# ---- design 1 ----
==> src/rtl/pipe_stage_reg.sv <==
// pipe_stage_reg: valid/ready pipeline register with 2-entry skid buffer, flush and optional perf counters (PIPE_REG_PERF_EN).
module pipe_stage_reg #(
  parameter int KEEP_W = 32,
  parameter int CLR_W  = 128
`ifdef PIPE_REG_PERF_EN
  , parameter int CNT_W = 32
`endif
) (
  input  logic              clk,
  input  logic              rst,
  input  logic              flush_i,
  input  logic              in_valid_i,
  output logic              in_ready_o,
  input  logic [KEEP_W-1:0] in_keep_i,
  input  logic [CLR_W-1:0]  in_clr_i,
  output logic              out_valid_o,
  input  logic              out_ready_i,
  output logic [KEEP_W-1:0] out_keep_o,
  output logic [CLR_W-1:0]  out_clr_o
`ifdef PIPE_REG_PERF_EN
  , output logic [CNT_W-1:0] stall_cnt_o,
  output logic [CNT_W-1:0]  bubble_cnt_o
`endif
);
  typedef enum logic [1:0] {EMPTY, ONE, FULL} state_e;
  state_e state_q, state_d;
  logic [KEEP_W-1:0] main_keep_q, main_keep_d, skid_keep_q, skid_keep_d;
  logic [CLR_W-1:0]  main_clr_q, main_clr_d, skid_clr_q, skid_clr_d;
  logic push, pop;
  assign in_ready_o  = state_q != FULL;
  assign out_valid_o = state_q != EMPTY;
  assign out_keep_o  = main_keep_q;
  assign out_clr_o   = main_clr_q;
  assign push = in_valid_i & in_ready_o;
  assign pop  = out_valid_o & out_ready_i;
  // main.clr and skid are kept zero whenever invalid so outputs need no masking
  always_comb begin
    state_d     = state_q;
    main_keep_d = main_keep_q;
    main_clr_d  = main_clr_q;
    skid_keep_d = skid_keep_q;
    skid_clr_d  = skid_clr_q;
    if (flush_i) begin
      state_d     = EMPTY;
      main_keep_d = in_valid_i ? in_keep_i : main_keep_q;
      main_clr_d  = '0;
      skid_keep_d = '0;
      skid_clr_d  = '0;
    end else begin
      case (state_q)
        EMPTY: if (push) begin
          state_d     = ONE;
          main_keep_d = in_keep_i;
          main_clr_d  = in_clr_i;
        end
        ONE: if (push && pop) begin
          main_keep_d = in_keep_i;
          main_clr_d  = in_clr_i;
        end else if (push) begin
          state_d     = FULL;
          skid_keep_d = in_keep_i;
          skid_clr_d  = in_clr_i;
        end else if (pop) begin
          state_d    = EMPTY;
          main_clr_d = '0;
        end
        FULL: if (pop) begin
          state_d     = ONE;
          main_keep_d = skid_keep_q;
          main_clr_d  = skid_clr_q;
          skid_keep_d = '0;
          skid_clr_d  = '0;
        end
        default: state_d = EMPTY;
      endcase
    end
  end
  always_ff @(posedge clk) begin
    if (rst) begin
      state_q     <= EMPTY;
      main_keep_q <= '0;
      main_clr_q  <= '0;
      skid_keep_q <= '0;
      skid_clr_q  <= '0;
    end else begin
      state_q     <= state_d;
      main_keep_q <= main_keep_d;
      main_clr_q  <= main_clr_d;
      skid_keep_q <= skid_keep_d;
      skid_clr_q  <= skid_clr_d;
    end
  end
`ifdef PIPE_REG_PERF_EN
  logic [CNT_W-1:0] stall_cnt_q, stall_cnt_d, bubble_cnt_q, bubble_cnt_d;
  always_comb begin
    stall_cnt_d  = (out_valid_o && !out_ready_i && !(&stall_cnt_q)) ? stall_cnt_q + 1'b1 : stall_cnt_q;
    bubble_cnt_d = (!out_valid_o && !(&bubble_cnt_q)) ? bubble_cnt_q + 1'b1 : bubble_cnt_q;
  end
  always_ff @(posedge clk) begin
    if (rst) begin
      stall_cnt_q  <= '0;
      bubble_cnt_q <= '0;
    end else begin
      stall_cnt_q  <= stall_cnt_d;
      bubble_cnt_q <= bubble_cnt_d;
    end
  end
  assign stall_cnt_o  = stall_cnt_q;
  assign bubble_cnt_o = bubble_cnt_q;
`endif
endmodule

==> config.mk <==
export PLATFORM = sky130hd
export DESIGN_NAME = pipe_stage_reg
export DESIGN_NICKNAME = d
export VERILOG_FILES = /design/src/rtl/pipe_stage_reg.sv
export SDC_FILE = /design/constraint.sdc
export NUM_CORES = 1
export LEC_CHECK = 0
export CAP_MARGIN = 40
export CORE_ASPECT_RATIO = 0.5
export CORE_MARGIN = 4
export CORE_UTILIZATION = 41
export DETAILED_ROUTE_END_ITERATION = 12
export GPL_TIMING_DRIVEN = 0
export PLACE_DENSITY_LB_ADDON = 0.05
export SLEW_MARGIN = 5
export SYNTH_ARGS = -nofsm -noshare
export SYNTH_HDL_FRONTEND = slang
export SYNTH_SLANG_ARGS = --single-unit
==> constraint.sdc <==
create_clock -name clk -period 3.6 [get_ports clk]
set_input_delay 0.72 -clock clk [delete_from_list [all_inputs] [get_ports clk]]
set_output_delay 0.72 -clock clk [all_outputs]
set_load 0.005 [all_outputs]
Design 1, placed cells, one colour a class:
Scale bar: 100 um.
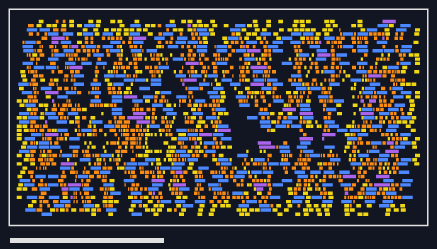
- other buffers and delay cells: yellow (cells 532)
- flip-flops: blue (cells 322)
- clock drivers and dummy loads: purple (cells 55)
- all other logic: orange (cells 1037)
post-route cell area: 19110 um2
Final Util: 0.5701

==> results.sh <==
# implementation run metrics
export IMPL_topRoutingLayerUsed="met4"
export IMPL_fin_ws_ns=0.7443
export IMPL_path_cells="inv_1 -> ha_1 -> nand3b_1 -> o22ai_2 -> a21boi_2 -> buf_2 -> buf_2 -> o21ai_1"
export IMPL_n_fill_cell=2997
export IMPL_cp_max_fo=10
export IMPL_power_density_nw_per_um2=449.5
export IMPL_yosysWarnings=0
export IMPL_routed_wl_um=48920
export IMPL_hold_viol=0
export IMPL_post_place_cells=2332
export IMPL_cap_violations=0
export IMPL_viasPerCell=5.887
export IMPL_nClkBuffers=41
export IMPL_register_area_um2=6446
export IMPL_nMultiInputCombCells=1029
export IMPL_startpoint_type="register"
export IMPL_path_clk_slew_ns=0.07
export IMPL_min_delay_start="skid_clr_q[68]"
export IMPL_dpl_cell_area_um2=18040
export IMPL_worst_hold_slack_ns=0.4499
export IMPL_grt_overflow=0
export IMPL_pwr_share_comb=0.158
export IMPL_fa_ha_area_frac=0.006191
export IMPL_crit_arrival_ns=3.29
export IMPL_post_cts_setup_buffers=0
export IMPL_cp_startpoint="state_q[0]"
export IMPL_dr_wl_met3_um=2908
export IMPL_ys_cells=1559
export IMPL_setup_tns_final_ns=0
export IMPL_clock_skew_ns=0.008005
export IMPL_simple_gate_area_frac=0.1716
export IMPL_tool_warnings=32
export IMPL_required_ns=4.04
export IMPL_pg_seq_mw=3.79
export IMPL_cts_hold_buf=0
export IMPL_dp_hpwl_um=35670
export IMPL_final_cells=2391
export IMPL_p_comb_mw=1.36
export IMPL_die_w_um=270.7
export IMPL_layout_drive_gt1_share=0.08479
export IMPL_final_antenna_net_count=0
export IMPL_peakVddDrop_v=0.0003096
export IMPL_drt_met1_wl_um=20920
export IMPL_n_tap_cell=441
export IMPL_nFlopsAndLatches=322
export IMPL_rows=47
export IMPL_dpl_worst_slack_ns=0.2924
export IMPL_ff_type="dfxtp_1"
export IMPL_reg2regPathDepth=8
export IMPL_cts_tree="done"
export IMPL_endpoint_kind="register"
export IMPL_synthesis_instances=1559
export IMPL_synth_top_area_share=0.4556
export IMPL_seq_area_frac=0.3373
export IMPL_combGateArea_um2=6830
export IMPL_final_cell_mix="clkdlybuf4s50_1 (326), dfxtp_1 (322), nand2_1 (161)"
export IMPL_diodes=4
export IMPL_synth_edff_count=0
export IMPL_fin_crit_ns=2.856
export IMPL_comb_share=0.3575
export IMPL_regToRegSetupSlack_ns=0.74
export IMPL_largest_cell_class="logic gates"
export IMPL_ys_flops=322
export IMPL_switching_share=0.2584
export IMPL_chip_area_um2=37720
export IMPL_cts_buffers=30
export IMPL_status="complete, no violations"
## worst reg2reg max path, cell delays in order (launching register included)
cell and delay (ns):
dfxtp_1 0.41, inv_1 0.13, ha_1 0.28, nand3b_1 0.21
o22ai_2 0.38, a21boi_2 0.43, buf_2 0.45, buf_2 0.31
o21ai_1 0.13
## per-layer routing
metal | track usage | vias up
met5 | 0 | -
met4 | 0.08819 | 0
met3 | 0.03887 | 100
met2 | 0.4107 | 497
met1 | 0.3182 | 6847
li1 | - | 6632
## flip-flops by register name (all words and copies together) (netlist names)
name	count
state_q	2
skid_clr_q	128
skid_keep_q	32
out_clr_o	128
out_keep_o	32

# ---- design 2 ----
--- src/rtl/cache_refill_controller.sv ---
// Miss-path sequencer: victim selection, memory fetch and a single-cycle fill strobe.
// Optional CACHE_REFILL_INVALID_FIRST_EN: prefer the lowest-index invalid way over round-robin.
module cache_refill_controller #(
  parameter int NWAYS      = 5,
  parameter int ADDR_WIDTH = 32,
  parameter int LINE_WIDTH = 32
) (
  input  logic                     clk,
  input  logic                     rst,
  input  logic                     lookup_valid,
  input  logic [ADDR_WIDTH-1:0]    lookup_addr,
  input  logic                     hit,
  input  logic [NWAYS-1:0]         way_valid,
  output logic                     lookup_ready,
  output logic                     mem_req_valid,
  output logic [ADDR_WIDTH-1:0]    mem_req_addr,
  input  logic                     mem_req_ready,
  input  logic                     mem_resp_valid,
  input  logic [LINE_WIDTH-1:0]    mem_resp_data,
  output logic                     enable_write,
  output logic [$clog2(NWAYS)-1:0] way_to_write,
  output logic [LINE_WIDTH-1:0]    fill_data,
  output logic                     busy,
  output logic                     refill_done
);

  localparam int WAY_W = $clog2(NWAYS);

  typedef enum logic [1:0] {
    IDLE = 2'd0,
    REQ  = 2'd1,
    WAIT = 2'd2,
    FILL = 2'd3
  } state_e;

  state_e           state_r;
  logic [WAY_W-1:0] rr_ptr_r;
  logic [WAY_W-1:0] victim_r;
  logic             from_rr_r;
  logic [WAY_W-1:0] rr_next_s;
  logic [WAY_W-1:0] victim_s;
  logic             from_rr_s;

  assign rr_next_s = (rr_ptr_r == WAY_W'(NWAYS - 1)) ? {WAY_W{1'b0}} : rr_ptr_r + WAY_W'(1);

`ifdef CACHE_REFILL_INVALID_FIRST_EN
  logic [WAY_W-1:0] inv_idx_s;
  logic             any_invalid_s;

  // Victim choice: lowest invalid way wins, otherwise the round-robin pointer
  always_comb begin
    inv_idx_s     = {WAY_W{1'b0}};
    any_invalid_s = ~(&way_valid);
    for (int i = NWAYS - 1; i >= 0; i--) begin
      inv_idx_s = way_valid[i] ? inv_idx_s : WAY_W'(i);
    end
    if (any_invalid_s) begin
      victim_s  = inv_idx_s;
      from_rr_s = 1'b0;
    end else begin
      victim_s  = rr_ptr_r;
      from_rr_s = 1'b1;
    end
  end
`else
  logic unused_way_valid_s;
  assign unused_way_valid_s = ^way_valid;

  // Victim choice: always the round-robin pointer
  always_comb begin
    victim_s  = rr_ptr_r;
    from_rr_s = 1'b1;
  end
`endif

  // Refill FSM with registered outputs; strobes default low and pulse only on entry to FILL
  always_ff @(posedge clk) begin
    if (rst) begin
      state_r       <= IDLE;
      rr_ptr_r      <= {WAY_W{1'b0}};
      victim_r      <= {WAY_W{1'b0}};
      from_rr_r     <= 1'b0;
      lookup_ready  <= 1'b1;
      mem_req_valid <= 1'b0;
      mem_req_addr  <= {ADDR_WIDTH{1'b0}};
      enable_write  <= 1'b0;
      way_to_write  <= {WAY_W{1'b0}};
      fill_data     <= {LINE_WIDTH{1'b0}};
      busy          <= 1'b0;
      refill_done   <= 1'b0;
    end else begin
      enable_write <= 1'b0;
      refill_done  <= 1'b0;
      way_to_write <= {WAY_W{1'b0}};
      case (state_r)
        IDLE: begin
          if (lookup_valid && !hit) begin
            state_r       <= REQ;
            mem_req_addr  <= lookup_addr;
            victim_r      <= victim_s;
            from_rr_r     <= from_rr_s;
            mem_req_valid <= 1'b1;
            lookup_ready  <= 1'b0;
            busy          <= 1'b1;
          end else begin
            state_r <= IDLE;
          end
        end
        REQ: begin
          if (mem_req_ready) begin
            state_r       <= WAIT;
            mem_req_valid <= 1'b0;
          end else begin
            state_r <= REQ;
          end
        end
        WAIT: begin
          if (mem_resp_valid) begin
            state_r      <= FILL;
            fill_data    <= mem_resp_data;
            enable_write <= 1'b1;
            refill_done  <= 1'b1;
            way_to_write <= victim_r;
          end else begin
            state_r <= WAIT;
          end
        end
        FILL: begin
          state_r      <= IDLE;
          lookup_ready <= 1'b1;
          busy         <= 1'b0;
          if (from_rr_r) begin
            rr_ptr_r <= rr_next_s;
          end else begin
            rr_ptr_r <= rr_ptr_r;
          end
        end
        default: begin
          state_r       <= IDLE;
          lookup_ready  <= 1'b1;
          mem_req_valid <= 1'b0;
          busy          <= 1'b0;
        end
      endcase
    end
  end

endmodule

--- config.mk ---
export PLATFORM = sky130hd
export DESIGN_NAME = cache_refill_controller
export DESIGN_NICKNAME = d
export VERILOG_FILES = /design/src/rtl/cache_refill_controller.sv
export SDC_FILE = /design/constraint.sdc
export NUM_CORES = 1
export LEC_CHECK = 0
export CAP_MARGIN = 0
export CELL_PAD_IN_SITES_DETAIL_PLACEMENT = 1
export CELL_PAD_IN_SITES_GLOBAL_PLACEMENT = 2
export CORE_MARGIN = 2
export CORE_UTILIZATION = 21
export CTS_CLUSTER_SIZE = 8
export DETAILED_ROUTE_END_ITERATION = 10
export GPL_TIMING_DRIVEN = 0
export MAX_ROUTING_LAYER = met4
export PLACE_DENSITY_LB_ADDON = 0.1
export SETUP_SLACK_MARGIN = 0.05
export SLEW_MARGIN = 15
export SYNTH_ARGS = -nofsm -noshare
export SYNTH_HDL_FRONTEND = slang
export SYNTH_SLANG_ARGS = --single-unit
export TNS_END_PERCENT = 10
--- constraint.sdc ---
create_clock -name clk -period 1.9 [get_ports clk]
set_input_delay 0.19 -clock clk [delete_from_list [all_inputs] [get_ports clk]]
set_output_delay 0.19 -clock clk [all_outputs]
set_load 0.03 [all_outputs]
Design 2, met2 routing:
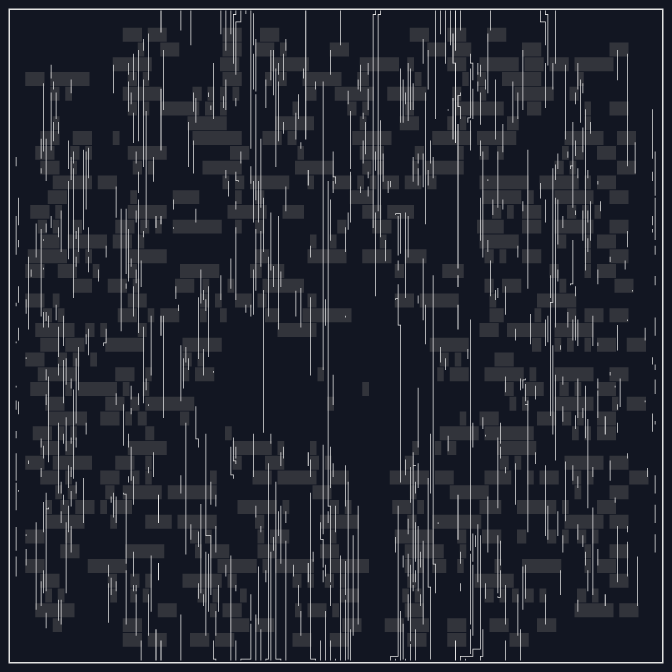
- share of all routed wire: 45%
- longest straight run: 59.8 um
- main direction: vertical
- nets with wire on the layer: 479
- wire length on this layer: 4080 um
via count: 2795
final wirelength: 9125 um
GRT met2 Usage: 0.2081

==> results.sh <==
# implementation run metrics
export IMPL_status="complete, no violations"
export IMPL_wl_per_cell_um=13.54
export IMPL_clkPwrFrac=0.423
export IMPL_crit_path_max_incr_delay_ns=0.66
export IMPL_initCoreUtil=0.2149
export IMPL_finalCritPeriodShare=0.8510
export IMPL_synth_edff_count=0
export IMPL_path_delay_family="buffers and inverters"
export IMPL_fa_ha_area_frac=0.008830
export IMPL_cts_resized=0
export IMPL_worst_slew_pin_slew_ns=0.5941
export IMPL_holdPathEnd="refill_done"
export IMPL_grt_usage=0.1362
export IMPL_rows=42
export IMPL_startpoint_type="register"
export IMPL_lay_top_count="clkdlybuf4s50_1"
export IMPL_chip_area_um2=14440
export IMPL_r2r_end="mem_req_addr[18]"
export IMPL_seq_power_share=0.441
export IMPL_fin_ws_ns=0.2830
export IMPL_power_switching_mw=0.9670
export IMPL_drt_met1_wl_um=4281
export IMPL_async_flop_share=0
export IMPL_required_ns=1.71
export IMPL_finalSetupViolCount=0
export IMPL_worst_hold_slack_ns=0.2921
export IMPL_grt_antenna_before_repair=0
export IMPL_p_leak_nw=1.656
export IMPL_viasPerCell=4.147
export IMPL_grt_pass1_vias=3000
export IMPL_yosysUniqueCellTypes=24
export IMPL_drv_slew=0
export IMPL_grt_most_used_layer="met2"
export IMPL_synthesis_instances=343
export IMPL_r2r_start="state_r[0]"
export IMPL_ys_cells=343
export IMPL_dpl_cell_area_um2=4456
export IMPL_use_met3=0.03679
export IMPL_switching_share=0.2424
export IMPL_ys_flops=80
export IMPL_xor_area_frac=0
export IMPL_cts_tree="done"
export IMPL_simple_gate_area_frac=0.2247
export IMPL_final_cells=674
export IMPL_diodes=0
cell type report:
type	count	area (um2)	share of cell area
sequential	80	1602	0.3372
timing repair buffer	140	1401	0.2950
multi-input combinational	234	1077	0.2268
clock buffer	13	280.3	0.05901
tap	176	220.2	0.04636
buffer	27	148.9	0.03135
clock inverter	2	12.51	0.002634
inverter	2	7.507	0.001581
sequential cells by signal, indices dropped and copies added, names as in the netlist, named ones only:
name           count
busy               1
mem_req_valid      1
fill_data         32
way_to_write       3
victim_r           3
state_r            1
lookup_ready       1
rr_ptr_r           3
mem_req_addr      32
refill_done        1
from_rr_r          1

# ---- design 3 ----
Design 3, logic cells by family:
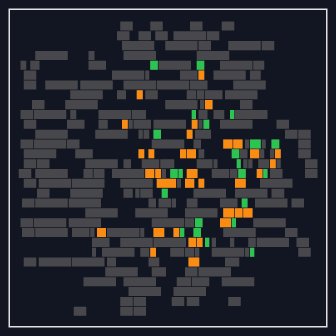
--- config.mk ---
export PLATFORM = sky130hd
export DESIGN_NAME = irq_request_unit
export DESIGN_NICKNAME = d
export VERILOG_FILES = /design/src/rtl/irq_request_unit.sv
export SDC_FILE = /design/constraint.sdc
export NUM_CORES = 1
export LEC_CHECK = 0
export ABC_AREA = 0
export CORE_MARGIN = 2
export CORE_UTILIZATION = 35
export CTS_CLUSTER_SIZE = 10
export DETAILED_ROUTE_END_ITERATION = 12
export GPL_ROUTABILITY_DRIVEN = 1
export PLACE_DENSITY = 0.61
export SLEW_MARGIN = 10
export SYNTH_ARGS = -nofsm -noshare
export SYNTH_HDL_FRONTEND = slang
export SYNTH_SLANG_ARGS = --single-unit
--- constraint.sdc ---
create_clock -name clk -period 4.9 [get_ports clk]
set_input_delay 0.49 -clock clk [delete_from_list [all_inputs] [get_ports clk]]
set_output_delay 0.49 -clock clk [all_outputs]
set_load 0.02 [all_outputs]
--- src/rtl/irq_request_unit.sv ---
// Parametrised IRQ request unit: synchronises request pins, latches IRR, resolves priority against ISR, runs the two-strobe INTA sequence.
// Define ROTATE_PRIORITY_EN to enable rotating priority, where EOI moves the pointer past the retired channel.
module irq_request_unit #(
  parameter  int unsigned N_IRQ       = 8,
  parameter  int unsigned SYNC_STAGES = 2,
  localparam int unsigned IDX_W       = $clog2(N_IRQ)
) (
  input  logic             clk,
  input  logic             rst_n,
  input  logic [N_IRQ-1:0] irq_lines,
  input  logic [N_IRQ-1:0] trig_mode,
  input  logic [N_IRQ-1:0] imr,
  input  logic             ack_first,
  input  logic             ack_second,
  input  logic             eoi,
  output logic             int_req,
  output logic [IDX_W-1:0] vector_idx,
  output logic             vector_valid,
  output logic             spurious,
  output logic [N_IRQ-1:0] irr,
  output logic [N_IRQ-1:0] isr
);

  typedef enum logic {IDLE, WAIT2} state_t;

  state_t            state_q, state_d;
  logic [N_IRQ-1:0]  sync_q [SYNC_STAGES];
  logic [N_IRQ-1:0]  s, s_d, imr_q, mode_q;
  logic [N_IRQ-1:0]  req, req_rot, isr_rot;
  logic [N_IRQ-1:0]  grant_vec, eoi_vec, edge_next, irr_d;
  logic [IDX_W-1:0]  cand_rank, top_rank, cand_idx, top_idx;
  logic [IDX_W-1:0]  win_q, win_d;
  logic              spur_q, spur_d;
  logic              cand_ok, isr_any, higher;
  logic              grant, vec_load, int_req_d;

  function automatic logic [IDX_W-1:0] lowest(input logic [N_IRQ-1:0] v);
    logic [IDX_W-1:0] r;
    r = '0;
    for (int unsigned i = N_IRQ; i > 0; i--)
      if (v[i-1]) r = IDX_W'(i-1);
    return r;
  endfunction

  always_ff @(posedge clk or negedge rst_n) begin
    if (!rst_n) begin
      for (int unsigned i = 0; i < SYNC_STAGES; i++) sync_q[i] <= '0;
      s_d    <= '0;
      imr_q  <= '0;
      mode_q <= '0;
    end else begin
      sync_q[0] <= irq_lines;
      for (int unsigned i = 1; i < SYNC_STAGES; i++) sync_q[i] <= sync_q[i-1];
      s_d    <= sync_q[SYNC_STAGES-1];
      imr_q  <= imr;
      mode_q <= trig_mode;
    end
  end

  assign s   = sync_q[SYNC_STAGES-1];
  assign req = irr & ~imr_q;

`ifdef ROTATE_PRIORITY_EN
  // Priority is resolved in "rank" space (vectors rotated so the pointer is bit 0), then mapped back to a channel index.
  logic [IDX_W-1:0]   ptr;
  logic [2*N_IRQ-1:0] req_dbl, isr_dbl;
  logic [IDX_W:0]     cand_sum, top_sum;

  assign req_dbl = {req, req};
  assign isr_dbl = {isr, isr};
  assign req_rot = req_dbl[ptr +: N_IRQ];
  assign isr_rot = isr_dbl[ptr +: N_IRQ];

  always_comb begin
    cand_sum = {1'b0, cand_rank} + {1'b0, ptr};
    top_sum  = {1'b0, top_rank} + {1'b0, ptr};
    if (cand_sum >= (IDX_W+1)'(N_IRQ)) cand_sum = cand_sum - (IDX_W+1)'(N_IRQ);
    if (top_sum >= (IDX_W+1)'(N_IRQ))  top_sum  = top_sum - (IDX_W+1)'(N_IRQ);
    cand_idx = cand_sum[IDX_W-1:0];
    top_idx  = top_sum[IDX_W-1:0];
  end

  always_ff @(posedge clk or negedge rst_n) begin
    if (!rst_n)
      ptr <= '0;
    else if (eoi && isr_any)
      ptr <= (top_idx == IDX_W'(N_IRQ-1)) ? '0 : top_idx + 1'b1;
  end
`else
  assign req_rot  = req;
  assign isr_rot  = isr;
  assign cand_idx = cand_rank;
  assign top_idx  = top_rank;
`endif

  assign cand_ok   = |req;
  assign isr_any   = |isr;
  assign cand_rank = lowest(req_rot);
  assign top_rank  = lowest(isr_rot);
  assign higher    = !isr_any || (cand_rank < top_rank);

  always_comb begin
    state_d   = state_q;
    win_d     = win_q;
    spur_d    = spur_q;
    grant     = 1'b0;
    vec_load  = 1'b0;
    int_req_d = 1'b0;
    case (state_q)
      IDLE: begin
        if (ack_first) begin
          state_d = WAIT2;
          grant   = cand_ok;
          win_d   = cand_ok ? cand_idx : IDX_W'(N_IRQ-1);
          spur_d  = !cand_ok;
        end else begin
          int_req_d = cand_ok && higher;
        end
      end
      WAIT2: begin
        if (ack_second) begin
          vec_load = 1'b1;
          state_d  = IDLE;
        end
      end
      default: state_d = IDLE;
    endcase
  end

  always_ff @(posedge clk or negedge rst_n) begin
    if (!rst_n) begin
      state_q      <= IDLE;
      win_q        <= '0;
      spur_q       <= 1'b0;
      int_req      <= 1'b0;
      vector_idx   <= '0;
      vector_valid <= 1'b0;
      spurious     <= 1'b0;
    end else begin
      state_q      <= state_d;
      win_q        <= win_d;
      spur_q       <= spur_d;
      int_req      <= int_req_d;
      vector_valid <= vec_load;
      spurious     <= vec_load & spur_q;
      if (vec_load) vector_idx <= win_q;
    end
  end

  assign grant_vec = grant ? (N_IRQ'(1) << cand_idx) : '0;
  assign eoi_vec   = (eoi && isr_any) ? (N_IRQ'(1) << top_idx) : '0;
  // Edge channels: clear (line low or grant) dominates a same-cycle set.
  assign edge_next = (irr | (s & ~s_d)) & s & ~grant_vec;
  assign irr_d     = (mode_q & s) | (~mode_q & edge_next);

  always_ff @(posedge clk or negedge rst_n) begin
    if (!rst_n) begin
      irr <= '0;
      isr <= '0;
    end else begin
      irr <= irr_d;
      isr <= (isr & ~eoi_vec) | grant_vec;
    end
  end

endmodule

==> results.sh <==
# implementation run metrics
export IMPL_status="complete, no violations"
export IMPL_endpoint_kind="output pin"
export IMPL_rows=30
export IMPL_fin_crit_ns=1.970
export IMPL_cts_root_buf="clkbuf_8"
export IMPL_clock_area_frac=0.05610
export IMPL_cts_buffers=9
export IMPL_worst_hold_slack_ns=0.3277
export IMPL_cap_violations=0
export IMPL_fin_ws_ns=2.930
export IMPL_seq_area_frac=0.5220
export IMPL_synth_nets=213
export IMPL_yosysUniqueCellTypes=44
export IMPL_area_growth_pct=32.05
export IMPL_most_common_cell="dfrtp_1"
export IMPL_buffers=51
export IMPL_ys_sh_aoi=0.1317
export IMPL_clock_latency_ns=0.34
export IMPL_worst_slew_pin_slew_ns=0.7889
export IMPL_p_leak_nw=1.376
export IMPL_ff_type="dfrtp_1"
export IMPL_largest_area_cell="dfrtp_1"
export IMPL_dpl_worst_slack_ns=2.771
export IMPL_grt_max_degree=68
export IMPL_fin_util=0.4754
export IMPL_intPower_mw=1.010
export IMPL_topCellsByArea="dfrtp_1 (69%), o21ai_0 (1.9%), nor2_1 (1.9%), inv_1 (1.7%), nand2b_1 (1.5%)"
export IMPL_post_cts_setup_buffers=0
export IMPL_final_cell_mix="dfrtp_1 (67), clkdlybuf4s50_1 (49), nor2_1 (12)"
export IMPL_grt_setup_unrepaired="no"
export IMPL_dp_hpwl_um=3178
export IMPL_ys_sh_mux=0.01389
export IMPL_die_size_y_um=87.37
export IMPL_finalCritPeriodShare=0.4021
export IMPL_required_ns=4.41
export IMPL_syn_avg_cell_area_um2=13.22
export IMPL_cts_resized=0
export IMPL_drv_slew=0
export IMPL_crit_arrival_ns=1.48
export IMPL_clock_sinks=67
export IMPL_peakVddDrop_v=0.0001936
export IMPL_bufAreaShareNonClock=0.1566
export IMPL_initCoreUtil=0.3600
export IMPL_clkPwrFrac=0.280
export IMPL_startpoint_type="register"
export IMPL_final_antenna_net_count=0
export IMPL_cts_tree="done"
export IMPL_nMultiInputCombCells=105
export IMPL_io_buffers=50
export IMPL_diodes=0
export IMPL_crit_path_top_delay_cell="clkdlybuf4s50_1"
export IMPL_netlist_area_um2=2432
export IMPL_power_top_group="sequential cells"
export IMPL_r2r_end="int_req"
export IMPL_dr_pass1_iters=6
export IMPL_synth_edff_count=0
export IMPL_layout_drive_gt1_share=0.1280
export IMPL_finalSetupViolCount=0
export IMPL_nets=274
Notes on 'logic cells by family' of design 3 above:
- inverting AOI/OAI gates: orange (cells 34; most used o21ai_0)
- NAND gates: green (cells 22; most used nand2_1)
Comb area share: 0.2213
Commonest Layout Cell: dfrtp_1

-- metrics by stage --
step	std cells	total power, mW	instance area [um2]
finish	330	1.450	3212
global route	330	1.540	3212
CTS	330	1.471	3212
detailed placement	314	1.060	3032
global placement	314	1.057	3032
floorplan	184	0.8919	2432
-- routing by layer --
layer	vias up	wire length, um	global-route usage
li1	775	-	-
met1	779	1995	0.1741
met2	53	1984	0.1825
met3	10	259	0.03697
met4	0	123	0.08392
met5	-	0	0
-- worst register-to-register path: cells and delay by family, from the launching register on --
kind            cells  cell delay (ns)
compound gates      4             0.90
flops               1             0.46
simple gates        1             0.44

# ---- design 4 ----
Design 4, cell outlines without signal wires:
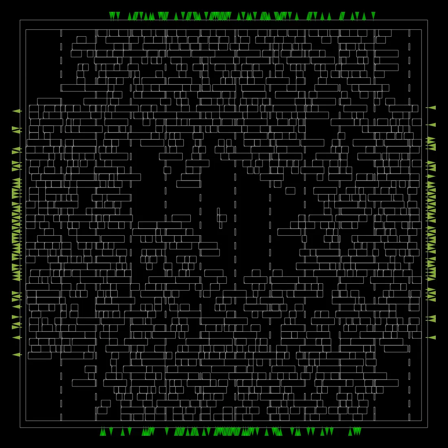
Design 4, placed cells, one colour a class:
Scale bar: 50 um.
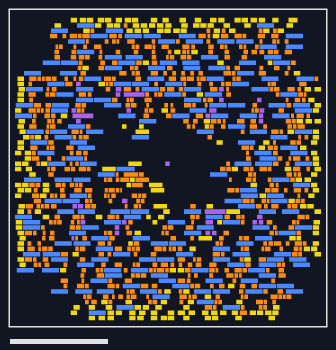
Design 4, clock wires, drivers and flops:
Scale bar: 50 um.
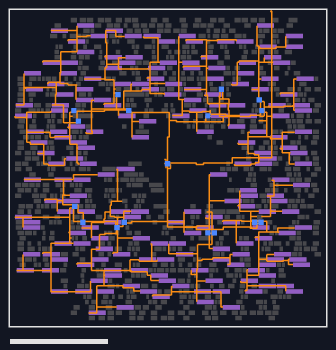
[src/rtl/pipe_stage_reg.sv]
// Inter-stage pipeline register with valid/ready handshake, 2-entry skid buffer, stall and flush.
// Define PIPE_NOP_INJECT_EN to load NOP_INSTR into the instruction field on reset/flush and while empty.
module pipe_stage_reg #(
  parameter int                 DATA_W    = 96,
  parameter logic [DATA_W-1:0]  RESET_VAL = {DATA_W{1'b0}},
  parameter int                 INSTR_LSB = 64,
  parameter logic [31:0]        NOP_INSTR = 32'h00000013
) (
  input  logic              clk,
  input  logic              rst,
  input  logic              stall,
  input  logic              flush,
  input  logic              in_valid,
  output logic              in_ready,
  input  logic [DATA_W-1:0] in_data,
  output logic              out_valid,
  input  logic              out_ready,
  output logic [DATA_W-1:0] out_data,
  output logic [1:0]        occupancy
);

`ifdef PIPE_NOP_INJECT_EN
  localparam logic NOP_EN = 1'b1;
`else
  localparam logic NOP_EN = 1'b0;
`endif

  typedef enum logic [1:0] {
    EMPTY = 2'd0,
    ONE   = 2'd1,
    FULL  = 2'd2
  } state_t;

  state_t              state_r;
  logic [DATA_W-1:0]   main_r;
  logic [DATA_W-1:0]   skid_r;
  logic                in_ready_r;
  logic                out_valid_r;
  logic                in_fire_s;
  logic                out_fire_s;
  logic [DATA_W-1:0]   out_data_s;

  function automatic logic [DATA_W-1:0] reset_word();
    logic [DATA_W-1:0] w;
    w = RESET_VAL;
    if (NOP_EN) begin
      w[INSTR_LSB +: 32] = NOP_INSTR;
    end
    return w;
  endfunction

  assign in_fire_s  = in_valid & in_ready_r;
  assign out_fire_s = out_valid_r & out_ready & ~stall;

  // Occupancy FSM; handshake flags are updated alongside the state so they stay registered.
  always_ff @(posedge clk or negedge rst) begin
    if (!rst) begin
      state_r     <= EMPTY;
      main_r      <= reset_word();
      skid_r      <= reset_word();
      in_ready_r  <= 1'b1;
      out_valid_r <= 1'b0;
    end else if (flush) begin
      // Flush wins over stall and both fires; any presented input is dropped.
      state_r     <= EMPTY;
      main_r      <= reset_word();
      skid_r      <= reset_word();
      in_ready_r  <= 1'b1;
      out_valid_r <= 1'b0;
    end else begin
      case (state_r)
        EMPTY: begin
          if (in_fire_s) begin
            main_r      <= in_data;
            state_r     <= ONE;
            out_valid_r <= 1'b1;
          end
        end
        ONE: begin
          if (in_fire_s && out_fire_s) begin
            main_r <= in_data;
          end else if (in_fire_s) begin
            skid_r     <= in_data;
            state_r    <= FULL;
            in_ready_r <= 1'b0;
          end else if (out_fire_s) begin
            state_r     <= EMPTY;
            out_valid_r <= 1'b0;
          end
        end
        FULL: begin
          if (out_fire_s) begin
            main_r     <= skid_r;
            state_r    <= ONE;
            in_ready_r <= 1'b1;
          end
        end
        default: begin
          state_r     <= EMPTY;
          main_r      <= reset_word();
          skid_r      <= reset_word();
          in_ready_r  <= 1'b1;
          out_valid_r <= 1'b0;
        end
      endcase
    end
  end

  // Output bus: raw main register, or a bubble in the instruction field while empty.
  always_comb begin
    out_data_s = main_r;
    if (NOP_EN && !out_valid_r) begin
      out_data_s[INSTR_LSB +: 32] = NOP_INSTR;
    end else begin
      out_data_s = main_r;
    end
  end

  assign out_data  = out_data_s;
  assign in_ready  = in_ready_r;
  assign out_valid = out_valid_r;
  assign occupancy = state_r;

endmodule
[config.mk]
export PLATFORM = sky130hd
export DESIGN_NAME = pipe_stage_reg
export DESIGN_NICKNAME = d
export VERILOG_FILES = /design/src/rtl/pipe_stage_reg.sv
export SDC_FILE = /design/constraint.sdc
export NUM_CORES = 1
export LEC_CHECK = 0
export CAP_MARGIN = 20
export CORE_MARGIN = 2
export CORE_UTILIZATION = 40
export CTS_BUF_LIST = sky130_fd_sc_hd__clkbuf_4
export CTS_CLUSTER_SIZE = 25
export DETAILED_ROUTE_END_ITERATION = 16
export PLACE_DENSITY = 0.68
export SYNTH_ARGS = -nofsm -noshare
export SYNTH_HDL_FRONTEND = slang
export SYNTH_SLANG_ARGS = --single-unit
[constraint.sdc]
create_clock -name clk -period 2.8 [get_ports clk]
set_input_delay 0.28 -clock clk [delete_from_list [all_inputs] [get_ports clk]]
set_output_delay 0.28 -clock clk [all_outputs]
set_load 0.005 [all_outputs]
==> results.sh <==
# implementation run metrics
export IMPL_status="complete, no violations"
export IMPL_relSlewSlack=0.3890
export IMPL_max_clock_path_buffers=2
export IMPL_path_buffers=2
export IMPL_simple_gate_area_frac=0.2029
export IMPL_finalCritPeriodShare=0.8730
export IMPL_final_antenna_net_count=0
export IMPL_ys_sh_aoi=0.1420
export IMPL_grt_antenna_before_repair=1
export IMPL_viasPerCell=5.327
export IMPL_worst_slew_pin_slew_ns=0.9165
export IMPL_cp_max_fo=66
export IMPL_dr_wl_met3_um=1138
export IMPL_largest_cell_class="sequential cells"
export IMPL_routed_wl_um=24860
export IMPL_combGateArea_um2=4536
export IMPL_setup_tns_final_ns=0
export IMPL_required_ns=2.52
export IMPL_cap_violations=0
export IMPL_core_area_um2=24320
export IMPL_r2r_start="occupancy[1]"
export IMPL_grt_setup_unrepaired="no"
export IMPL_drt_met1_wl_um=11440
export IMPL_grt_pass1_vias=7453
export IMPL_clock_sinks=196
export IMPL_cts_htree_levels=4
export IMPL_drt_iter0_drc=474
export IMPL_path_delay_family="buffers and inverters"
export IMPL_crit_arrival_ns=2.16
export IMPL_chip_area_um2=26110
export IMPL_cp_startpoint="occupancy[0]"
export IMPL_worst_hold_slack_ns=0.2427
export IMPL_dr_pass1_iters=4
export IMPL_io_pins=202
export IMPL_synth_edff_count=0
export IMPL_async_flop_share=1.000
export IMPL_power_mw=6.792
export IMPL_register_area_um2=4911
export IMPL_vias=7341
export IMPL_fa_ha_area_frac=0
export IMPL_comb_share=0.3644
export IMPL_topRoutingLayerUsed="met4"
export IMPL_gp_congestion=0.7306
export IMPL_fin_crit_ns=2.445
export IMPL_nMultiInputCombCells=602
export IMPL_die_size_y_um=161.6
export IMPL_topCellsByArea="dfrtp_1 (49%), a22o_1 (8.5%), nand3b_1 (7.4%), mux2_2 (6.3%), nor2b_1 (6.2%)"
export IMPL_grt_most_used_layer="met2"
export IMPL_ff_type="dfrtp_1"
export IMPL_cts_root_buf="clkbuf_4"
export IMPL_ys_area_um2=9932
export IMPL_intPower_mw=4.808
export IMPL_grt_usage=0.1912
export IMPL_io_buffers=201
export IMPL_met2_usage=0.3157
About 'cell outlines without signal wires' of design 4:
row count: 57
flop count: 196
# Taps: 324

About 'placed cells, one colour a class' of design 4:
- other buffers and delay cells: yellow (cells 221)
- clock drivers and dummy loads: purple (cells 32)
- flip-flops: blue (cells 196)
- all other logic: orange (cells 602)
Seq/total area: 0.3946
post-route cell area: 12450 um2
Final Util: 0.5118

About 'clock wires, drivers and flops' of design 4:
- clock wires: orange (length 2520 um)
- flip-flops: purple (count 196)
- cells driving clock nets: blue (count 17)
- flops lie: all over the die
clock latency (worst-skew pair): 0.57 ns
P_clk: 1.71 mW
clk_skew: 0.03227 ns
Clk pwr share: 0.252

[power by group through the flow]
stage               clock (mW)  sequential [mW]  combinational, mW
global route              1.90             3.31               1.96
CTS                       1.78             3.27               1.84
global placement             0             3.32               1.81
detailed placement           0             3.32               1.83
finish                    1.71             3.27               1.81
floorplan                    0             3.30              0.997
[synth_stat cells, types with 2 or more instances]
cell	number
a21oi_1	99
clkbuf_1	33
buf_4	13
o21bai_1	2
dfrtp_1	195
and3b_1	2
buf_6	9
mux2_1	40
mux2_2	56
a22o_1	96
nand2b_1	96
nor2b_1	98
nor2_1	2
buf_2	33
nand3b_1	98

# ---- design 5 ----
--- config.mk ---
export PLATFORM = sky130hd
export DESIGN_NAME = tower_pixel_queue
export DESIGN_NICKNAME = d
export VERILOG_FILES = /design/src/rtl/tower_pixel_queue.sv
export SDC_FILE = /design/constraint.sdc
export NUM_CORES = 1
export LEC_CHECK = 0
export CELL_PAD_IN_SITES_DETAIL_PLACEMENT = 0
export CELL_PAD_IN_SITES_GLOBAL_PLACEMENT = 1
export CORE_AREA = 5 5 196 198
export DETAILED_ROUTE_END_ITERATION = 10
export DIE_AREA = 0 0 201 203
export PLACE_DENSITY = 0.81
export SLEW_MARGIN = 20
export SYNTH_ARGS = -nofsm -noshare
export SYNTH_HDL_FRONTEND = slang
export SYNTH_SLANG_ARGS = --single-unit
export TNS_END_PERCENT = 100
--- constraint.sdc ---
create_clock -name clk -period 2.55 [get_ports clk]
set_clock_uncertainty 0.05 [all_clocks]
set_input_delay 0.6375 -clock clk [delete_from_list [all_inputs] [get_ports clk]]
set_output_delay 0.6375 -clock clk [all_outputs]
set_load 0.01 [all_outputs]
--- src/rtl/tower_pixel_queue.sv ---
// ---------------------------------------------------------------------------
// tower_pixel_queue
//
// Buffers the muxed tower pixel stream in a small FIFO and drains it to the
// VGA adapter write port at one pixel per cycle. It also owns a full-screen
// clear sweep. The sweep pre-empts the drain and flushes the pixels that are
// already queued.
//
// Optional feature macro: TOWER_QUEUE_BOUNDS_CHECK_EN
//   defined   : pushes with x >= X_MAX or y >= Y_MAX are discarded, and
//               dropped_count counts them (it saturates at 255).
//   undefined : all pushes are stored, and dropped_count is tied to 0.
//
// Ports
//   clk           in   single clock
//   resetn        in   asynchronous reset, active HIGH (legacy name)
//   in_wren       in   pixel write request
//   in_coord      in   {x[14:7], y[6:0]}
//   in_colour     in   9-bit colour
//   in_ready      out  FIFO not full
//   clear_req     in   single-cycle clear request
//   clear_busy    out  clear sweep in progress
//   vga_x/y       out  registered VGA coordinate
//   vga_colour    out  registered VGA colour
//   vga_plot      out  registered VGA write enable
//   fifo_level    out  FIFO occupancy
//   dropped_count out  discarded out-of-bounds pushes
// ---------------------------------------------------------------------------
module tower_pixel_queue #(
    parameter int         DEPTH     = 16,
    parameter logic [8:0] BG_COLOUR = 9'h000,
    parameter int         X_MAX     = 160,
    parameter int         Y_MAX     = 120
) (
    input  logic                     clk,
    input  logic                     resetn,
    input  logic                     in_wren,
    input  logic [14:0]              in_coord,
    input  logic [8:0]               in_colour,
    output logic                     in_ready,
    input  logic                     clear_req,
    output logic                     clear_busy,
    output logic [7:0]               vga_x,
    output logic [6:0]               vga_y,
    output logic [8:0]               vga_colour,
    output logic                     vga_plot,
    output logic [$clog2(DEPTH):0]   fifo_level,
    output logic [7:0]               dropped_count
);

    localparam int         AW         = $clog2(DEPTH);
    localparam int         LW         = AW + 1;
    localparam logic [AW:0] FULL_LEVEL = LW'(DEPTH);
    localparam logic [7:0] X_LAST     = 8'(X_MAX - 1);
    localparam logic [6:0] Y_LAST     = 7'(Y_MAX - 1);

    typedef enum logic {
        S_IDLE  = 1'b0,
        S_CLEAR = 1'b1
    } state_t;

    state_t          state_q, state_d;
    logic [AW-1:0]   wr_ptr_q, wr_ptr_d;
    logic [AW-1:0]   rd_ptr_q, rd_ptr_d;
    logic [AW:0]     level_q, level_d;
    logic [7:0]      xc_q, xc_d;
    logic [6:0]      yc_q, yc_d;
    logic [7:0]      vga_x_q, vga_x_d;
    logic [6:0]      vga_y_q, vga_y_d;
    logic [8:0]      vga_colour_q, vga_colour_d;
    logic            vga_plot_q, vga_plot_d;

    // Each entry holds {coord, colour}.
    logic [23:0]     mem [DEPTH];
    logic [23:0]     rd_data;

    logic            push;
    logic            store;
    logic            pop;
    logic            flush;

    assign in_ready = (level_q != FULL_LEVEL);
    assign push     = in_wren && in_ready;
    assign rd_data  = mem[rd_ptr_q];

`ifdef TOWER_QUEUE_BOUNDS_CHECK_EN
    localparam logic [8:0] X_LIM = 9'(X_MAX);
    localparam logic [7:0] Y_LIM = 8'(Y_MAX);

    logic       in_bounds;
    logic [7:0] dropped_q, dropped_d;

    assign in_bounds = ({1'b0, in_coord[14:7]} < X_LIM) &&
                       ({1'b0, in_coord[6:0]}  < Y_LIM);
    assign store     = push && in_bounds;

    always_comb begin
        dropped_d = dropped_q;
        if (push && !in_bounds && (dropped_q != 8'hFF)) begin
            dropped_d = dropped_q + 8'd1;
        end
    end

    always_ff @(posedge clk or posedge resetn) begin
        if (resetn) begin
            dropped_q <= 8'd0;
        end else begin
            dropped_q <= dropped_d;
        end
    end

    assign dropped_count = dropped_q;
`else
    assign store         = push;
    assign dropped_count = 8'd0;
`endif

    // The storage array has no reset. Only the pointers define what is valid.
    always_ff @(posedge clk) begin
        if (store) begin
            mem[wr_ptr_q] <= {in_coord, in_colour};
        end
    end

    always_comb begin
        state_d      = state_q;
        rd_ptr_d     = rd_ptr_q;
        wr_ptr_d     = wr_ptr_q;
        level_d      = level_q;
        xc_d         = xc_q;
        yc_d         = yc_q;
        vga_x_d      = vga_x_q;
        vga_y_d      = vga_y_q;
        vga_colour_d = vga_colour_q;
        vga_plot_d   = 1'b0;
        pop          = 1'b0;
        flush        = 1'b0;

        case (state_q)
            S_IDLE: begin
                if (clear_req) begin
                    // Queued pixels would be erased by the sweep, so drop them.
                    // No pop happens on this edge. A push on the same edge
                    // survives the flush.
                    flush    = 1'b1;
                    state_d  = S_CLEAR;
                    rd_ptr_d = wr_ptr_q;
                    xc_d     = 8'd0;
                    yc_d     = 7'd0;
                end else if (level_q != '0) begin
                    pop          = 1'b1;
                    rd_ptr_d     = rd_ptr_q + 1'b1;
                    vga_plot_d   = 1'b1;
                    vga_x_d      = rd_data[23:16];
                    vga_y_d      = rd_data[15:9];
                    vga_colour_d = rd_data[8:0];
                end
            end
            S_CLEAR: begin
                vga_plot_d   = 1'b1;
                vga_x_d      = xc_q;
                vga_y_d      = yc_q;
                vga_colour_d = BG_COLOUR;
                if (xc_q == X_LAST) begin
                    xc_d = 8'd0;
                    if (yc_q == Y_LAST) begin
                        yc_d    = 7'd0;
                        state_d = S_IDLE;
                    end else begin
                        yc_d = yc_q + 7'd1;
                    end
                end else begin
                    xc_d = xc_q + 8'd1;
                end
            end
            default: state_d = S_IDLE;
        endcase

        if (store) begin
            wr_ptr_d = wr_ptr_q + 1'b1;
        end

        if (flush) begin
            level_d = {{AW{1'b0}}, store};
        end else if (pop && !store) begin
            level_d = level_q - 1'b1;
        end else if (store && !pop) begin
            level_d = level_q + 1'b1;
        end
    end

    always_ff @(posedge clk or posedge resetn) begin
        if (resetn) begin
            state_q      <= S_IDLE;
            rd_ptr_q     <= '0;
            wr_ptr_q     <= '0;
            level_q      <= '0;
            xc_q         <= 8'd0;
            yc_q         <= 7'd0;
            vga_x_q      <= 8'd0;
            vga_y_q      <= 7'd0;
            vga_colour_q <= 9'd0;
            vga_plot_q   <= 1'b0;
        end else begin
            state_q      <= state_d;
            rd_ptr_q     <= rd_ptr_d;
            wr_ptr_q     <= wr_ptr_d;
            level_q      <= level_d;
            xc_q         <= xc_d;
            yc_q         <= yc_d;
            vga_x_q      <= vga_x_d;
            vga_y_q      <= vga_y_d;
            vga_colour_q <= vga_colour_d;
            vga_plot_q   <= vga_plot_d;
        end
    end

    assign clear_busy = (state_q == S_CLEAR);
    assign vga_x      = vga_x_q;
    assign vga_y      = vga_y_q;
    assign vga_colour = vga_colour_q;
    assign vga_plot   = vga_plot_q;
    assign fifo_level = level_q;

endmodule

Design 5, placed cells, one colour a class:
Scale bar: 50 um.
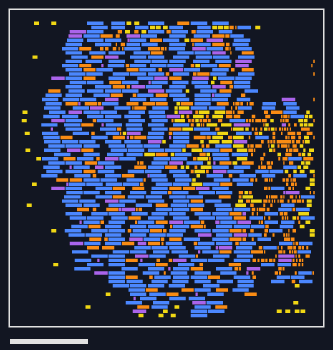
- other buffers and delay cells: yellow (cells 131)
- flip-flops: blue (cells 438)
- all other logic: orange (cells 409)
- clock drivers and dummy loads: purple (cells 80)
Seq/total area: 0.6253
row count: 70

Design 5, met2 routing:
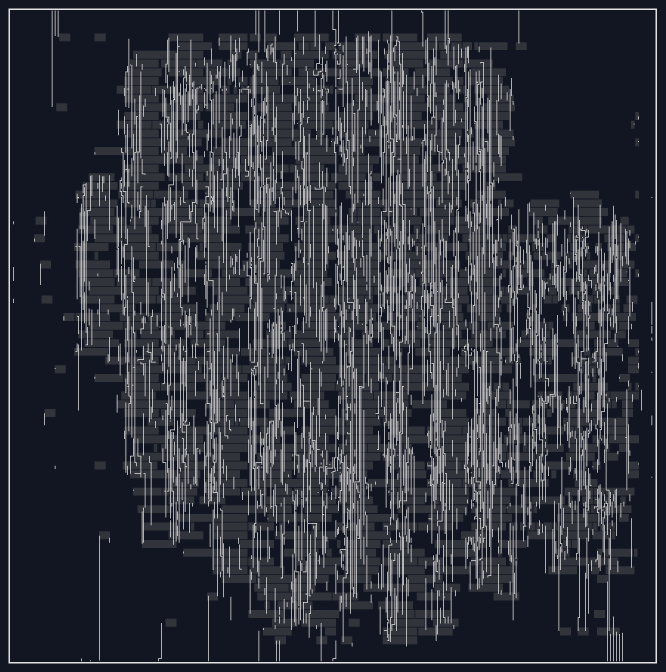
- longest straight run: 81.3 um
- main direction: vertical
final wirelength: 37100 um
via count: 8931
GRT met2 Usage: 0.2965

Design 5, cell outlines without signal wires:
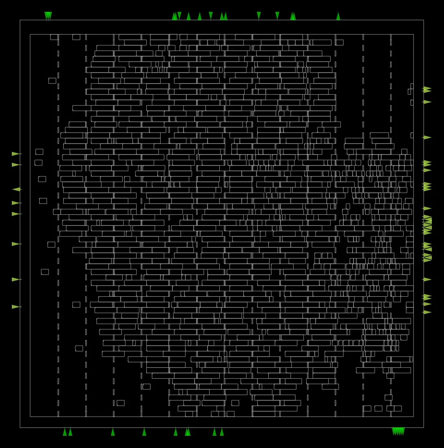
Final Util: 0.5672
Non-Filler Instances: 1526

logic make-up after synthesis:
| family | after synthesis | synth area share |
|---|---|---|
| other | 1 | 0.0002169 |
| multiplexers | 101 | 0.1280 |
| XOR/XNOR | 11 | 0.005574 |
| AND-OR/OR-AND | 153 | 0.06037 |
| flip-flops | 438 | 0.7453 |
| adder cells (fa/ha/maj) | 8 | 0.005791 |
| buffers and inverters | 82 | 0.02251 |
| AND/OR/NAND/NOR | 107 | 0.03228 |
registers in the layout (all words and copies together), names as in the netlist, 5 cells and up:
register,flops
vga_y,7
xc_q,8
fifo_level,5
vga_x,8
yc_q,7
vga_colour,9
mem,384
==> results.sh <==
# implementation run metrics
export IMPL_crit_arrival_ns=2.92
export IMPL_lay_top_count="edfxtp_1"
export IMPL_cap_violations=0
export IMPL_clock_area_frac=0.07125
export IMPL_ys_seq_share=0.7453
export IMPL_p_comb_mw=4.39
export IMPL_nMultiInputCombCells=388
export IMPL_cts_root_buf="clkbuf_16"
export IMPL_syn_avg_cell_area_um2=19.18
export IMPL_pg_seq_mw=9.22
export IMPL_synthesis_instances=901
export IMPL_clkPwrFrac=0.323
export IMPL_topRoutingLayerUsed="met4"
export IMPL_cts_buffers=44
export IMPL_power_density_nw_per_um2=975.6
export IMPL_finalSetupViolCount=0
export IMPL_largest_area_cell="edfxtp_1"
export IMPL_clock_latency_ns=0.55
export IMPL_fin_ws_ns=0.03668
export IMPL_largest_cell_class="sequential cells"
export IMPL_tool_warnings=31
export IMPL_post_place_cells=1444
export IMPL_status="complete, no violations"
export IMPL_fmax_ghz=0.3979
export IMPL_cts_htree_levels=2
export IMPL_cts_tree="done"
export IMPL_comb_share=0.1996
export IMPL_hold_viol=0
export IMPL_topCellsByArea="edfxtp_1 (67%), mux4_2 (13%), dfrtp_1 (7.8%), a22oi_1 (2.2%), a21oi_1 (1.0%)"
export IMPL_final_antenna_net_count=0
export IMPL_path_clk_slew_ns=0.06
export IMPL_grt_most_used_layer="met2"
export IMPL_grt_antenna_before_repair=0

# ---- design 6 ----
File: config.mk
export PLATFORM = sky130hd
export DESIGN_NAME = mem_arbiter
export DESIGN_NICKNAME = d
export VERILOG_FILES = /design/src/rtl/mem_arb_pkg.sv /design/src/rtl/mem_arbiter_rr.sv /design/src/rtl/mem_arbiter.sv
export SDC_FILE = /design/constraint.sdc
export NUM_CORES = 1
export LEC_CHECK = 0
export ABC_AREA = 0
export CAP_MARGIN = 30
export CORE_ASPECT_RATIO = 0.6
export CORE_MARGIN = 1.5
export CORE_UTILIZATION = 35
export DETAILED_ROUTE_END_ITERATION = 6
export GPL_TIMING_DRIVEN = 1
export MAX_ROUTING_LAYER = met4
export PLACE_DENSITY = 0.87
export SYNTH_ARGS = -nofsm -noshare
export SYNTH_HDL_FRONTEND = slang
export SYNTH_HIERARCHICAL = 1
export SYNTH_SLANG_ARGS = --single-unit
File: constraint.sdc
create_clock -name clk -period 1.5 [get_ports clk]
set_input_delay 0.225 -clock clk [delete_from_list [all_inputs] [get_ports clk]]
set_output_delay 0.225 -clock clk [all_outputs]
set_load 0.005 [all_outputs]
File: src/rtl/mem_arb_pkg.sv
// mem_arb_pkg: shared types and constants for the two-port memory arbiter.
// Exports arb_state_t, port_vec_t, NUM_PORTS, ADDR_W and the port_id helper.
package mem_arb_pkg;

   localparam int NUM_PORTS = 2;
   localparam int ADDR_W    = 8;

   typedef enum logic {
      IDLE   = 1'b0,
      ACCESS = 1'b1
   } arb_state_t;

   typedef logic [NUM_PORTS-1:0] port_vec_t;

   // Port number of a one-hot two-way grant (0 when port 0 or nobody).
   function automatic logic port_id(input port_vec_t g);
      return g[1];
   endfunction

endpackage

File: src/rtl/mem_arbiter_rr.sv
// rr_arbiter2: two-way arbiter with a registered last_grant.
// Ports: clk, rst_n, req[1:0] (qualified requests), grant[1:0] (one-hot, comb).
// Build option: MEM_ARB_FIXED_PRIO_EN selects fixed priority (port 0 wins ties).
module rr_arbiter2
   import mem_arb_pkg::*;
(
   input  logic      clk,
   input  logic      rst_n,
   input  port_vec_t req,
   output port_vec_t grant
);

   logic last_grant;

   // Reset value 1 makes port 0 the winner of the first tie.
   always_ff @(posedge clk or negedge rst_n) begin
      if (!rst_n) begin
         last_grant <= 1'b1;
      end else if (|grant) begin
         last_grant <= port_id(grant);
      end
   end

   always_comb begin
      grant = '0;
      unique case (req)
         2'b01: grant = 2'b01;
         2'b10: grant = 2'b10;
`ifdef MEM_ARB_FIXED_PRIO_EN
         2'b11: grant = 2'b01;
`else
         2'b11: grant = last_grant ? 2'b01 : 2'b10;
`endif
         default: grant = '0;
      endcase
   end

endmodule

File: src/rtl/mem_arbiter.sv
// mem_arbiter: arbitrates two requesters onto a 256 x 2*WIDTH memory.
// Ports: pN_valid/ready/write/addr/wdata request side, pN_resp_valid and
// resp_rdata response side, memory* strobes/address/data to the memory.
// Build option: MEM_ARB_FIXED_PRIO_EN (fixed priority instead of round robin).
module mem_arbiter
   import mem_arb_pkg::*;
#(
   parameter int WIDTH = 8
) (
   input  logic                clk,
   input  logic                rst_n,
   input  logic                p0_valid,
   output logic                p0_ready,
   input  logic                p0_write,
   input  logic [ADDR_W-1:0]   p0_addr,
   input  logic [2*WIDTH-1:0]  p0_wdata,
   output logic                p0_resp_valid,
   input  logic                p1_valid,
   output logic                p1_ready,
   input  logic                p1_write,
   input  logic [ADDR_W-1:0]   p1_addr,
   input  logic [2*WIDTH-1:0]  p1_wdata,
   output logic                p1_resp_valid,
   output logic [2*WIDTH-1:0]  resp_rdata,
   output logic                memoryWrite,
   output logic                memoryRead,
   output logic [ADDR_W-1:0]   memoryAddress,
   output logic [2*WIDTH-1:0]  memoryWriteData,
   input  logic [2*WIDTH-1:0]  memoryOutData
);

   localparam int DW = 2 * WIDTH;

   typedef struct packed {
      logic              write;
      logic [ADDR_W-1:0] addr;
      logic [DW-1:0]     wdata;
   } mem_req_t;

   arb_state_t state;
   arb_state_t state_nxt;
   mem_req_t   req_q;
   mem_req_t   req_sel;
   logic       port_q;
   port_vec_t  req_vec;
   port_vec_t  grant;
   logic       handshake;

   // Requests are only arbitrated while idle, so ready is low in ACCESS.
   assign req_vec = (state == IDLE) ? {p1_valid, p0_valid} : '0;

   rr_arbiter2 u_arb (
      .clk   (clk),
      .rst_n (rst_n),
      .req   (req_vec),
      .grant (grant)
   );

   assign p0_ready  = grant[0];
   assign p1_ready  = grant[1];
   assign handshake = |grant;

   always_comb begin
      req_sel.write = p0_write;
      req_sel.addr  = p0_addr;
      req_sel.wdata = p0_wdata;
      if (grant[1]) begin
         req_sel.write = p1_write;
         req_sel.addr  = p1_addr;
         req_sel.wdata = p1_wdata;
      end
   end

   // Strobes decode straight from state, so an async reset in ACCESS
   // kills memoryWrite before the closing edge.
   always_comb begin
      state_nxt   = state;
      memoryWrite = 1'b0;
      memoryRead  = 1'b0;
      unique case (state)
         IDLE: begin
            if (handshake) state_nxt = ACCESS;
         end
         ACCESS: begin
            memoryWrite = req_q.write;
            memoryRead  = !req_q.write;
            state_nxt   = IDLE;
         end
      endcase
   end

   always_ff @(posedge clk or negedge rst_n) begin
      if (!rst_n) begin
         state         <= IDLE;
         req_q         <= '0;
         port_q        <= 1'b0;
         p0_resp_valid <= 1'b0;
         p1_resp_valid <= 1'b0;
         resp_rdata    <= '0;
      end else begin
         state         <= state_nxt;
         p0_resp_valid <= (state == ACCESS) && !port_q;
         p1_resp_valid <= (state == ACCESS) && port_q;
         if (handshake) begin
            req_q  <= req_sel;
            port_q <= port_id(grant);
         end
         if ((state == ACCESS) && !req_q.write) begin
            resp_rdata <= memoryOutData;
         end
      end
   end

   assign memoryAddress   = req_q.addr;
   assign memoryWriteData = req_q.wdata;

   a_strobe_excl: assert property (
      @(posedge clk) disable iff (!rst_n) !(memoryRead && memoryWrite));

   a_ready_excl: assert property (
      @(posedge clk) disable iff (!rst_n) !(p0_ready && p1_ready));

   a_resp_excl: assert property (
      @(posedge clk) disable iff (!rst_n) !(p0_resp_valid && p1_resp_valid));

endmodule

==> results.sh <==
# implementation run metrics
export IMPL_status="finished with violations"
export IMPL_violations="setup timing"
export IMPL_n_tap_cell=84
export IMPL_ys_cells=187
export IMPL_netlist_area_um2=2193
export IMPL_r2r_start="state"
export IMPL_xor_area_frac=0
export IMPL_power_mw=6.636
export IMPL_nets=364
export IMPL_cts_tree="done"
export IMPL_register_area_um2=1152
export IMPL_fa_ha_area_frac=0
export IMPL_final_antenna_net_count=0
export IMPL_finalSetupViolCount=27
export IMPL_cap_violations=0
export IMPL_post_cts_setup_buffers=3
export IMPL_r2r_end="memoryWriteData[15]"
export IMPL_power_clock_mw=0.898
export IMPL_fin_ws_ns=-0.1164
export IMPL_dp_hpwl_um=3737
export IMPL_dr_wl_met3_um=248
export IMPL_ys_sh_aoi=0.06959
export IMPL_diodes=0
export IMPL_layout_drive_gt1_share=0.1831
export IMPL_nFlopsAndLatches=46
export IMPL_cts_buffers=5
export IMPL_required_ns=1.27
export IMPL_crit_path_top_delay_cell="dfrtp_1"
export IMPL_fin_crit_ns=1.616
export IMPL_wl_per_cell_um=14.84
export IMPL_worst_slew_pin_slew_ns=0.2462
export IMPL_nClkBuffers=7
export IMPL_comb_share=0.2268
export IMPL_ys_area_um2=2193
export IMPL_synthesis_instances=187
export IMPL_regToRegSetupSlack_ns=-0.10
export IMPL_remaining_drc_errors=0
export IMPL_viasPerCell=4.485
export IMPL_ys_sh_mux=0.2116
export IMPL_grt_pass1_wl_um=8597
export IMPL_path_clk_slew_ns=0.08
export IMPL_grt_usage=0.1697
-- through the flow --
step | std cells | utilization | setup TNS (ns) | setup WS (ns) | instance area [um2]
floorplan | 187 | - | 0 | 0.001241 | 2220
global placement | 358 | 0.5393 | -8.814 | -0.3350 | 3281
detailed placement | 358 | 0.5393 | -10.25 | -0.4004 | 3281
CTS | 372 | 0.5740 | -1.052 | -0.1172 | 3492
global route | 379 | 0.5958 | -3.727 | -0.1808 | 3625
finish | 379 | 0.5958 | -1.613 | -0.1164 | 3625
Design 6, placed cells, one colour a class:
Scale bar: 20 um.
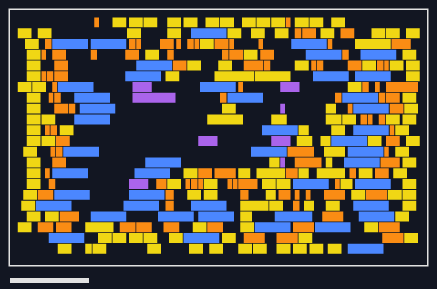
- clock drivers and dummy loads: purple (cells 8)
- flip-flops: blue (cells 46)
- other buffers and delay cells: yellow (cells 135)
- all other logic: orange (cells 106)
post-route cell area: 3625 um2
Seq/total area: 0.3179

Design 6, logic cells by family:
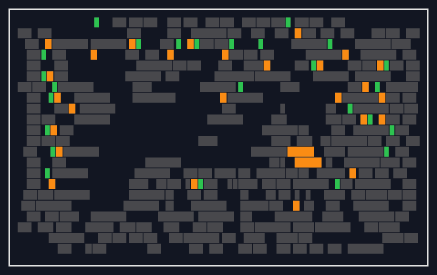
- inverting AOI/OAI gates: orange (cells 28; most used o21ai_1)
- NAND gates: green (cells 25; most used nand2_1)
Commonest Layout Cell: clkdlybuf4s50_1
Non-Filler Instances: 379


# ---- design 7 ----
Design 7, cell outlines without signal wires:
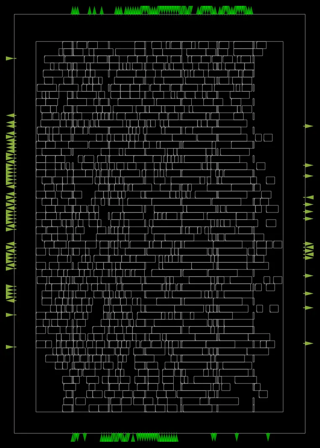
Design 7, logic cells by family:
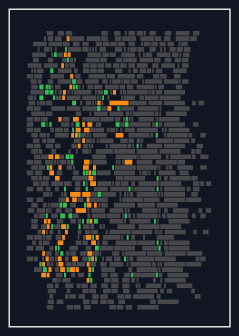
Design 7, met2 routing:
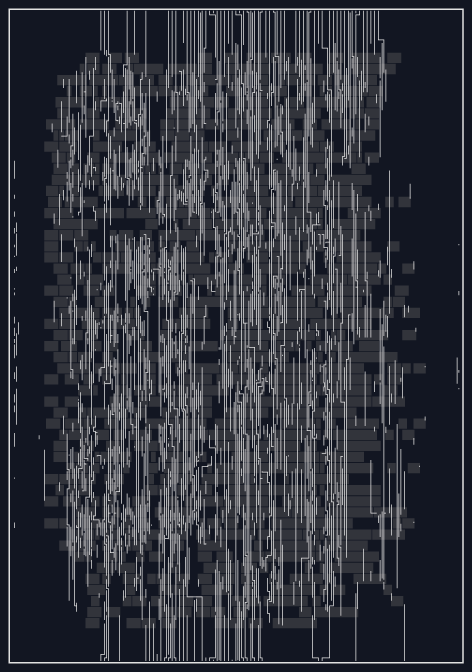
$ cat src/rtl/pc_fetch_unit.sv
// pc_fetch_unit
//   Program-counter / instruction-register stage ahead of the decoder FSM.
//   Holds the PC, drives the unified memory address, latches fetched words,
//   and applies the decoder's next-PC controls. Also tracks a saturating
//   retired-instruction count, a sticky branch-to-self halt flag and a small
//   circular history of taken redirects for debug readout.
//
// Ports
//   clk, reset     : clock, synchronous active-high reset
//   pc_en          : commit next PC this cycle
//   pc_mux_ctrl    : next PC = PC + disp (relative to the branch's own PC)
//   pc_load        : next PC = rtarget (wins over pc_mux_ctrl)
//   disp, rtarget  : sign-extended displacement, register jump target
//   ir_en          : capture mem_dout into ir_reg
//   LS_ctrl, raddr : 1 selects raddr as memory address, 0 selects PC
//   mem_dout       : memory read data
//   hist_idx       : redirect history index, 0 = most recent
//   pc, mem_addr   : current PC (zero-extended), combinational memory address
//   ir_reg         : instruction register
//   retired        : committed PC updates, saturating at 16'hFFFF
//   halted         : sticky, a commit targeted its own PC
//   hist_pc        : source PC of the selected redirect, 0 if not valid
//   hist_count     : valid history entries, saturating at HIST_DEPTH
module pc_fetch_unit #(
  parameter int          ADDR_BITS  = 16,
  parameter logic [15:0] RESET_PC   = 16'h0000,
  parameter int          HIST_DEPTH = 4
) (
  input  logic                          clk,
  input  logic                          reset,
  input  logic                          pc_en,
  input  logic                          pc_mux_ctrl,
  input  logic                          pc_load,
  input  logic [15:0]                   disp,
  input  logic [15:0]                   rtarget,
  input  logic                          ir_en,
  input  logic                          LS_ctrl,
  input  logic [15:0]                   raddr,
  input  logic [15:0]                   mem_dout,
  input  logic [$clog2(HIST_DEPTH)-1:0] hist_idx,
  output logic [15:0]                   pc,
  output logic [15:0]                   mem_addr,
  output logic [15:0]                   ir_reg,
  output logic [15:0]                   retired,
  output logic                          halted,
  output logic [15:0]                   hist_pc,
  output logic [4:0]                    hist_count
);

  localparam int IDX_W = $clog2(HIST_DEPTH);

  logic [ADDR_BITS-1:0] pc_q;
  logic [ADDR_BITS-1:0] next_pc;
  logic [ADDR_BITS-1:0] hist_mem [HIST_DEPTH];
  logic [IDX_W-1:0]     wptr_q;
  logic [IDX_W-1:0]     rd_ptr;
  logic [4:0]           hist_count_q;
  logic [15:0]          ir_q;
  logic [15:0]          retired_q;
  logic                 halted_q;
  logic                 redirect;

  // Next-PC select. Arithmetic is done at ADDR_BITS width so wrap-around
  // modulo 2^ADDR_BITS falls out of the truncation.
  always_comb begin
    next_pc = pc_q + ADDR_BITS'(1);
    if (pc_load) begin
      next_pc = rtarget[ADDR_BITS-1:0];
    end else if (pc_mux_ctrl) begin
      next_pc = pc_q + disp[ADDR_BITS-1:0];
    end
  end

  assign redirect = pc_en && (pc_load || pc_mux_ctrl);

  always_ff @(posedge clk) begin
    if (reset) begin
      pc_q         <= RESET_PC[ADDR_BITS-1:0];
      ir_q         <= '0;
      retired_q    <= '0;
      halted_q     <= 1'b0;
      wptr_q       <= '0;
      hist_count_q <= '0;
      for (int i = 0; i < HIST_DEPTH; i++) begin
        hist_mem[i] <= '0;
      end
    end else begin
      if (ir_en) begin
        ir_q <= mem_dout;
      end
      if (pc_en) begin
        pc_q <= next_pc;
        if (retired_q != 16'hFFFF) begin
          retired_q <= retired_q + 16'd1;
        end
        if (next_pc == pc_q) begin
          halted_q <= 1'b1;
        end
      end
      if (redirect) begin
        hist_mem[wptr_q] <= pc_q;
        // HIST_DEPTH is a power of two, so the pointer wraps naturally.
        wptr_q <= wptr_q + IDX_W'(1);
        if (hist_count_q != 5'(HIST_DEPTH)) begin
          hist_count_q <= hist_count_q + 5'd1;
        end
      end
    end
  end

  // Most recent entry sits just behind the write pointer.
  assign rd_ptr = wptr_q - IDX_W'(1) - hist_idx;

  always_comb begin
    pc                 = '0;
    pc[ADDR_BITS-1:0]  = pc_q;
    hist_pc            = '0;
    if (5'(hist_idx) < hist_count_q) begin
      hist_pc[ADDR_BITS-1:0] = hist_mem[rd_ptr];
    end
  end

  assign mem_addr   = LS_ctrl ? raddr : pc;
  assign ir_reg     = ir_q;
  assign retired    = retired_q;
  assign halted     = halted_q;
  assign hist_count = hist_count_q;

endmodule

$ cat config.mk
export PLATFORM = sky130hd
export DESIGN_NAME = pc_fetch_unit
export DESIGN_NICKNAME = d
export VERILOG_FILES = /design/src/rtl/pc_fetch_unit.sv
export SDC_FILE = /design/constraint.sdc
export NUM_CORES = 1
export LEC_CHECK = 0
export CAP_MARGIN = 20
export CORE_AREA = 8 8 103 152
export DETAILED_ROUTE_END_ITERATION = 10
export DIE_AREA = 0 0 111 160
export GPL_TIMING_DRIVEN = 0
export PLACE_DENSITY_LB_ADDON = 0.2
export SLEW_MARGIN = 10
export SYNTH_ARGS = -nofsm -noshare
export SYNTH_HDL_FRONTEND = slang
export SYNTH_SLANG_ARGS = --single-unit
$ cat constraint.sdc
create_clock -name clk -period 5.7 [get_ports clk]
set_input_delay 1.71 -clock clk [delete_from_list [all_inputs] [get_ports clk]]
set_output_delay 1.71 -clock clk [all_outputs]
set_load 0.02 [all_outputs]
==> results.sh <==
# implementation run metrics
export IMPL_post_place_cells=959
export IMPL_min_delay_start="halted"
export IMPL_met1_usage=0.2151
export IMPL_switching_share=0.2774
export IMPL_regToRegSetupSlack_ns=2.29
export IMPL_synth_top_area_share=0.2935
export IMPL_path_delay_family="buffers and inverters"
export IMPL_seq_power_share=0.401
export IMPL_ys_cells=640
export IMPL_ys_top_logic_family="simple AND/OR/NAND/NOR gates"
export IMPL_dr_pass1_iters=5
export IMPL_clock_skew_ns=0.008275
export IMPL_wl_per_cell_um=18.76
export IMPL_relSlewSlack=0.4746
export IMPL_diodes=0
export IMPL_power_mw=2.491
export IMPL_cap_violations=0
export IMPL_p_leak_nw=3.642
export IMPL_largest_register_ffs=64
export IMPL_gp_congestion=0.9115
export IMPL_inv_count=26
export IMPL_hp_class="reg2reg"
export IMPL_ys_sh_mux=0.1210
export IMPL_post_cts_setup_buffers=3
export IMPL_dp_hpwl_um=14080
export IMPL_grt_pass1_wl_um=29860
export IMPL_crit_arrival_ns=3.89
export IMPL_final_area_um2=8946
export IMPL_xor_area_frac=0.05962
export IMPL_r2r_start="pc[0]"
export IMPL_bufAreaShareNonClock=0.1917
export IMPL_tool_warnings=27
export IMPL_ys_seq_share=0.4647
export IMPL_path_buffers=5
export IMPL_max_clock_path_buffers=2
export IMPL_status="complete, no violations"
export IMPL_synthesis_instances=640
export IMPL_io_buffers=154
export IMPL_synth_edff_count=64
export IMPL_drt_iter0_drc=326
export IMPL_r2r_end="halted"
export IMPL_cts_root_buf="clkbuf_16"
export IMPL_combGateArea_um2=3337
export IMPL_nClkBuffers=20
export IMPL_clkPwrFrac=0.391
export IMPL_cts_hold_buf=0
export IMPL_topCellsByArea="edfxtp_1 (29%), dfxtp_1 (17%), mux4_2 (5.5%), nor2_1 (5.5%), ha_1 (3.8%)"
export IMPL_setup_tns_final_ns=0
export IMPL_power_density_nw_per_um2=278.5
export IMPL_holdPathEnd="halted"
export IMPL_syn_avg_cell_area_um2=10.23
export IMPL_path_class="in2out"
export IMPL_yosysUniqueCellTypes=57
export IMPL_required_ns=3.99
export IMPL_chip_area_um2=17760
## Picture notes: 'cell outlines without signal wires' of design 7
# Taps: 162
Seq/total area: 0.3401
Non-Filler Instances: 993
core area: 13340 um2
Final Util: 0.6707

## Picture notes: 'logic cells by family' of design 7
- NAND gates: green (cells 79; most used nand2_1)
- inverting AOI/OAI gates: orange (cells 73)
Comb area share: 0.3730
Commonest Layout Cell: clkdlybuf4s50_1

## Picture notes: 'met2 routing' of design 7
- wire length on this layer: 10500 um
- main direction: vertical
- share of all routed wire: 56%
final wirelength: 18630 um
via count: 5436

## worst min-delay path, delay by kind of cell, from the launching register on
family           cells  cell delay, ns
flip-flops           1            0.33
AND-OR/OR-AND        1            0.05
AND/OR/NAND/NOR      1            0.07
## power by group through the flow
stage / Combinational, mW / Clock (mW) / Sequential, mW
detailed placement: 0.510 / 0 / 1.01
finish: 0.519 / 0.975 / 0.998
global placement: 0.495 / 0 / 1.01
global route: 0.558 / 1.02 / 1.00
CTS: 0.521 / 0.978 / 0.997
floorplan: 0.287 / 0 / 1.02

# ---- design 8 ----
Design 8, logic cells by family:
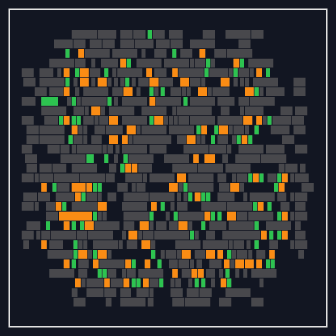
Design 8, placed cells, one colour a class:
Scale bar: 20 um.
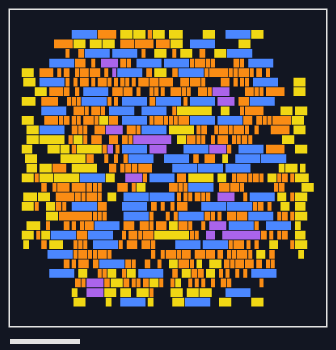
Design 8, met2 routing:
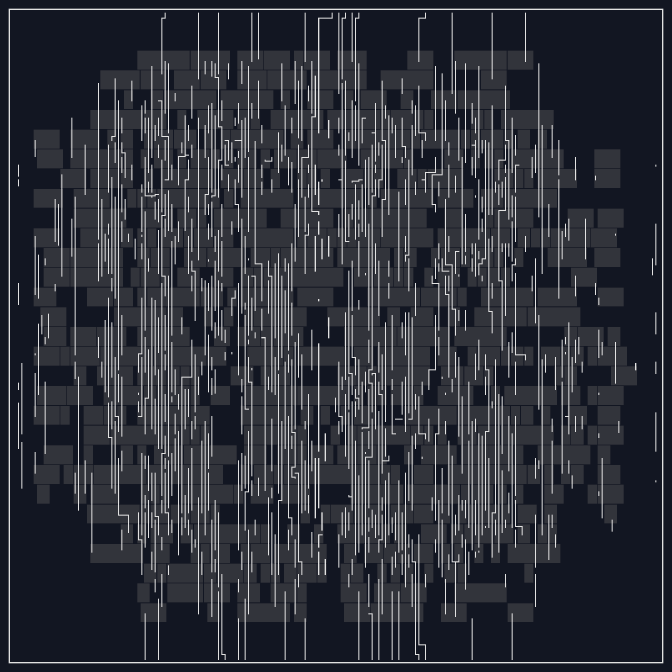
$ cat config.mk
export PLATFORM = sky130hd
export DESIGN_NAME = boundary_scan_register
export DESIGN_NICKNAME = d
export VERILOG_FILES = /design/src/rtl/jtag_pkg.sv /design/src/rtl/boundary_scan_register_cell.sv /design/src/rtl/boundary_scan_register.sv
export SDC_FILE = /design/constraint.sdc
export NUM_CORES = 1
export LEC_CHECK = 0
export CORE_MARGIN = 3
export CORE_UTILIZATION = 51
export DETAILED_ROUTE_END_ITERATION = 10
export MAX_ROUTING_LAYER = met4
export PLACE_DENSITY = 0.85
export SYNTH_ARGS = -nofsm -noshare
export SYNTH_HDL_FRONTEND = slang
export SYNTH_SLANG_ARGS = --single-unit
$ cat constraint.sdc
create_clock -name TCK -period 2 [get_ports TCK]
set_input_delay 0.4 -clock TCK [delete_from_list [all_inputs] [get_ports TCK]]
set_output_delay 0.4 -clock TCK [all_outputs]
set_load 0.01 [all_outputs]
$ cat src/rtl/jtag_pkg.sv
// Shared JTAG definitions for the boundary-scan wrapper: instruction codes
// and the decoded instruction type.
package jtag_pkg;

    typedef logic [1:0] instr_t;

    localparam instr_t EXTEST         = 2'b00;
    localparam instr_t SAMPLE_PRELOAD = 2'b01;
    localparam instr_t INTEST         = 2'b10;
    localparam instr_t BYPASS         = 2'b11;

    function automatic logic is_bypass(instr_t instr);
        return instr == BYPASS;
    endfunction

endpackage

$ cat src/rtl/boundary_scan_register_cell.sv
// One boundary-scan cell: capture/shift flop, update flop and the
// functional-path mux that selects between the pin and the update flop.
module boundary_scan_cell_sync (
    input  logic clk,
    input  logic rst,
    input  logic capture_data,
    input  logic serial_in,
    output logic serial_out,
    input  logic capture_en,
    input  logic shift_en,
    input  logic update_en,
    input  logic mode_sel,
    input  logic func_in,
    output logic func_out
);

    logic shift_q;
    logic shift_d;
    logic update_q;
    logic update_d;

    // Capture outranks shift; update always samples the pre-edge shift value.
    always_comb begin
        shift_d  = shift_q;
        update_d = update_q;
        if (capture_en) begin
            shift_d = capture_data;
        end else if (shift_en) begin
            shift_d = serial_in;
        end
        if (update_en) begin
            update_d = shift_q;
        end
    end

    always_ff @(posedge clk) begin
        if (rst) begin
            shift_q  <= 1'b0;
            update_q <= 1'b0;
        end else begin
            shift_q  <= shift_d;
            update_q <= update_d;
        end
    end

    assign serial_out = shift_q;
    assign func_out   = mode_sel ? update_q : func_in;

endmodule

$ cat src/rtl/boundary_scan_register.sv
// Boundary-scan data register wrapping both sides of a core: input cells,
// then output cells, in one TDI-to-TDO chain, plus the bypass register.
module boundary_scan_register
    import jtag_pkg::*;
#(
    parameter int N_IN  = 16,
    parameter int N_OUT = 17
) (
    input  logic               TCK,
    input  logic               RST,
    input  logic [1:0]         Instr,
    input  logic               CaptureDR,
    input  logic               ShiftDR,
    input  logic               UpdateDR,
    input  logic               TDI,
    output logic               TDO,
    input  logic [N_IN-1:0]    pin_in,
    output logic [N_IN-1:0]    core_in,
    input  logic [N_OUT-1:0]   core_out,
    output logic [N_OUT-1:0]   pin_out
);

    localparam int L = N_IN + N_OUT;

    instr_t instr;
    logic   in_bypass;
    logic   sel_intest;
    logic   sel_extest;
    logic   cell_capture;
    logic   cell_shift;
    logic   cell_update;
    logic   bypass_q;
    logic   bypass_d;
    logic [L:0] chain;

    assign instr = instr_t'(Instr);

    // BYPASS freezes every boundary cell so its contents survive the interval.
    always_comb begin
        in_bypass    = is_bypass(instr);
        sel_intest   = (instr == INTEST);
        sel_extest   = (instr == EXTEST);
        cell_capture = CaptureDR & ~in_bypass;
        cell_shift   = ShiftDR   & ~in_bypass;
        cell_update  = UpdateDR  & ~in_bypass;
    end

    assign chain[0] = TDI;

    for (genvar i = 0; i < N_IN; i++) begin : g_in_cell
        boundary_scan_cell_sync u_cell (
            .clk          (TCK),
            .rst          (RST),
            .capture_data (pin_in[i]),
            .serial_in    (chain[i]),
            .serial_out   (chain[i+1]),
            .capture_en   (cell_capture),
            .shift_en     (cell_shift),
            .update_en    (cell_update),
            .mode_sel     (sel_intest),
            .func_in      (pin_in[i]),
            .func_out     (core_in[i])
        );
    end

    for (genvar j = 0; j < N_OUT; j++) begin : g_out_cell
        boundary_scan_cell_sync u_cell (
            .clk          (TCK),
            .rst          (RST),
            .capture_data (core_out[j]),
            .serial_in    (chain[N_IN+j]),
            .serial_out   (chain[N_IN+j+1]),
            .capture_en   (cell_capture),
            .shift_en     (cell_shift),
            .update_en    (cell_update),
            .mode_sel     (sel_extest),
            .func_in      (core_out[j]),
            .func_out     (pin_out[j])
        );
    end

    always_comb begin
        bypass_d = bypass_q;
        if (in_bypass) begin
            if (CaptureDR) begin
                bypass_d = 1'b0;
            end else if (ShiftDR) begin
                bypass_d = TDI;
            end
        end
    end

    always_ff @(posedge TCK) begin
        if (RST) begin
            bypass_q <= 1'b0;
        end else begin
            bypass_q <= bypass_d;
        end
    end

    // Plain combinational select; falling-edge retiming is done by the TAP.
    assign TDO = in_bypass ? bypass_q : chain[L];

endmodule

==> results.sh <==
# implementation run metrics
export IMPL_power_switching_mw=0.8959
export IMPL_post_cts_setup_buffers=1
export IMPL_gp_congestion=0.7863
export IMPL_cts_root_buf="clkbuf_8"
export IMPL_power_density_nw_per_um2=754.2
export IMPL_dr_pass1_iters=5
export IMPL_synthesis_instances=464
export IMPL_path_class="in2out"
export IMPL_xor_area_frac=0
export IMPL_clock_sinks=67
export IMPL_finalSetupViolCount=0
export IMPL_status="complete, no violations"
export IMPL_power_top_group="sequential cells"
export IMPL_required_ns=1.60
export IMPL_clock_latency_ns=0.34
export IMPL_r2r_end="g_out_cell[0].u_cell.serial_out"
export IMPL_dpl_cell_area_um2=4285
export IMPL_ys_cells=464
export IMPL_grt_setup_unrepaired="no"
export IMPL_cts_tree="done"
export IMPL_hold_viol=0
export IMPL_cts_resized=96
## Picture notes: 'logic cells by family' of design 8
- NAND gates: green (cells 86; most used nand2_1; where all over the die)
- inverting AOI/OAI gates: orange (cells 87; most used a21oi_1)
Commonest Layout Cell: nand2_1
Non-Filler Instances: 610

## Picture notes: 'placed cells, one colour a class' of design 8
- clock drivers and dummy loads: purple (cells 16)
- other buffers and delay cells: yellow (cells 108)
- all other logic: orange (cells 326)
- flip-flops: blue (cells 67)
row count: 29
core area: 6568 um2
Seq/total area: 0.2939
post-route cell area: 4564 um2
Final Util: 0.6950

## Picture notes: 'met2 routing' of design 8
- nets with wire on the layer: 451
- longest straight run: 37.1 um
- main direction: vertical
- share of all routed wire: 48%
- wire length on this layer: 4280 um
via count: 3254
final wirelength: 8916 um
GRT met2 Usage: 0.3590

[cell type report]
type                            count  share of cell area
Clock buffer                       12             0.03399
Multi-Input combinational cell    293              0.3684
Clock inverter                      4             0.01590
Tap cell                           93             0.02549
Inverter                           33             0.02714
Sequential cell                    67              0.2939
Timing Repair Buffer              108              0.2352
[state kept, by name, indices dropped and copies added, names as in the netlist]
| register | count |
|---|---|
| g_out_cell.u_cell.serial_out | 17 |
| g_out_cell.u_cell.update_q | 17 |
| g_in_cell.u_cell.serial_out | 16 |
| g_in_cell.u_cell.update_q | 16 |
| bypass_q | 1 |

# ---- design 9 ----
<file path="src/rtl/wlan_scrambler_par.sv">
// 802.11 frame-synchronous scrambler/descrambler (x^7 + x^4 + 1), DW bits per beat.
// Seeded mode scrambles/descrambles from an explicit seed; recovery mode learns the seed from the SERVICE field.
module wlan_scrambler_par #(
  parameter int DW = 1
) (
  input  logic          clk,
  input  logic          reset,
  input  logic          start,
  input  logic          mode,
  input  logic [6:0]    seed,
  input  logic          in_valid,
  input  logic [DW-1:0] in_data,
  output logic          out_valid,
  output logic [DW-1:0] out_data,
  output logic          seed_valid,
  output logic [6:0]    seed_out
);

  localparam logic [2:0] RC_DONE = 3'd7;

  generate
    if ((DW < 1) || (DW > 8)) begin : g_bad_dw
      $error("wlan_scrambler_par: DW must be in the range 1 to 8");
    end
  endgenerate

  // State vector holds {x7..x1}; rc counts recovery bits and sits at 7 in normal operation.
  logic [6:0]    lfsr_r;
  logic [2:0]    rc_r;
  logic          out_valid_r;
  logic [DW-1:0] out_data_r;
  logic          seed_valid_r;
  logic [6:0]    seed_out_r;

  logic [6:0]    base_state_s;
  logic [2:0]    base_rc_s;
  logic [6:0]    next_state_s;
  logic [2:0]    next_rc_s;
  logic [DW-1:0] beat_out_s;
  logic          done_s;
  logic [6:0]    cap_s;

  // Select the state a beat starts from: a start pulse replaces the running frame state.
  always_comb begin
    base_state_s = lfsr_r;
    base_rc_s    = rc_r;
    if (start) begin
      if (mode) begin
        base_state_s = 7'd0;
        base_rc_s    = 3'd0;
      end else begin
        base_state_s = seed;
        base_rc_s    = RC_DONE;
      end
    end else begin
      base_state_s = lfsr_r;
      base_rc_s    = rc_r;
    end
  end

  // Unrolled per-bit LFSR steps; recovery bits shift received data in and output zero.
  always_comb begin
    logic [6:0] st_v;
    logic [2:0] rc_v;
    logic       f_v;
    st_v       = base_state_s;
    rc_v       = base_rc_s;
    f_v        = 1'b0;
    beat_out_s = {DW{1'b0}};
    done_s     = 1'b0;
    cap_s      = 7'd0;
    for (int i = 0; i < DW; i++) begin
      f_v = st_v[6] ^ st_v[3];
      if (rc_v != RC_DONE) begin
        beat_out_s[i] = 1'b0;
        st_v          = {st_v[5:0], in_data[i]};
        rc_v          = rc_v + 3'd1;
        done_s        = done_s | (rc_v == RC_DONE);
        cap_s         = (rc_v == RC_DONE) ? st_v : cap_s;
      end else begin
        beat_out_s[i] = in_data[i] ^ f_v;
        st_v          = {st_v[5:0], f_v};
      end
    end
    next_state_s = st_v;
    next_rc_s    = rc_v;
  end

  // Frame state, output beat and recovered-seed registers.
  always_ff @(posedge clk) begin
    if (reset) begin
      lfsr_r       <= 7'd0;
      rc_r         <= RC_DONE;
      out_valid_r  <= 1'b0;
      out_data_r   <= {DW{1'b0}};
      seed_valid_r <= 1'b0;
      seed_out_r   <= 7'd0;
    end else begin
      out_valid_r  <= in_valid;
      seed_valid_r <= in_valid & done_s;
      if (in_valid) begin
        lfsr_r     <= next_state_s;
        rc_r       <= next_rc_s;
        out_data_r <= beat_out_s;
      end else begin
        lfsr_r     <= base_state_s;
        rc_r       <= base_rc_s;
        out_data_r <= out_data_r;
      end
      if (in_valid && done_s) begin
        seed_out_r <= cap_s;
      end else if (start) begin
        seed_out_r <= 7'd0;
      end else begin
        seed_out_r <= seed_out_r;
      end
    end
  end

  assign out_valid  = out_valid_r;
  assign out_data   = out_data_r;
  assign seed_valid = seed_valid_r;
  assign seed_out   = seed_out_r;

endmodule
</file>
<file path="config.mk">
export PLATFORM = sky130hd
export DESIGN_NAME = wlan_scrambler_par
export DESIGN_NICKNAME = d
export VERILOG_FILES = /design/src/rtl/wlan_scrambler_par.sv
export SDC_FILE = /design/constraint.sdc
export NUM_CORES = 1
export LEC_CHECK = 0
export CORE_MARGIN = 2
export CORE_UTILIZATION = 30
export CTS_CLUSTER_SIZE = 40
export DETAILED_ROUTE_END_ITERATION = 12
export GPL_TIMING_DRIVEN = 0
export PLACE_DENSITY = 0.62
export SYNTH_ARGS = -nofsm -noshare
export SYNTH_HDL_FRONTEND = slang
export SYNTH_SLANG_ARGS = --single-unit
</file>
<file path="constraint.sdc">
create_clock -name clk -period 4.36 [get_ports clk]
set_clock_uncertainty 0.1 [all_clocks]
set_input_delay 0.436 -clock clk [delete_from_list [all_inputs] [get_ports clk]]
set_output_delay 0.436 -clock clk [all_outputs]
set_load 0.02 [all_outputs]
</file>
Design 9, met2 routing:
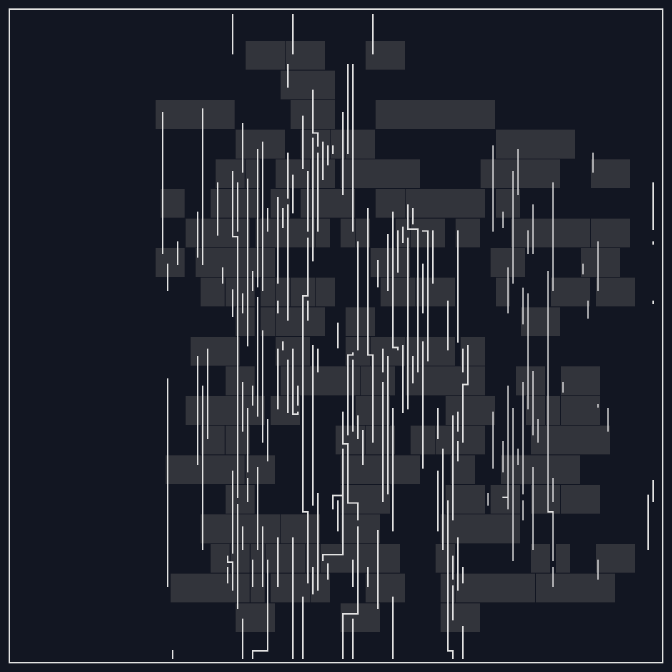
- longest straight run: 24.0 um
- wire length on this layer: 1000 um
final wirelength: 2001 um
via count: 753

==> results.sh <==
# implementation run metrics
export IMPL_status="complete, no violations"
export IMPL_switching_share=0.2401
export IMPL_p_comb_mw=0.0753
export IMPL_comb_share=0.3866
export IMPL_path_clk_slew_ns=0.13
export IMPL_final_area_um2=1252
export IMPL_io_buffers=22
export IMPL_power_top_group="sequential cells"
export IMPL_path_cells="clkdlybuf4s50_1 -> nor2b_4 -> buf_6 -> a21o_1 -> ha_1 -> ha_1 -> nor2b_4 -> a311oi_2 -> a22o_1"
export IMPL_drv_slew=0
export IMPL_grt_pass1_wl_um=3312
export IMPL_buffers=28
export IMPL_ys_sh_aoi=0.2533
export IMPL_max_clock_path_buffers=2
export IMPL_crit_path_max_incr_delay_ns=0.59
export IMPL_grt_setup_unrepaired="no"
export IMPL_syn_avg_cell_area_um2=9.983
export IMPL_bufAreaShareNonClock=0.2038
export IMPL_hold_viol=0
export IMPL_synth_edff_count=0
export IMPL_ys_area_um2=938.4
export IMPL_final_antenna_net_count=0
export IMPL_register_area_um2=400.4
export IMPL_drt_iter0_drc=25
export IMPL_finalSetupViolCount=0
export IMPL_met2_usage=0.2205
export IMPL_nClkBuffers=3
export IMPL_peakVddDrop_v=0.0001198
export IMPL_initCoreUtil=0.3125
export IMPL_clock_latency_ns=0.30
export IMPL_grt_antenna_before_repair=0
export IMPL_grt_max_degree=13
export IMPL_netlist_area_um2=938.4
-- state kept, by name, indices dropped and copies added, names as in the netlist --
name and cells:
lfsr_r 7, out_data 1, out_valid 1, rc_r 3
seed_out 7, seed_valid 1
-- cells in the mapped netlist, types with 3 or more instances --
master    number
a211oi_1       3
nand2_1        9
a21o_1         4
clkbuf_1       3
nor2b_1        7
o21ai_1        7
nand2b_1       3
a22oi_1        5
a211oi_2       4
ha_1           4
inv_1          4
dfxtp_1       20
-- per-layer routing --
layer  up-vias  routed length [um]
met4         0                  27
met3         2                  61
met1       354                 906
li1        383                   -
met5         -                   0
met2        14                1004

# ---- design 10 ----
Design 10, placed cells, one colour a class:
Scale bar: 20 um.
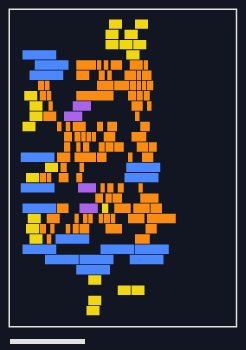
Design 10, logic cells by family:
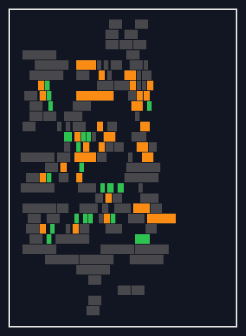
`src/rtl/rr_grant_encoder.sv`:
```
// Round-robin arbiter with registered one-hot and binary grant outputs and a valid/ready grant handshake.
// Optional grant lock (holds the rotation pointer on handshake) is built when RR_GRANT_LOCK_EN is defined.
module rr_grant_encoder #(
  parameter int IN_W  = 8,
  parameter int OUT_W = $clog2(IN_W)
) (
  input  logic             clk,
  input  logic             rst_n,
  input  logic [IN_W-1:0]  req,
  input  logic             gnt_ready,
`ifdef RR_GRANT_LOCK_EN
  input  logic             lock,
`endif
  output logic             gnt_valid,
  output logic [IN_W-1:0]  gnt_oh,
  output logic [OUT_W-1:0] gnt_idx
);

  typedef enum logic {
    IDLE  = 1'b0,
    GRANT = 1'b1
  } state_t;

  state_t           state, state_n;
  logic [OUT_W-1:0] ptr, ptr_n;
  logic             valid_n;
  logic [IN_W-1:0]  oh_n;
  logic [OUT_W-1:0] idx_n;

  logic             handshake;
  logic             lock_eff;
  logic             holder_active;
  logic [OUT_W-1:0] adv_ptr;
  logic [OUT_W-1:0] search_ptr;
  logic [IN_W-1:0]  upper_req;
  logic [OUT_W-1:0] win_idx;
  logic [IN_W-1:0]  win_oh;
  logic             any_req;

  function automatic logic [OUT_W-1:0] lowest_set(input logic [IN_W-1:0] v);
    lowest_set = '0;
    for (int i = IN_W - 1; i >= 0; i--) begin
      if (v[i]) lowest_set = OUT_W'(i);
    end
  endfunction

`ifdef RR_GRANT_LOCK_EN
  assign lock_eff = lock;
`else
  assign lock_eff = 1'b0;
`endif

  assign handshake     = (state == GRANT) && gnt_ready;
  assign any_req       = |req;
  assign holder_active = |(req & gnt_oh);

  // Wrap explicitly at IN_W-1 so non-power-of-two widths never point past the last requester.
  assign adv_ptr = (gnt_idx == OUT_W'(IN_W - 1)) ? '0 : gnt_idx + OUT_W'(1);

  always_comb begin
    search_ptr = ptr;
    if (handshake) begin
      if (!lock_eff)          search_ptr = adv_ptr;
      else if (holder_active) search_ptr = gnt_idx;
    end
  end

  // Bits at or above the pointer win first; otherwise wrap to the lowest request overall.
  assign upper_req = req & ({IN_W{1'b1}} << search_ptr);
  assign win_idx   = (|upper_req) ? lowest_set(upper_req) : lowest_set(req);
  assign win_oh    = {{(IN_W-1){1'b0}}, 1'b1} << win_idx;

  always_comb begin
    state_n = state;
    ptr_n   = ptr;
    valid_n = gnt_valid;
    oh_n    = gnt_oh;
    idx_n   = gnt_idx;
    case (state)
      IDLE: begin
        if (any_req) begin
          state_n = GRANT;
          valid_n = 1'b1;
          oh_n    = win_oh;
          idx_n   = win_idx;
        end
      end
      GRANT: begin
        if (gnt_ready) begin
          if (!lock_eff) ptr_n = adv_ptr;
          if (any_req) begin
            oh_n  = win_oh;
            idx_n = win_idx;
          end else begin
            state_n = IDLE;
            valid_n = 1'b0;
            oh_n    = '0;
            idx_n   = '0;
          end
        end
      end
      default: begin
        state_n = IDLE;
        valid_n = 1'b0;
        oh_n    = '0;
        idx_n   = '0;
      end
    endcase
  end

  always_ff @(posedge clk or negedge rst_n) begin
    if (!rst_n) begin
      state     <= IDLE;
      ptr       <= '0;
      gnt_valid <= 1'b0;
      gnt_oh    <= '0;
      gnt_idx   <= '0;
    end else begin
      state     <= state_n;
      ptr       <= ptr_n;
      gnt_valid <= valid_n;
      gnt_oh    <= oh_n;
      gnt_idx   <= idx_n;
    end
  end

  // Structural invariants of the registered grant.
  a_onehot_when_valid : assert property (@(posedge clk) disable iff (!rst_n)
    gnt_valid |-> $onehot(gnt_oh));
  a_zero_when_idle : assert property (@(posedge clk) disable iff (!rst_n)
    !gnt_valid |-> (gnt_oh == '0) && (gnt_idx == '0));
  a_hold_under_backpressure : assert property (@(posedge clk) disable iff (!rst_n)
    (gnt_valid && !gnt_ready) |=> (gnt_valid && $stable(gnt_oh) && $stable(gnt_idx)));

endmodule

```
`config.mk`:
```
export PLATFORM = sky130hd
export DESIGN_NAME = rr_grant_encoder
export DESIGN_NICKNAME = d
export VERILOG_FILES = /design/src/rtl/rr_grant_encoder.sv
export SDC_FILE = /design/constraint.sdc
export NUM_CORES = 1
export LEC_CHECK = 0
export CAP_MARGIN = 15
export CORE_AREA = 2 2 58 82
export CTS_CLUSTER_SIZE = 8
export DETAILED_ROUTE_END_ITERATION = 10
export DIE_AREA = 0 0 60 84
export PLACE_DENSITY = 0.54
export SETUP_SLACK_MARGIN = 0.15
export SYNTH_ARGS = -nofsm -noshare
export SYNTH_HDL_FRONTEND = slang
export SYNTH_SLANG_ARGS = --single-unit
```
`constraint.sdc`:
```
create_clock -name clk -period 6.7 [get_ports clk]
set_input_delay 1.34 -clock clk [delete_from_list [all_inputs] [get_ports clk]]
set_output_delay 1.34 -clock clk [all_outputs]
set_load 0.01 [all_outputs]
```
==> results.sh <==
# implementation run metrics
export IMPL_syn_avg_cell_area_um2=9.509
export IMPL_clkPwrFrac=0.158
export IMPL_grt_overflow=0
export IMPL_path_clk_slew_ns=0.06
export IMPL_area_growth_pct=33.85
export IMPL_inv_count=9
export IMPL_fa_ha_area_frac=0.02392
export IMPL_hold_viol=0
export IMPL_diodes=0
export IMPL_synth_edff_count=0
export IMPL_register_area_um2=400.4
export IMPL_n_tap_cell=62
export IMPL_grt_pass1_wl_um=4795
export IMPL_relSlewSlack=0.5174
export IMPL_status="complete, no violations"
export IMPL_nFlopsAndLatches=16
export IMPL_cts_hold_buf=0
export IMPL_intPower_mw=0.3204
export IMPL_cts_tree="done"
export IMPL_ys_area_um2=1046
export IMPL_startpoint_type="primary input"
export IMPL_ys_cells=110
export IMPL_clock_sinks=16
export IMPL_crit_arrival_ns=3.54
export IMPL_dr_pass1_iters=4
export IMPL_clock_area_frac=0.03932
export IMPL_seq_power_share=0.289
export IMPL_r2r_end="gnt_oh[2]"
export IMPL_bufAreaShareNonClock=0.1609
export IMPL_nClkBuffers=4
export IMPL_crit_path_max_incr_delay_ns=0.53
export IMPL_chip_area_um2=5040
export IMPL_io_buffers=22
export IMPL_initCoreUtil=0.2382
export IMPL_viasPerCell=4.783
export IMPL_power_mw=0.5511
About 'placed cells, one colour a class' of design 10:
- all other logic: orange (cells 93)
- other buffers and delay cells: yellow (cells 23)
- flip-flops: blue (cells 16)
- clock drivers and dummy loads: purple (cells 4)
Final Util: 0.3189
row count: 29
post-route cell area: 1400 um2
core area: 4390 um2

About 'logic cells by family' of design 10:
- inverting AOI/OAI gates: orange (cells 29; most used o21ai_0)
- NAND gates: green (cells 20; most used nand2_1)
Comb area share: 0.4343
Non-Filler Instances: 198
Commonest Layout Cell: clkdlybuf4s50_1

==> sequential cells by signal, indices dropped and copies added, names as in the netlist <==
register and cells:
ptr 3, state 1, gnt_valid 1, gnt_idx 3, gnt_oh 8
==> critical path, delay by kind of cell <==
family                 cells  cell delay (ns)
AOI/OAI and AO/OA          5             1.28
buffers and inverters      1             0.53
and+or+nand+nor            2             0.38
==> layer usage <==
metal / up-vias / track usage
met1: 457 / 0.1449
met4: 0 / 0.04848
li1: 468 / -
met5: - / 0
met2: 18 / 0.2174
met3: 4 / 0.01705

# ---- design 11 ----
**config.mk**
```make
export PLATFORM = sky130hd
export DESIGN_NAME = fetch_stage_flat
export DESIGN_NICKNAME = d
export VERILOG_FILES = /design/src/rtl/fetch_stage_if.sv /design/src/rtl/fetch_stage.sv /design/src/flat_wrapper.sv
export SDC_FILE = /design/constraint.sdc
export NUM_CORES = 1
export LEC_CHECK = 0
export CAP_MARGIN = 10
export CORE_UTILIZATION = 35
export CTS_BUF_LIST = sky130_fd_sc_hd__clkbuf_16
export DETAILED_ROUTE_END_ITERATION = 6
export SYNTH_ARGS = -nofsm -noshare
export SYNTH_HDL_FRONTEND = slang
export SYNTH_SLANG_ARGS = --single-unit
```
**constraint.sdc**
```tcl
create_clock -name i_clk -period 5.7 [get_ports i_clk]
set_clock_uncertainty 0.1 [all_clocks]
set_input_delay 1.14 -clock i_clk [delete_from_list [all_inputs] [get_ports i_clk]]
set_output_delay 1.14 -clock i_clk [all_outputs]
set_load 0.1 [all_outputs]
```
**src/rtl/fetch_stage_if.sv**
```systemverilog
// Decode-facing valid/ready link carrying {pc, inst, fetch_misaligned} packets.
interface inst_packet_if;
  typedef struct packed {
    logic [31:0] pc;
    logic [31:0] inst;
    logic        fetch_misaligned;
  } inst_packet_t;

  logic         valid;
  logic         ready;
  inst_packet_t inst_packet;

  modport master (output valid, output inst_packet, input ready);
  modport out    (output valid, output inst_packet, input ready);
  modport slave  (input valid, input inst_packet, output ready);
endinterface

```
**src/rtl/fetch_stage.sv**
```systemverilog
// Fetch stage: sequential PC generation, credit-limited imem reads, in-order response buffer.
// Optional FETCH_MISALIGN_CHECK_EN: a misaligned redirect yields a single fault packet and fetch idles.
module fetch_stage #(
  parameter logic [31:0] RESET_PC     = 32'h0000_0000,
  parameter int          MAX_INFLIGHT = 2
) (
  input  logic        i_clk,
  input  logic        i_rst,
  input  logic        i_redirect,
  input  logic [31:0] i_redirect_pc,
  output logic        o_imem_req_valid,
  input  logic        i_imem_req_ready,
  output logic [31:0] o_imem_req_addr,
  input  logic        i_imem_resp_valid,
  input  logic [31:0] i_imem_resp_data,
  inst_packet_if.out  if_decode_out
);
  localparam int            PW   = (MAX_INFLIGHT > 1) ? $clog2(MAX_INFLIGHT) : 1;
  localparam logic [4:0]    MAXC = 5'(MAX_INFLIGHT);
  localparam logic [3:0]    FULL = 4'(MAX_INFLIGHT);
  localparam logic [PW-1:0] LAST = PW'(MAX_INFLIGHT - 1);

  logic [31:0]   pc_q, out_pc_q;
  logic [3:0]    inflight_q, discard_q, cnt_q;
  logic [PW-1:0] rd_ptr_q, wr_ptr_q;
  logic [31:0]   fifo_q [MAX_INFLIGHT];
  logic          rst_q;
  logic          fault_q, fault_pend_q;

  logic [31:0] redirect_pc;
  logic        misaligned_redirect;
  logic [4:0]  credits;
  logic        req_fire, drop, push, out_valid, pop, fifo_pop;

`ifdef FETCH_MISALIGN_CHECK_EN
  assign redirect_pc         = i_redirect_pc;
  assign misaligned_redirect = i_redirect_pc[1:0] != 2'b00;
`else
  assign redirect_pc         = {i_redirect_pc[31:2], 2'b00};
  assign misaligned_redirect = 1'b0;
`endif

  // Outstanding requests, pending discards and buffered words all consume a credit.
  assign credits = {1'b0, inflight_q} + {1'b0, discard_q} + {1'b0, cnt_q};

  assign o_imem_req_valid = !i_rst && !rst_q && !i_redirect && !fault_q && (credits < MAXC);
  assign o_imem_req_addr  = pc_q;
  assign req_fire         = o_imem_req_valid && i_imem_req_ready;

  assign drop = i_imem_resp_valid && (discard_q != 4'd0);
  assign push = i_imem_resp_valid && (discard_q == 4'd0) && !i_redirect;

  assign out_valid = (cnt_q != 4'd0) || fault_pend_q;
  assign pop       = out_valid && if_decode_out.ready;
  assign fifo_pop  = pop && (cnt_q != 4'd0);

  assign if_decode_out.valid                        = out_valid;
  assign if_decode_out.inst_packet.pc               = out_pc_q;
  assign if_decode_out.inst_packet.inst             = fault_pend_q ? 32'h0000_0013 : fifo_q[rd_ptr_q];
  assign if_decode_out.inst_packet.fetch_misaligned = fault_pend_q;

  always_ff @(posedge i_clk) begin
    if (i_rst) begin
      pc_q         <= RESET_PC;
      out_pc_q     <= RESET_PC;
      inflight_q   <= 4'd0;
      discard_q    <= 4'd0;
      cnt_q        <= 4'd0;
      rd_ptr_q     <= '0;
      wr_ptr_q     <= '0;
      rst_q        <= 1'b1;
      fault_q      <= 1'b0;
      fault_pend_q <= 1'b0;
    end else begin
      rst_q <= 1'b0;
      if (i_imem_resp_valid) assert (inflight_q != 4'd0 || discard_q != 4'd0);
      if (push) assert (cnt_q != FULL);
      if (i_redirect) begin
        // Everything still in flight, minus a response landing right now, must be dropped later.
        pc_q         <= redirect_pc;
        out_pc_q     <= redirect_pc;
        cnt_q        <= 4'd0;
        rd_ptr_q     <= '0;
        wr_ptr_q     <= '0;
        inflight_q   <= 4'd0;
        discard_q    <= discard_q + inflight_q - {3'b000, i_imem_resp_valid};
        fault_q      <= misaligned_redirect;
        fault_pend_q <= misaligned_redirect;
      end else begin
        if (req_fire) pc_q <= pc_q + 32'd4;
        inflight_q <= inflight_q + {3'b000, req_fire} - {3'b000, push};
        discard_q  <= discard_q - {3'b000, drop};
        cnt_q      <= cnt_q + {3'b000, push} - {3'b000, fifo_pop};
        if (push) begin
          fifo_q[wr_ptr_q] <= i_imem_resp_data;
          wr_ptr_q         <= (wr_ptr_q == LAST) ? '0 : wr_ptr_q + PW'(1);
        end
        if (fifo_pop) begin
          rd_ptr_q <= (rd_ptr_q == LAST) ? '0 : rd_ptr_q + PW'(1);
          out_pc_q <= out_pc_q + 32'd4;
        end
        if (pop) fault_pend_q <= 1'b0;
      end
    end
  end
endmodule

```
**src/flat_wrapper.sv**
```systemverilog
// flat-port wrapper written by rule: the top's interface ports become plain ports
module fetch_stage_flat 
#(
  parameter logic [31:0] RESET_PC     = 32'h0000_0000,
  parameter int          MAX_INFLIGHT = 2
)
  (i_clk, i_rst, i_redirect, i_redirect_pc, o_imem_req_valid, i_imem_req_ready, o_imem_req_addr, i_imem_resp_valid, i_imem_resp_data, if_decode_out_valid, if_decode_out_inst_packet, if_decode_out_ready);
  inst_packet_if if_decode_out_i ();
  input  logic i_clk;
  input  logic i_rst;
  input  logic i_redirect;
  input  logic [31:0] i_redirect_pc;
  output logic o_imem_req_valid;
  input  logic i_imem_req_ready;
  output logic [31:0] o_imem_req_addr;
  input  logic i_imem_resp_valid;
  input  logic [31:0] i_imem_resp_data;
  output wire logic [$bits(if_decode_out_i.valid)-1:0] if_decode_out_valid;
  output wire logic [$bits(if_decode_out_i.inst_packet)-1:0] if_decode_out_inst_packet;
  input wire logic [$bits(if_decode_out_i.ready)-1:0] if_decode_out_ready;
  assign if_decode_out_valid = if_decode_out_i.valid;
  assign if_decode_out_inst_packet = if_decode_out_i.inst_packet;
  assign if_decode_out_i.ready = if_decode_out_ready;
  fetch_stage #(.RESET_PC(RESET_PC), .MAX_INFLIGHT(MAX_INFLIGHT)) u_core (.i_clk(i_clk), .i_rst(i_rst), .i_redirect(i_redirect), .i_redirect_pc(i_redirect_pc), .o_imem_req_valid(o_imem_req_valid), .i_imem_req_ready(i_imem_req_ready), .o_imem_req_addr(o_imem_req_addr), .i_imem_resp_valid(i_imem_resp_valid), .i_imem_resp_data(i_imem_resp_data), .if_decode_out(if_decode_out_i));
endmodule
```
Design 11, logic cells by family:
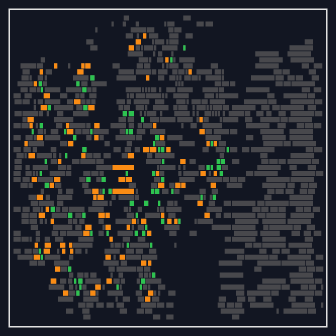
- NAND gates: green (cells 76; most used nand2_1)
- inverting AOI/OAI gates: orange (cells 95; most used a21oi_1)
Commonest Layout Cell: clkdlybuf4s50_1
Comb area share: 0.3445
Non-Filler Instances: 1091

Design 11, clock wires, drivers and flops:
Scale bar: 50 um.
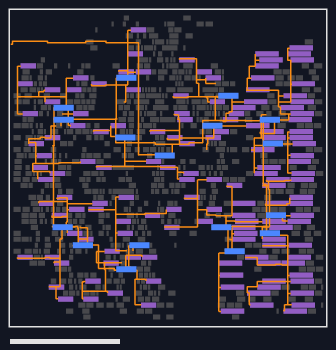
- flip-flops: purple (count 140)
- cells driving clock nets: blue (count 17)
- clock wires: orange (length 1810 um)
- routed clock nets: 18
Clk pwr share: 0.299
P_clk: 1.03 mW
clock latency (worst-skew pair): 0.42 ns

==> results.sh <==
# implementation run metrics
export IMPL_status="complete, no violations"
export IMPL_path_delay_family="adder cells"
export IMPL_p_leak_nw=3.305
export IMPL_vias=5621
export IMPL_power_top_group="combinational logic"
export IMPL_diodes=0
export IMPL_grt_antenna_before_repair=0
export IMPL_cts_tree="done"
export IMPL_crit_path_top_delay_cell="fa_1"
export IMPL_path_buffers=2
export IMPL_grt_usage=0.1840
export IMPL_fin_ws_ns=1.369
export IMPL_setup_tns_final_ns=0
export IMPL_bufAreaShareNonClock=0.1756
export IMPL_die_size_y_um=143.7
export IMPL_top_cells_by_count="dfxtp_1 (76), edfxtp_1 (64), inv_1 (49), nor2_1 (42), nand2_1 (34)"
export IMPL_dpl_cell_area_um2=8855
export IMPL_seq_area_frac=0.3661
export IMPL_max_clock_path_buffers=2
export IMPL_largest_area_cell="edfxtp_1"
export IMPL_syn_avg_cell_area_um2=10.62
export IMPL_cp_startpoint="u_core.cnt_q[1]"
export IMPL_ys_flops=140
export IMPL_async_flop_share=0
export IMPL_clock_sinks=140
export IMPL_buffers=168
export IMPL_pwr_share_comb=0.358
export IMPL_finalSetupViolCount=0
export IMPL_rows=51
export IMPL_worst_hold_slack_ns=0.4232
export IMPL_largest_cell_class="sequential cells"
export IMPL_grt_setup_unrepaired="no"
export IMPL_n_fill_cell=1774
export IMPL_dr_pass1_iters=5
export IMPL_inv_count=50
export IMPL_fin_util=0.4802
export IMPL_initCoreUtil=0.3588
export IMPL_final_area_um2=9407
export IMPL_nMultiInputCombCells=437
export IMPL_gp_congestion=0.8392
export IMPL_peakVddDrop_v=0.0002160
export IMPL_routed_wl_um=18530
export IMPL_fmax_ghz=0.2309
export IMPL_switching_share=0.4001
export IMPL_intPower_mw=2.074
export IMPL_ys_top_logic_family="simple AND/OR/NAND/NOR gates"
export IMPL_area_growth_pct=33.82
export IMPL_cts_resized=0
export IMPL_final_cell_mix="clkdlybuf4s50_1 (158), dfxtp_1 (76), edfxtp_1 (64)"
export IMPL_tool_warnings=28
export IMPL_nFlopsAndLatches=140
export IMPL_ys_seq_share=0.4899
export IMPL_grt_overflow=0
export IMPL_fin_crit_ns=4.331
export IMPL_crit_path_max_incr_delay_ns=0.57
export IMPL_core_area_um2=19590
export IMPL_topCellsByArea="edfxtp_1 (27%), dfxtp_1 (22%), mux2_2 (5.3%), ha_1 (4.1%), xnor2_1 (3.2%)"
export IMPL_synthesis_instances=662
export IMPL_crit_arrival_ns=3.09
export IMPL_whs_path_depth=2
export IMPL_path_clk_slew_ns=0.06
export IMPL_ys_area_um2=7029
export IMPL_r2r_end="u_core.o_imem_req_addr[18]"
export IMPL_io_buffers=161
export IMPL_nets=914
export IMPL_yosysWarnings=0
export IMPL_p_comb_mw=1.24
export IMPL_seq_power_share=0.343
export IMPL_grt_pass1_vias=5534
export IMPL_drv_slew=0
## registers in the layout, indices dropped and copies added (netlist names), named ones only
name and cells:
u_core.fifo_q 64, u_core.o_imem_req_addr 30, u_core.out_pc_q 30, u_core.cnt_q 4, u_core.discard_q 4, u_core.inflight_q 4, u_core.rd_ptr_q 1, u_core.rst_q 1
u_core.wr_ptr_q 1
## routing by layer
layer,global-route usage,vias up,routed length [um],share of wire
met1,0.2265,2695,8186,0.44
met4,0.05991,0,116,0.0063
li1,-,2740,-,-
met3,0.05965,8,1539,0.083
met2,0.3033,178,8692,0.47
met5,0,-,0,0

# ---- design 12 ----
Design 12, met2 routing:
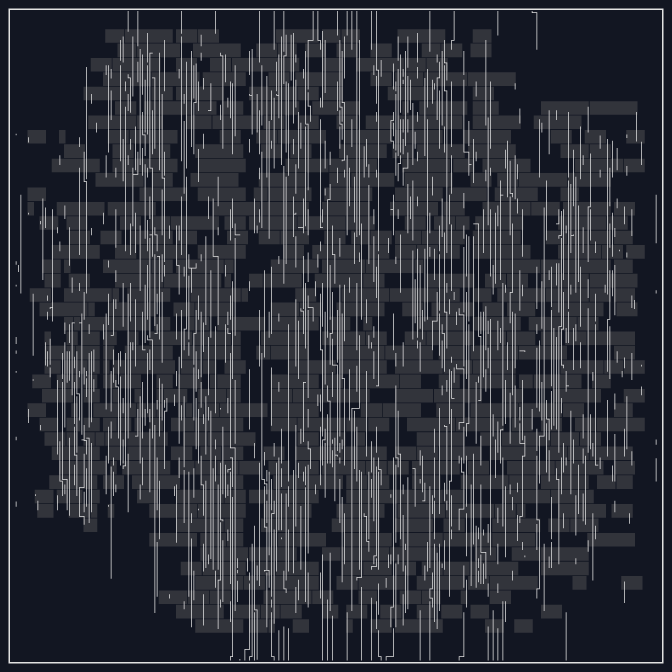
Design 12, clock wires, drivers and flops:
Scale bar: 20 um.
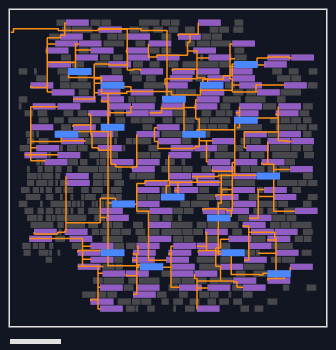
**config.mk**
```make
export PLATFORM = sky130hd
export DESIGN_NAME = fetch_queue
export DESIGN_NICKNAME = d
export VERILOG_FILES = /design/src/rtl/fetch_queue.sv
export SDC_FILE = /design/constraint.sdc
export NUM_CORES = 1
export LEC_CHECK = 0
export CORE_MARGIN = 3
export CORE_UTILIZATION = 50
export CTS_CLUSTER_DIAMETER = 120
export DETAILED_ROUTE_END_ITERATION = 16
export GPL_ROUTABILITY_DRIVEN = 0
export PLACE_DENSITY = 0.73
export RECOVER_POWER = 100
export SETUP_SLACK_MARGIN = 0.3
export SYNTH_ARGS = -nofsm -noshare
export SYNTH_HDL_FRONTEND = slang
export SYNTH_SLANG_ARGS = --single-unit
```
**constraint.sdc**
```tcl
create_clock -name clk -period 2.1 [get_ports clk]
set_input_delay 0.315 -clock clk [delete_from_list [all_inputs] [get_ports clk]]
set_output_delay 0.315 -clock clk [all_outputs]
set_load 0.03 [all_outputs]
```
**src/rtl/fetch_queue.sv**
```systemverilog
// Instruction fetch queue: one outstanding memory read feeding a 4-entry {pc, instr} FIFO.
// Optional same-cycle bypass of returned data when empty: define FQ_BYPASS_EN.
module fetch_queue (
    input  logic        clk,
    input  logic        rst_n,
    input  logic [15:0] pc,
    input  logic        flush,
    input  logic        memRdy,
    input  logic [15:0] memData,
    input  logic        deqEn,
    output logic        memReq,
    output logic [15:0] memAddr,
    output logic        pcStall,
    output logic [15:0] instr,
    output logic [15:0] instrPC,
    output logic        instrVld,
    output logic        full
);

    typedef enum logic [1:0] {
        IDLE = 2'd0,
        WAIT = 2'd1,
        DROP = 2'd2
    } state_t;

    state_t      state;
    logic [2:0]  count;
    logic [1:0]  rptr;
    logic [1:0]  wptr;
    logic [15:0] req_addr;
    logic [15:0] q_pc    [4];
    logic [15:0] q_instr [4];

    logic       issue;
    logic       enq;
    logic       bypass;
    logic       wr_en;
    logic       rd_en;
    logic [2:0] count_nxt;

    // issue is gated by rst_n so no request leaves while the block is held in reset
    assign issue   = rst_n && (state == IDLE) && (count < 3'd4) && !flush;
    assign enq     = (state == WAIT) && memRdy && !flush;
    assign memReq  = issue;
    assign memAddr = pc;
    assign pcStall = !(issue || flush);
    assign full    = (count == 3'd4);

`ifdef FQ_BYPASS_EN
    assign bypass = enq && (count == 3'd0);
`else
    assign bypass = 1'b0;
`endif

    assign instrVld = (count != 3'd0) || bypass;
    assign instr    = bypass ? memData  : q_instr[rptr];
    assign instrPC  = bypass ? req_addr : q_pc[rptr];

    // A bypassed word consumed in the same cycle never touches storage
    assign wr_en = enq && !(bypass && deqEn);
    assign rd_en = deqEn && (count != 3'd0);

    always_comb begin
        count_nxt = count;
        if (wr_en && !rd_en)
            count_nxt = count + 3'd1;
        else if (rd_en && !wr_en)
            count_nxt = count - 3'd1;
    end

    always_ff @(posedge clk or negedge rst_n) begin
        if (!rst_n) begin
            state    <= IDLE;
            count    <= '0;
            rptr     <= '0;
            wptr     <= '0;
            req_addr <= '0;
            for (int unsigned i = 0; i < 4; i++) begin
                q_pc[i]    <= '0;
                q_instr[i] <= '0;
            end
        end else begin
            case (state)
                IDLE: if (issue) begin
                    state    <= WAIT;
                    req_addr <= pc;
                end
                WAIT: begin
                    if (memRdy)
                        state <= IDLE;
                    else if (flush)
                        state <= DROP;
                end
                DROP: if (memRdy) state <= IDLE;
                default: state <= IDLE;
            endcase

            if (wr_en) begin
                q_pc[wptr]    <= req_addr;
                q_instr[wptr] <= memData;
            end

            if (flush) begin
                count <= '0;
                rptr  <= '0;
                wptr  <= '0;
            end else begin
                count <= count_nxt;
                if (wr_en) wptr <= wptr + 2'd1;
                if (rd_en) rptr <= rptr + 2'd1;
            end
        end
    end

endmodule

```
==> results.sh <==
# implementation run metrics
export IMPL_xor_area_frac=0.005098
export IMPL_r2r_end="q_pc[7]"
export IMPL_setup_tns_final_ns=-0.4796
export IMPL_ys_seq_share=0.5572
export IMPL_grt_most_used_layer="met2"
export IMPL_io_buffers=88
export IMPL_final_area_um2=8922
export IMPL_cts_root_buf="clkbuf_16"
export IMPL_drv_slew=154
export IMPL_synth_nets=461
export IMPL_final_cells=727
export IMPL_fin_crit_ns=2.163
export IMPL_cap_violations=1
export IMPL_final_antenna_net_count=0
export IMPL_reg2regPathDepth=5
export IMPL_ys_top_logic_family="multiplexers"
export IMPL_finalCritPeriodShare=1.030
export IMPL_synth_edff_count=0
export IMPL_fa_ha_area_frac=0.01020
export IMPL_status="finished with violations"
export IMPL_finalSetupViolCount=15
export IMPL_r2r_start="state[0]"
export IMPL_fin_ws_ns=-0.06345
export IMPL_topCellsByArea="dfrtp_1 (56%), mux2_2 (22%), mux4_2 (10%), buf_6 (2.1%), buf_4 (1.9%)"
export IMPL_required_ns=1.78
export IMPL_crit_path_top_delay_cell="mux4_2"
export IMPL_violations="capacitance limit, slew limit, setup timing"
export IMPL_seq_power_share=0.336
export IMPL_chip_area_um2=15190
export IMPL_hold_viol=0
export IMPL_crit_path_max_incr_delay_ns=0.54
export IMPL_dpl_cell_area_um2=7939
export IMPL_cts_hold_buf=0
Notes on 'met2 routing' of design 12 above:
- nets with wire on the layer: 553
- share of all routed wire: 52%
- main direction: vertical
- longest straight run: 44.5 um
via count: 3948
final wirelength: 14440 um
GRT met2 Usage: 0.3327

Notes on 'clock wires, drivers and flops' of design 12 above:
- flip-flops: purple (count 153)
- clock wires: orange (length 1740 um)
- cells driving clock nets: blue (count 17)
- flops lie: all over the die
- routed clock nets: 18
clk_skew: 0.008870 ns
P_clk: 3.14 mW
clock latency (worst-skew pair): 0.42 ns
Clk pwr share: 0.254

[area by class of cell]
type	count	area (um2)
Fill cell	962	4425
Multi-Input combinational cell	223	2818
Inverter	4	15.01
Tap cell	176	220.2
Timing Repair Buffer	139	1415
Clock inverter	5	80.08
Sequential cell	153	3831
Clock buffer	27	543.0
[timing repair]
action,4_1_cts,5_1_grt
endpoints found under the setup margin,75,130
cloned,2,2
setup buffers,20,4
resized,187,60
pin swaps,5,5
[sequential cells by signal, summed over array words and instances (netlist names)]
signal,count
count,3
q_instr,64
q_pc,64
req_addr,16
rptr,2
state,2
wptr,2

# ---- design 13 ----
File: config.mk
export PLATFORM = sky130hd
export DESIGN_NAME = uart_tx_serializer
export DESIGN_NICKNAME = d
export VERILOG_FILES = /design/src/rtl/uart_tx_serializer.sv
export SDC_FILE = /design/constraint.sdc
export NUM_CORES = 1
export LEC_CHECK = 0
export ABC_AREA = 1
export CORE_MARGIN = 8
export CORE_UTILIZATION = 35
export DETAILED_ROUTE_END_ITERATION = 16
export PLACE_DENSITY_LB_ADDON = 0.25
export SLEW_MARGIN = 20
export SYNTH_ARGS = -nofsm -noshare
export SYNTH_HDL_FRONTEND = slang
export SYNTH_SLANG_ARGS = --single-unit
File: constraint.sdc
create_clock -name CLK -period 1.6 [get_ports CLK]
set_clock_uncertainty 0.05 [all_clocks]
set_input_delay 0.24 -clock CLK [delete_from_list [all_inputs] [get_ports CLK]]
set_output_delay 0.24 -clock CLK [all_outputs]
set_load 0.01 [all_outputs]
File: src/rtl/uart_tx_serializer.sv
// UART transmit serializer: start bit, DATA_WIDTH data bits LSB first, optional parity, STOP_BITS stop bits.
// Define UART_TX_PARITY_EN to add the PAR_EN/PAR_TYP ports and the PARITY state.
module uart_tx_serializer #(
  parameter int DATA_WIDTH = 8,
  parameter int STOP_BITS  = 1
) (
  input  logic                  CLK,
  input  logic                  RST,
  input  logic [DATA_WIDTH-1:0] P_DATA,
  input  logic                  DATA_VALID,
  input  logic [5:0]            prescale,
`ifdef UART_TX_PARITY_EN
  input  logic                  PAR_EN,
  input  logic                  PAR_TYP,
`endif
  output logic                  TX_OUT,
  output logic                  busy,
  output logic [2:0]            state_dbg
);

  localparam int IDX_W = $clog2(DATA_WIDTH) + 1;
  localparam logic [IDX_W-1:0] LAST_IDX = IDX_W'(DATA_WIDTH - 1);
  localparam logic LAST_STOP = (STOP_BITS == 2) ? 1'b1 : 1'b0;

  typedef enum logic [2:0] {
    S_IDLE   = 3'd0,
    S_START  = 3'd1,
    S_DATA   = 3'd2,
`ifdef UART_TX_PARITY_EN
    S_PARITY = 3'd3,
`endif
    S_STOP   = 3'd4
  } state_t;

  state_t                state;
  logic [DATA_WIDTH-1:0] data_reg;
  logic [DATA_WIDTH-1:0] shift_reg;
  logic [5:0]            prescale_reg;
  logic [5:0]            bit_cnt;
  logic [IDX_W-1:0]      data_idx;
  logic                  stop_idx;
  logic                  bit_done;
`ifdef UART_TX_PARITY_EN
  logic                  par_en_reg;
  logic                  par_typ_reg;
`endif

  // prescale_reg is never 0 outside IDLE, so prescale_reg-1 is the last count of a bit.
  assign bit_done  = (bit_cnt == (prescale_reg - 6'd1));
  assign state_dbg = state;

  // Handshake: a word is taken on any posedge where DATA_VALID=1 and the FSM is IDLE
  // (busy=0); busy rises on that same edge and DATA_VALID is ignored until busy falls.
  always_ff @(posedge CLK or posedge RST) begin
    if (RST) begin
      state        <= S_IDLE;
      TX_OUT       <= 1'b1;
      busy         <= 1'b0;
      data_reg     <= '0;
      shift_reg    <= '0;
      prescale_reg <= '0;
      bit_cnt      <= '0;
      data_idx     <= '0;
      stop_idx     <= 1'b0;
`ifdef UART_TX_PARITY_EN
      par_en_reg   <= 1'b0;
      par_typ_reg  <= 1'b0;
`endif
    end else begin
      case (state)
        S_IDLE: begin
          TX_OUT  <= 1'b1;
          busy    <= 1'b0;
          bit_cnt <= '0;
          if (DATA_VALID) begin
            data_reg     <= P_DATA;
            shift_reg    <= P_DATA;
            prescale_reg <= (prescale == 6'd0) ? 6'd1 : prescale;
`ifdef UART_TX_PARITY_EN
            par_en_reg   <= PAR_EN;
            par_typ_reg  <= PAR_TYP;
`endif
            state        <= S_START;
            TX_OUT       <= 1'b0;
            busy         <= 1'b1;
          end
        end

        S_START: begin
          if (bit_done) begin
            bit_cnt  <= '0;
            data_idx <= '0;
            state    <= S_DATA;
            TX_OUT   <= shift_reg[0];
          end else begin
            bit_cnt <= bit_cnt + 6'd1;
          end
        end

        S_DATA: begin
          if (bit_done) begin
            bit_cnt <= '0;
            if (data_idx == LAST_IDX) begin
`ifdef UART_TX_PARITY_EN
              if (par_en_reg) begin
                state  <= S_PARITY;
                TX_OUT <= par_typ_reg ? ~^data_reg : ^data_reg;
              end else begin
                state    <= S_STOP;
                stop_idx <= 1'b0;
                TX_OUT   <= 1'b1;
              end
`else
              state    <= S_STOP;
              stop_idx <= 1'b0;
              TX_OUT   <= 1'b1;
`endif
            end else begin
              // Bit 0 was already driven on entry; shift so bit [1] is always the next one.
              data_idx  <= data_idx + 1'b1;
              shift_reg <= shift_reg >> 1;
              TX_OUT    <= shift_reg[1];
            end
          end else begin
            bit_cnt <= bit_cnt + 6'd1;
          end
        end

`ifdef UART_TX_PARITY_EN
        S_PARITY: begin
          if (bit_done) begin
            bit_cnt  <= '0;
            state    <= S_STOP;
            stop_idx <= 1'b0;
            TX_OUT   <= 1'b1;
          end else begin
            bit_cnt <= bit_cnt + 6'd1;
          end
        end
`endif

        S_STOP: begin
          TX_OUT <= 1'b1;
          if (bit_done) begin
            bit_cnt <= '0;
            if (stop_idx == LAST_STOP) begin
              state <= S_IDLE;
              busy  <= 1'b0;
            end else begin
              stop_idx <= 1'b1;
            end
          end else begin
            bit_cnt <= bit_cnt + 6'd1;
          end
        end

        default: begin
          state   <= S_IDLE;
          TX_OUT  <= 1'b1;
          busy    <= 1'b0;
          bit_cnt <= '0;
        end
      endcase
    end
  end

endmodule

Design 13, placed cells, one colour a class:
Scale bar: 20 um.
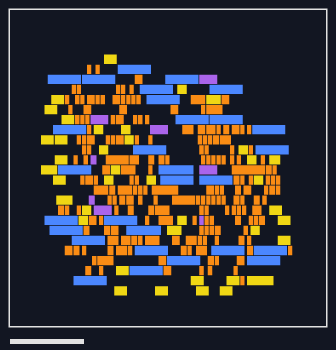
- other buffers and delay cells: yellow (cells 39)
- clock drivers and dummy loads: purple (cells 8)
- flip-flops: blue (cells 29)
- all other logic: orange (cells 196)
row count: 25
Seq/total area: 0.3224

Design 13, clock wires, drivers and flops:
Scale bar: 20 um.
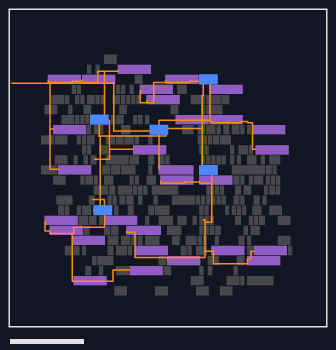
- flip-flops: purple (count 29)
- cells driving clock nets: blue (count 5)
- clock wires: orange (length 470 um)
- routed clock nets: 6
Clk pwr share: 0.152
clock latency (worst-skew pair): 0.28 ns
P_clk: 0.594 mW

Design 13, met2 routing:
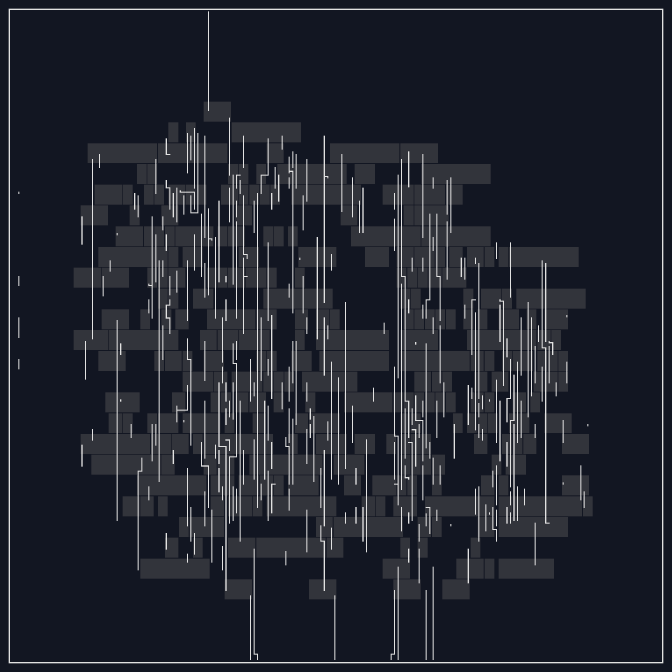
- wire length on this layer: 1710 um
- longest straight run: 41.1 um
- main direction: vertical
GRT met2 Usage: 0.1783
final wirelength: 3749 um
via count: 1495

==> results.sh <==
# implementation run metrics
export IMPL_initCoreUtil=0.3592
export IMPL_ys_seq_share=0.4313
export IMPL_diodes=0
export IMPL_die_size_y_um=85.39
export IMPL_max_clock_path_buffers=2
export IMPL_finalSetupViolCount=21
export IMPL_cp_max_fo=8
export IMPL_most_common_cell="nand2_1"
export IMPL_grt_usage=0.1130
export IMPL_final_antenna_net_count=0
export IMPL_power_switching_mw=1.676
export IMPL_fin_util=0.4813
export IMPL_fin_ws_ns=-0.1448
export IMPL_worst_hold_slack_ns=0.2271
export IMPL_final_area_um2=2258
export IMPL_status="finished with violations"
export IMPL_synth_nets=248
export IMPL_worstSetupPathDepth=11
export IMPL_io_buffers=21
export IMPL_startpoint_type="register"
export IMPL_topCellsByArea="dfrtp_1 (42%), nand2_1 (20%), inv_1 (5.8%), nand4_1 (3.3%), nand3_1 (3.3%)"
export IMPL_crit_arrival_ns=1.87
export IMPL_seq_power_share=0.316
export IMPL_required_ns=1.72
export IMPL_syn_avg_cell_area_um2=7.392
export IMPL_nets=291
export IMPL_ff_type="dfrtp_1"
export IMPL_nFlopsAndLatches=29
export IMPL_violations="setup timing"
==> what timing repair did <==
item | in CTS | in global routing
hold buffers | 0 | 0
gates resized | 7 | 18
pin swaps | 9 | 4
endpoints found under the setup margin | 22 | 25
buffers inserted | 1 | 2
==> cells by family after synthesis <==
kind of cell / share of synthesized area
compound gates: 0.05939
xor+xnor: 0.03118
fa+ha+maj: 0.02227
buf+inv: 0.07572
flops: 0.4313
simple gates: 0.3801
==> routing by layer <==
layer	up-vias	wire length, um	track usage
li1	802	-	-
met1	659	1791	0.1400
met2	27	1713	0.1783
met3	7	191	0.03571
met4	0	53	0.04299
met5	-	0	0


==> gallery <==
Logic cells by family.
(a)
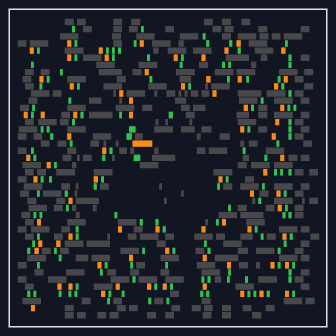
(b)
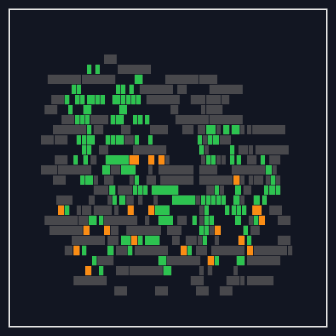
(c)
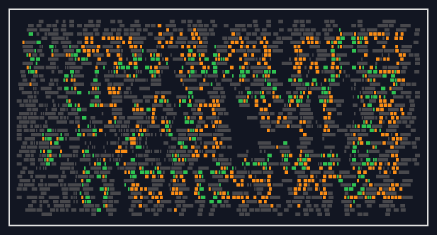
(d)
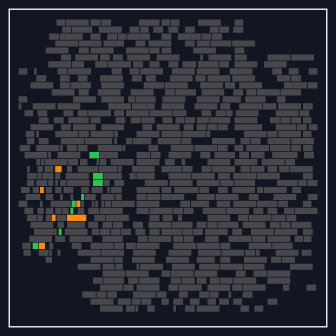
(e)
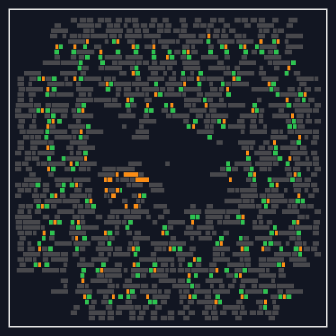
(f)
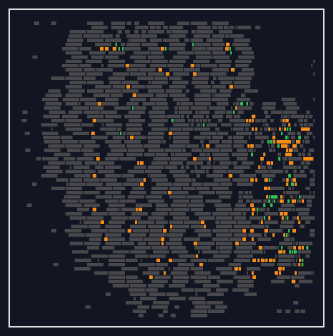
- design 2 = (a)
- design 5 = (f)
- design 13 = (b)
- design 4 = (e)
- design 1 = (c)
- design 12 = (d)


## Gallery

Met2 routing.
panel A
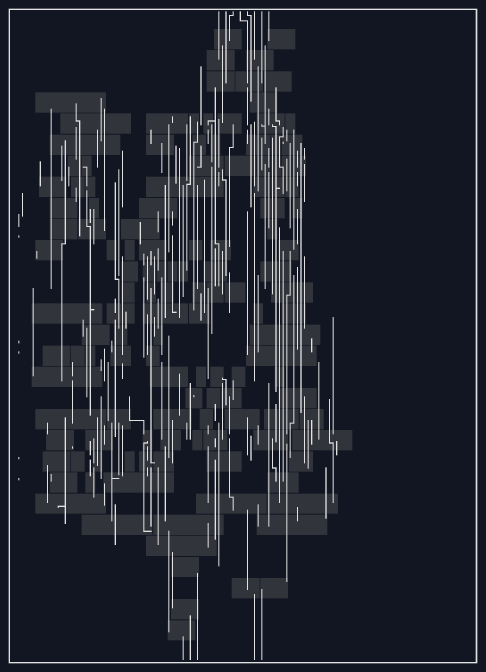
panel B
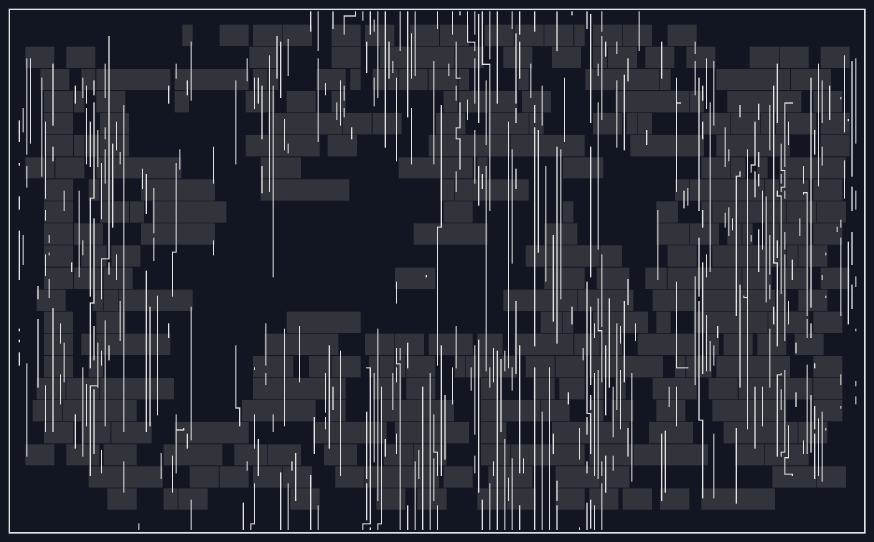
panel C
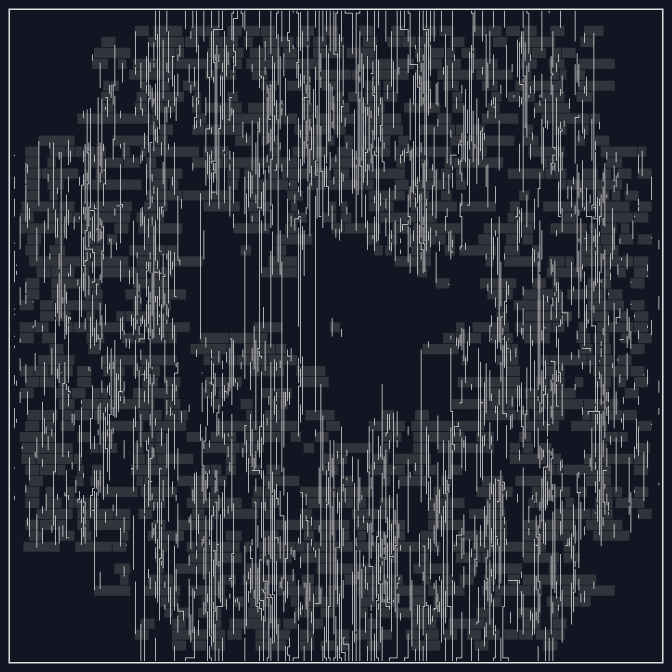
panel D
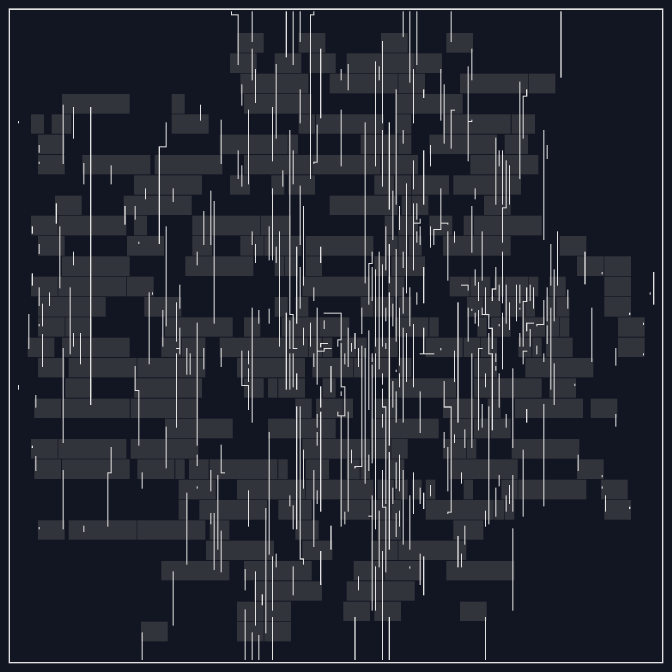
panel E
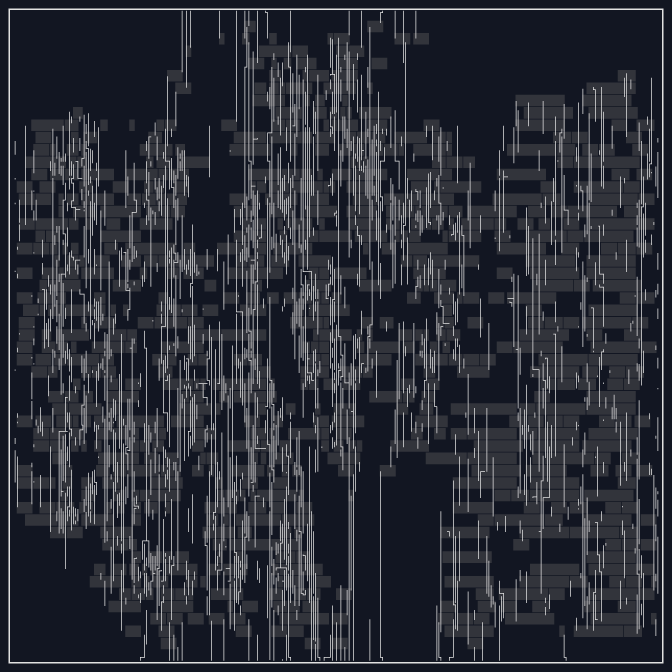
panel F
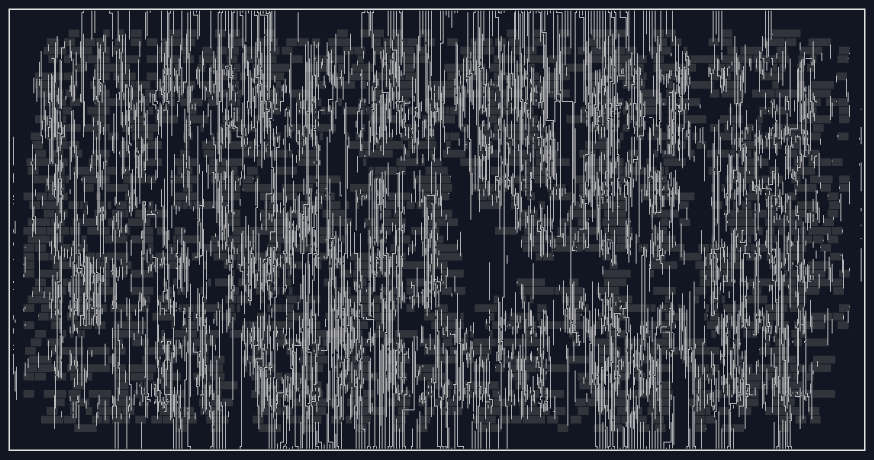
- design 11 = panel E
- design 3 = panel D
- design 1 = panel F
- design 6 = panel B
- design 10 = panel A
- design 4 = panel C

No activity file was given, so power comes from the tool's default toggle rates.
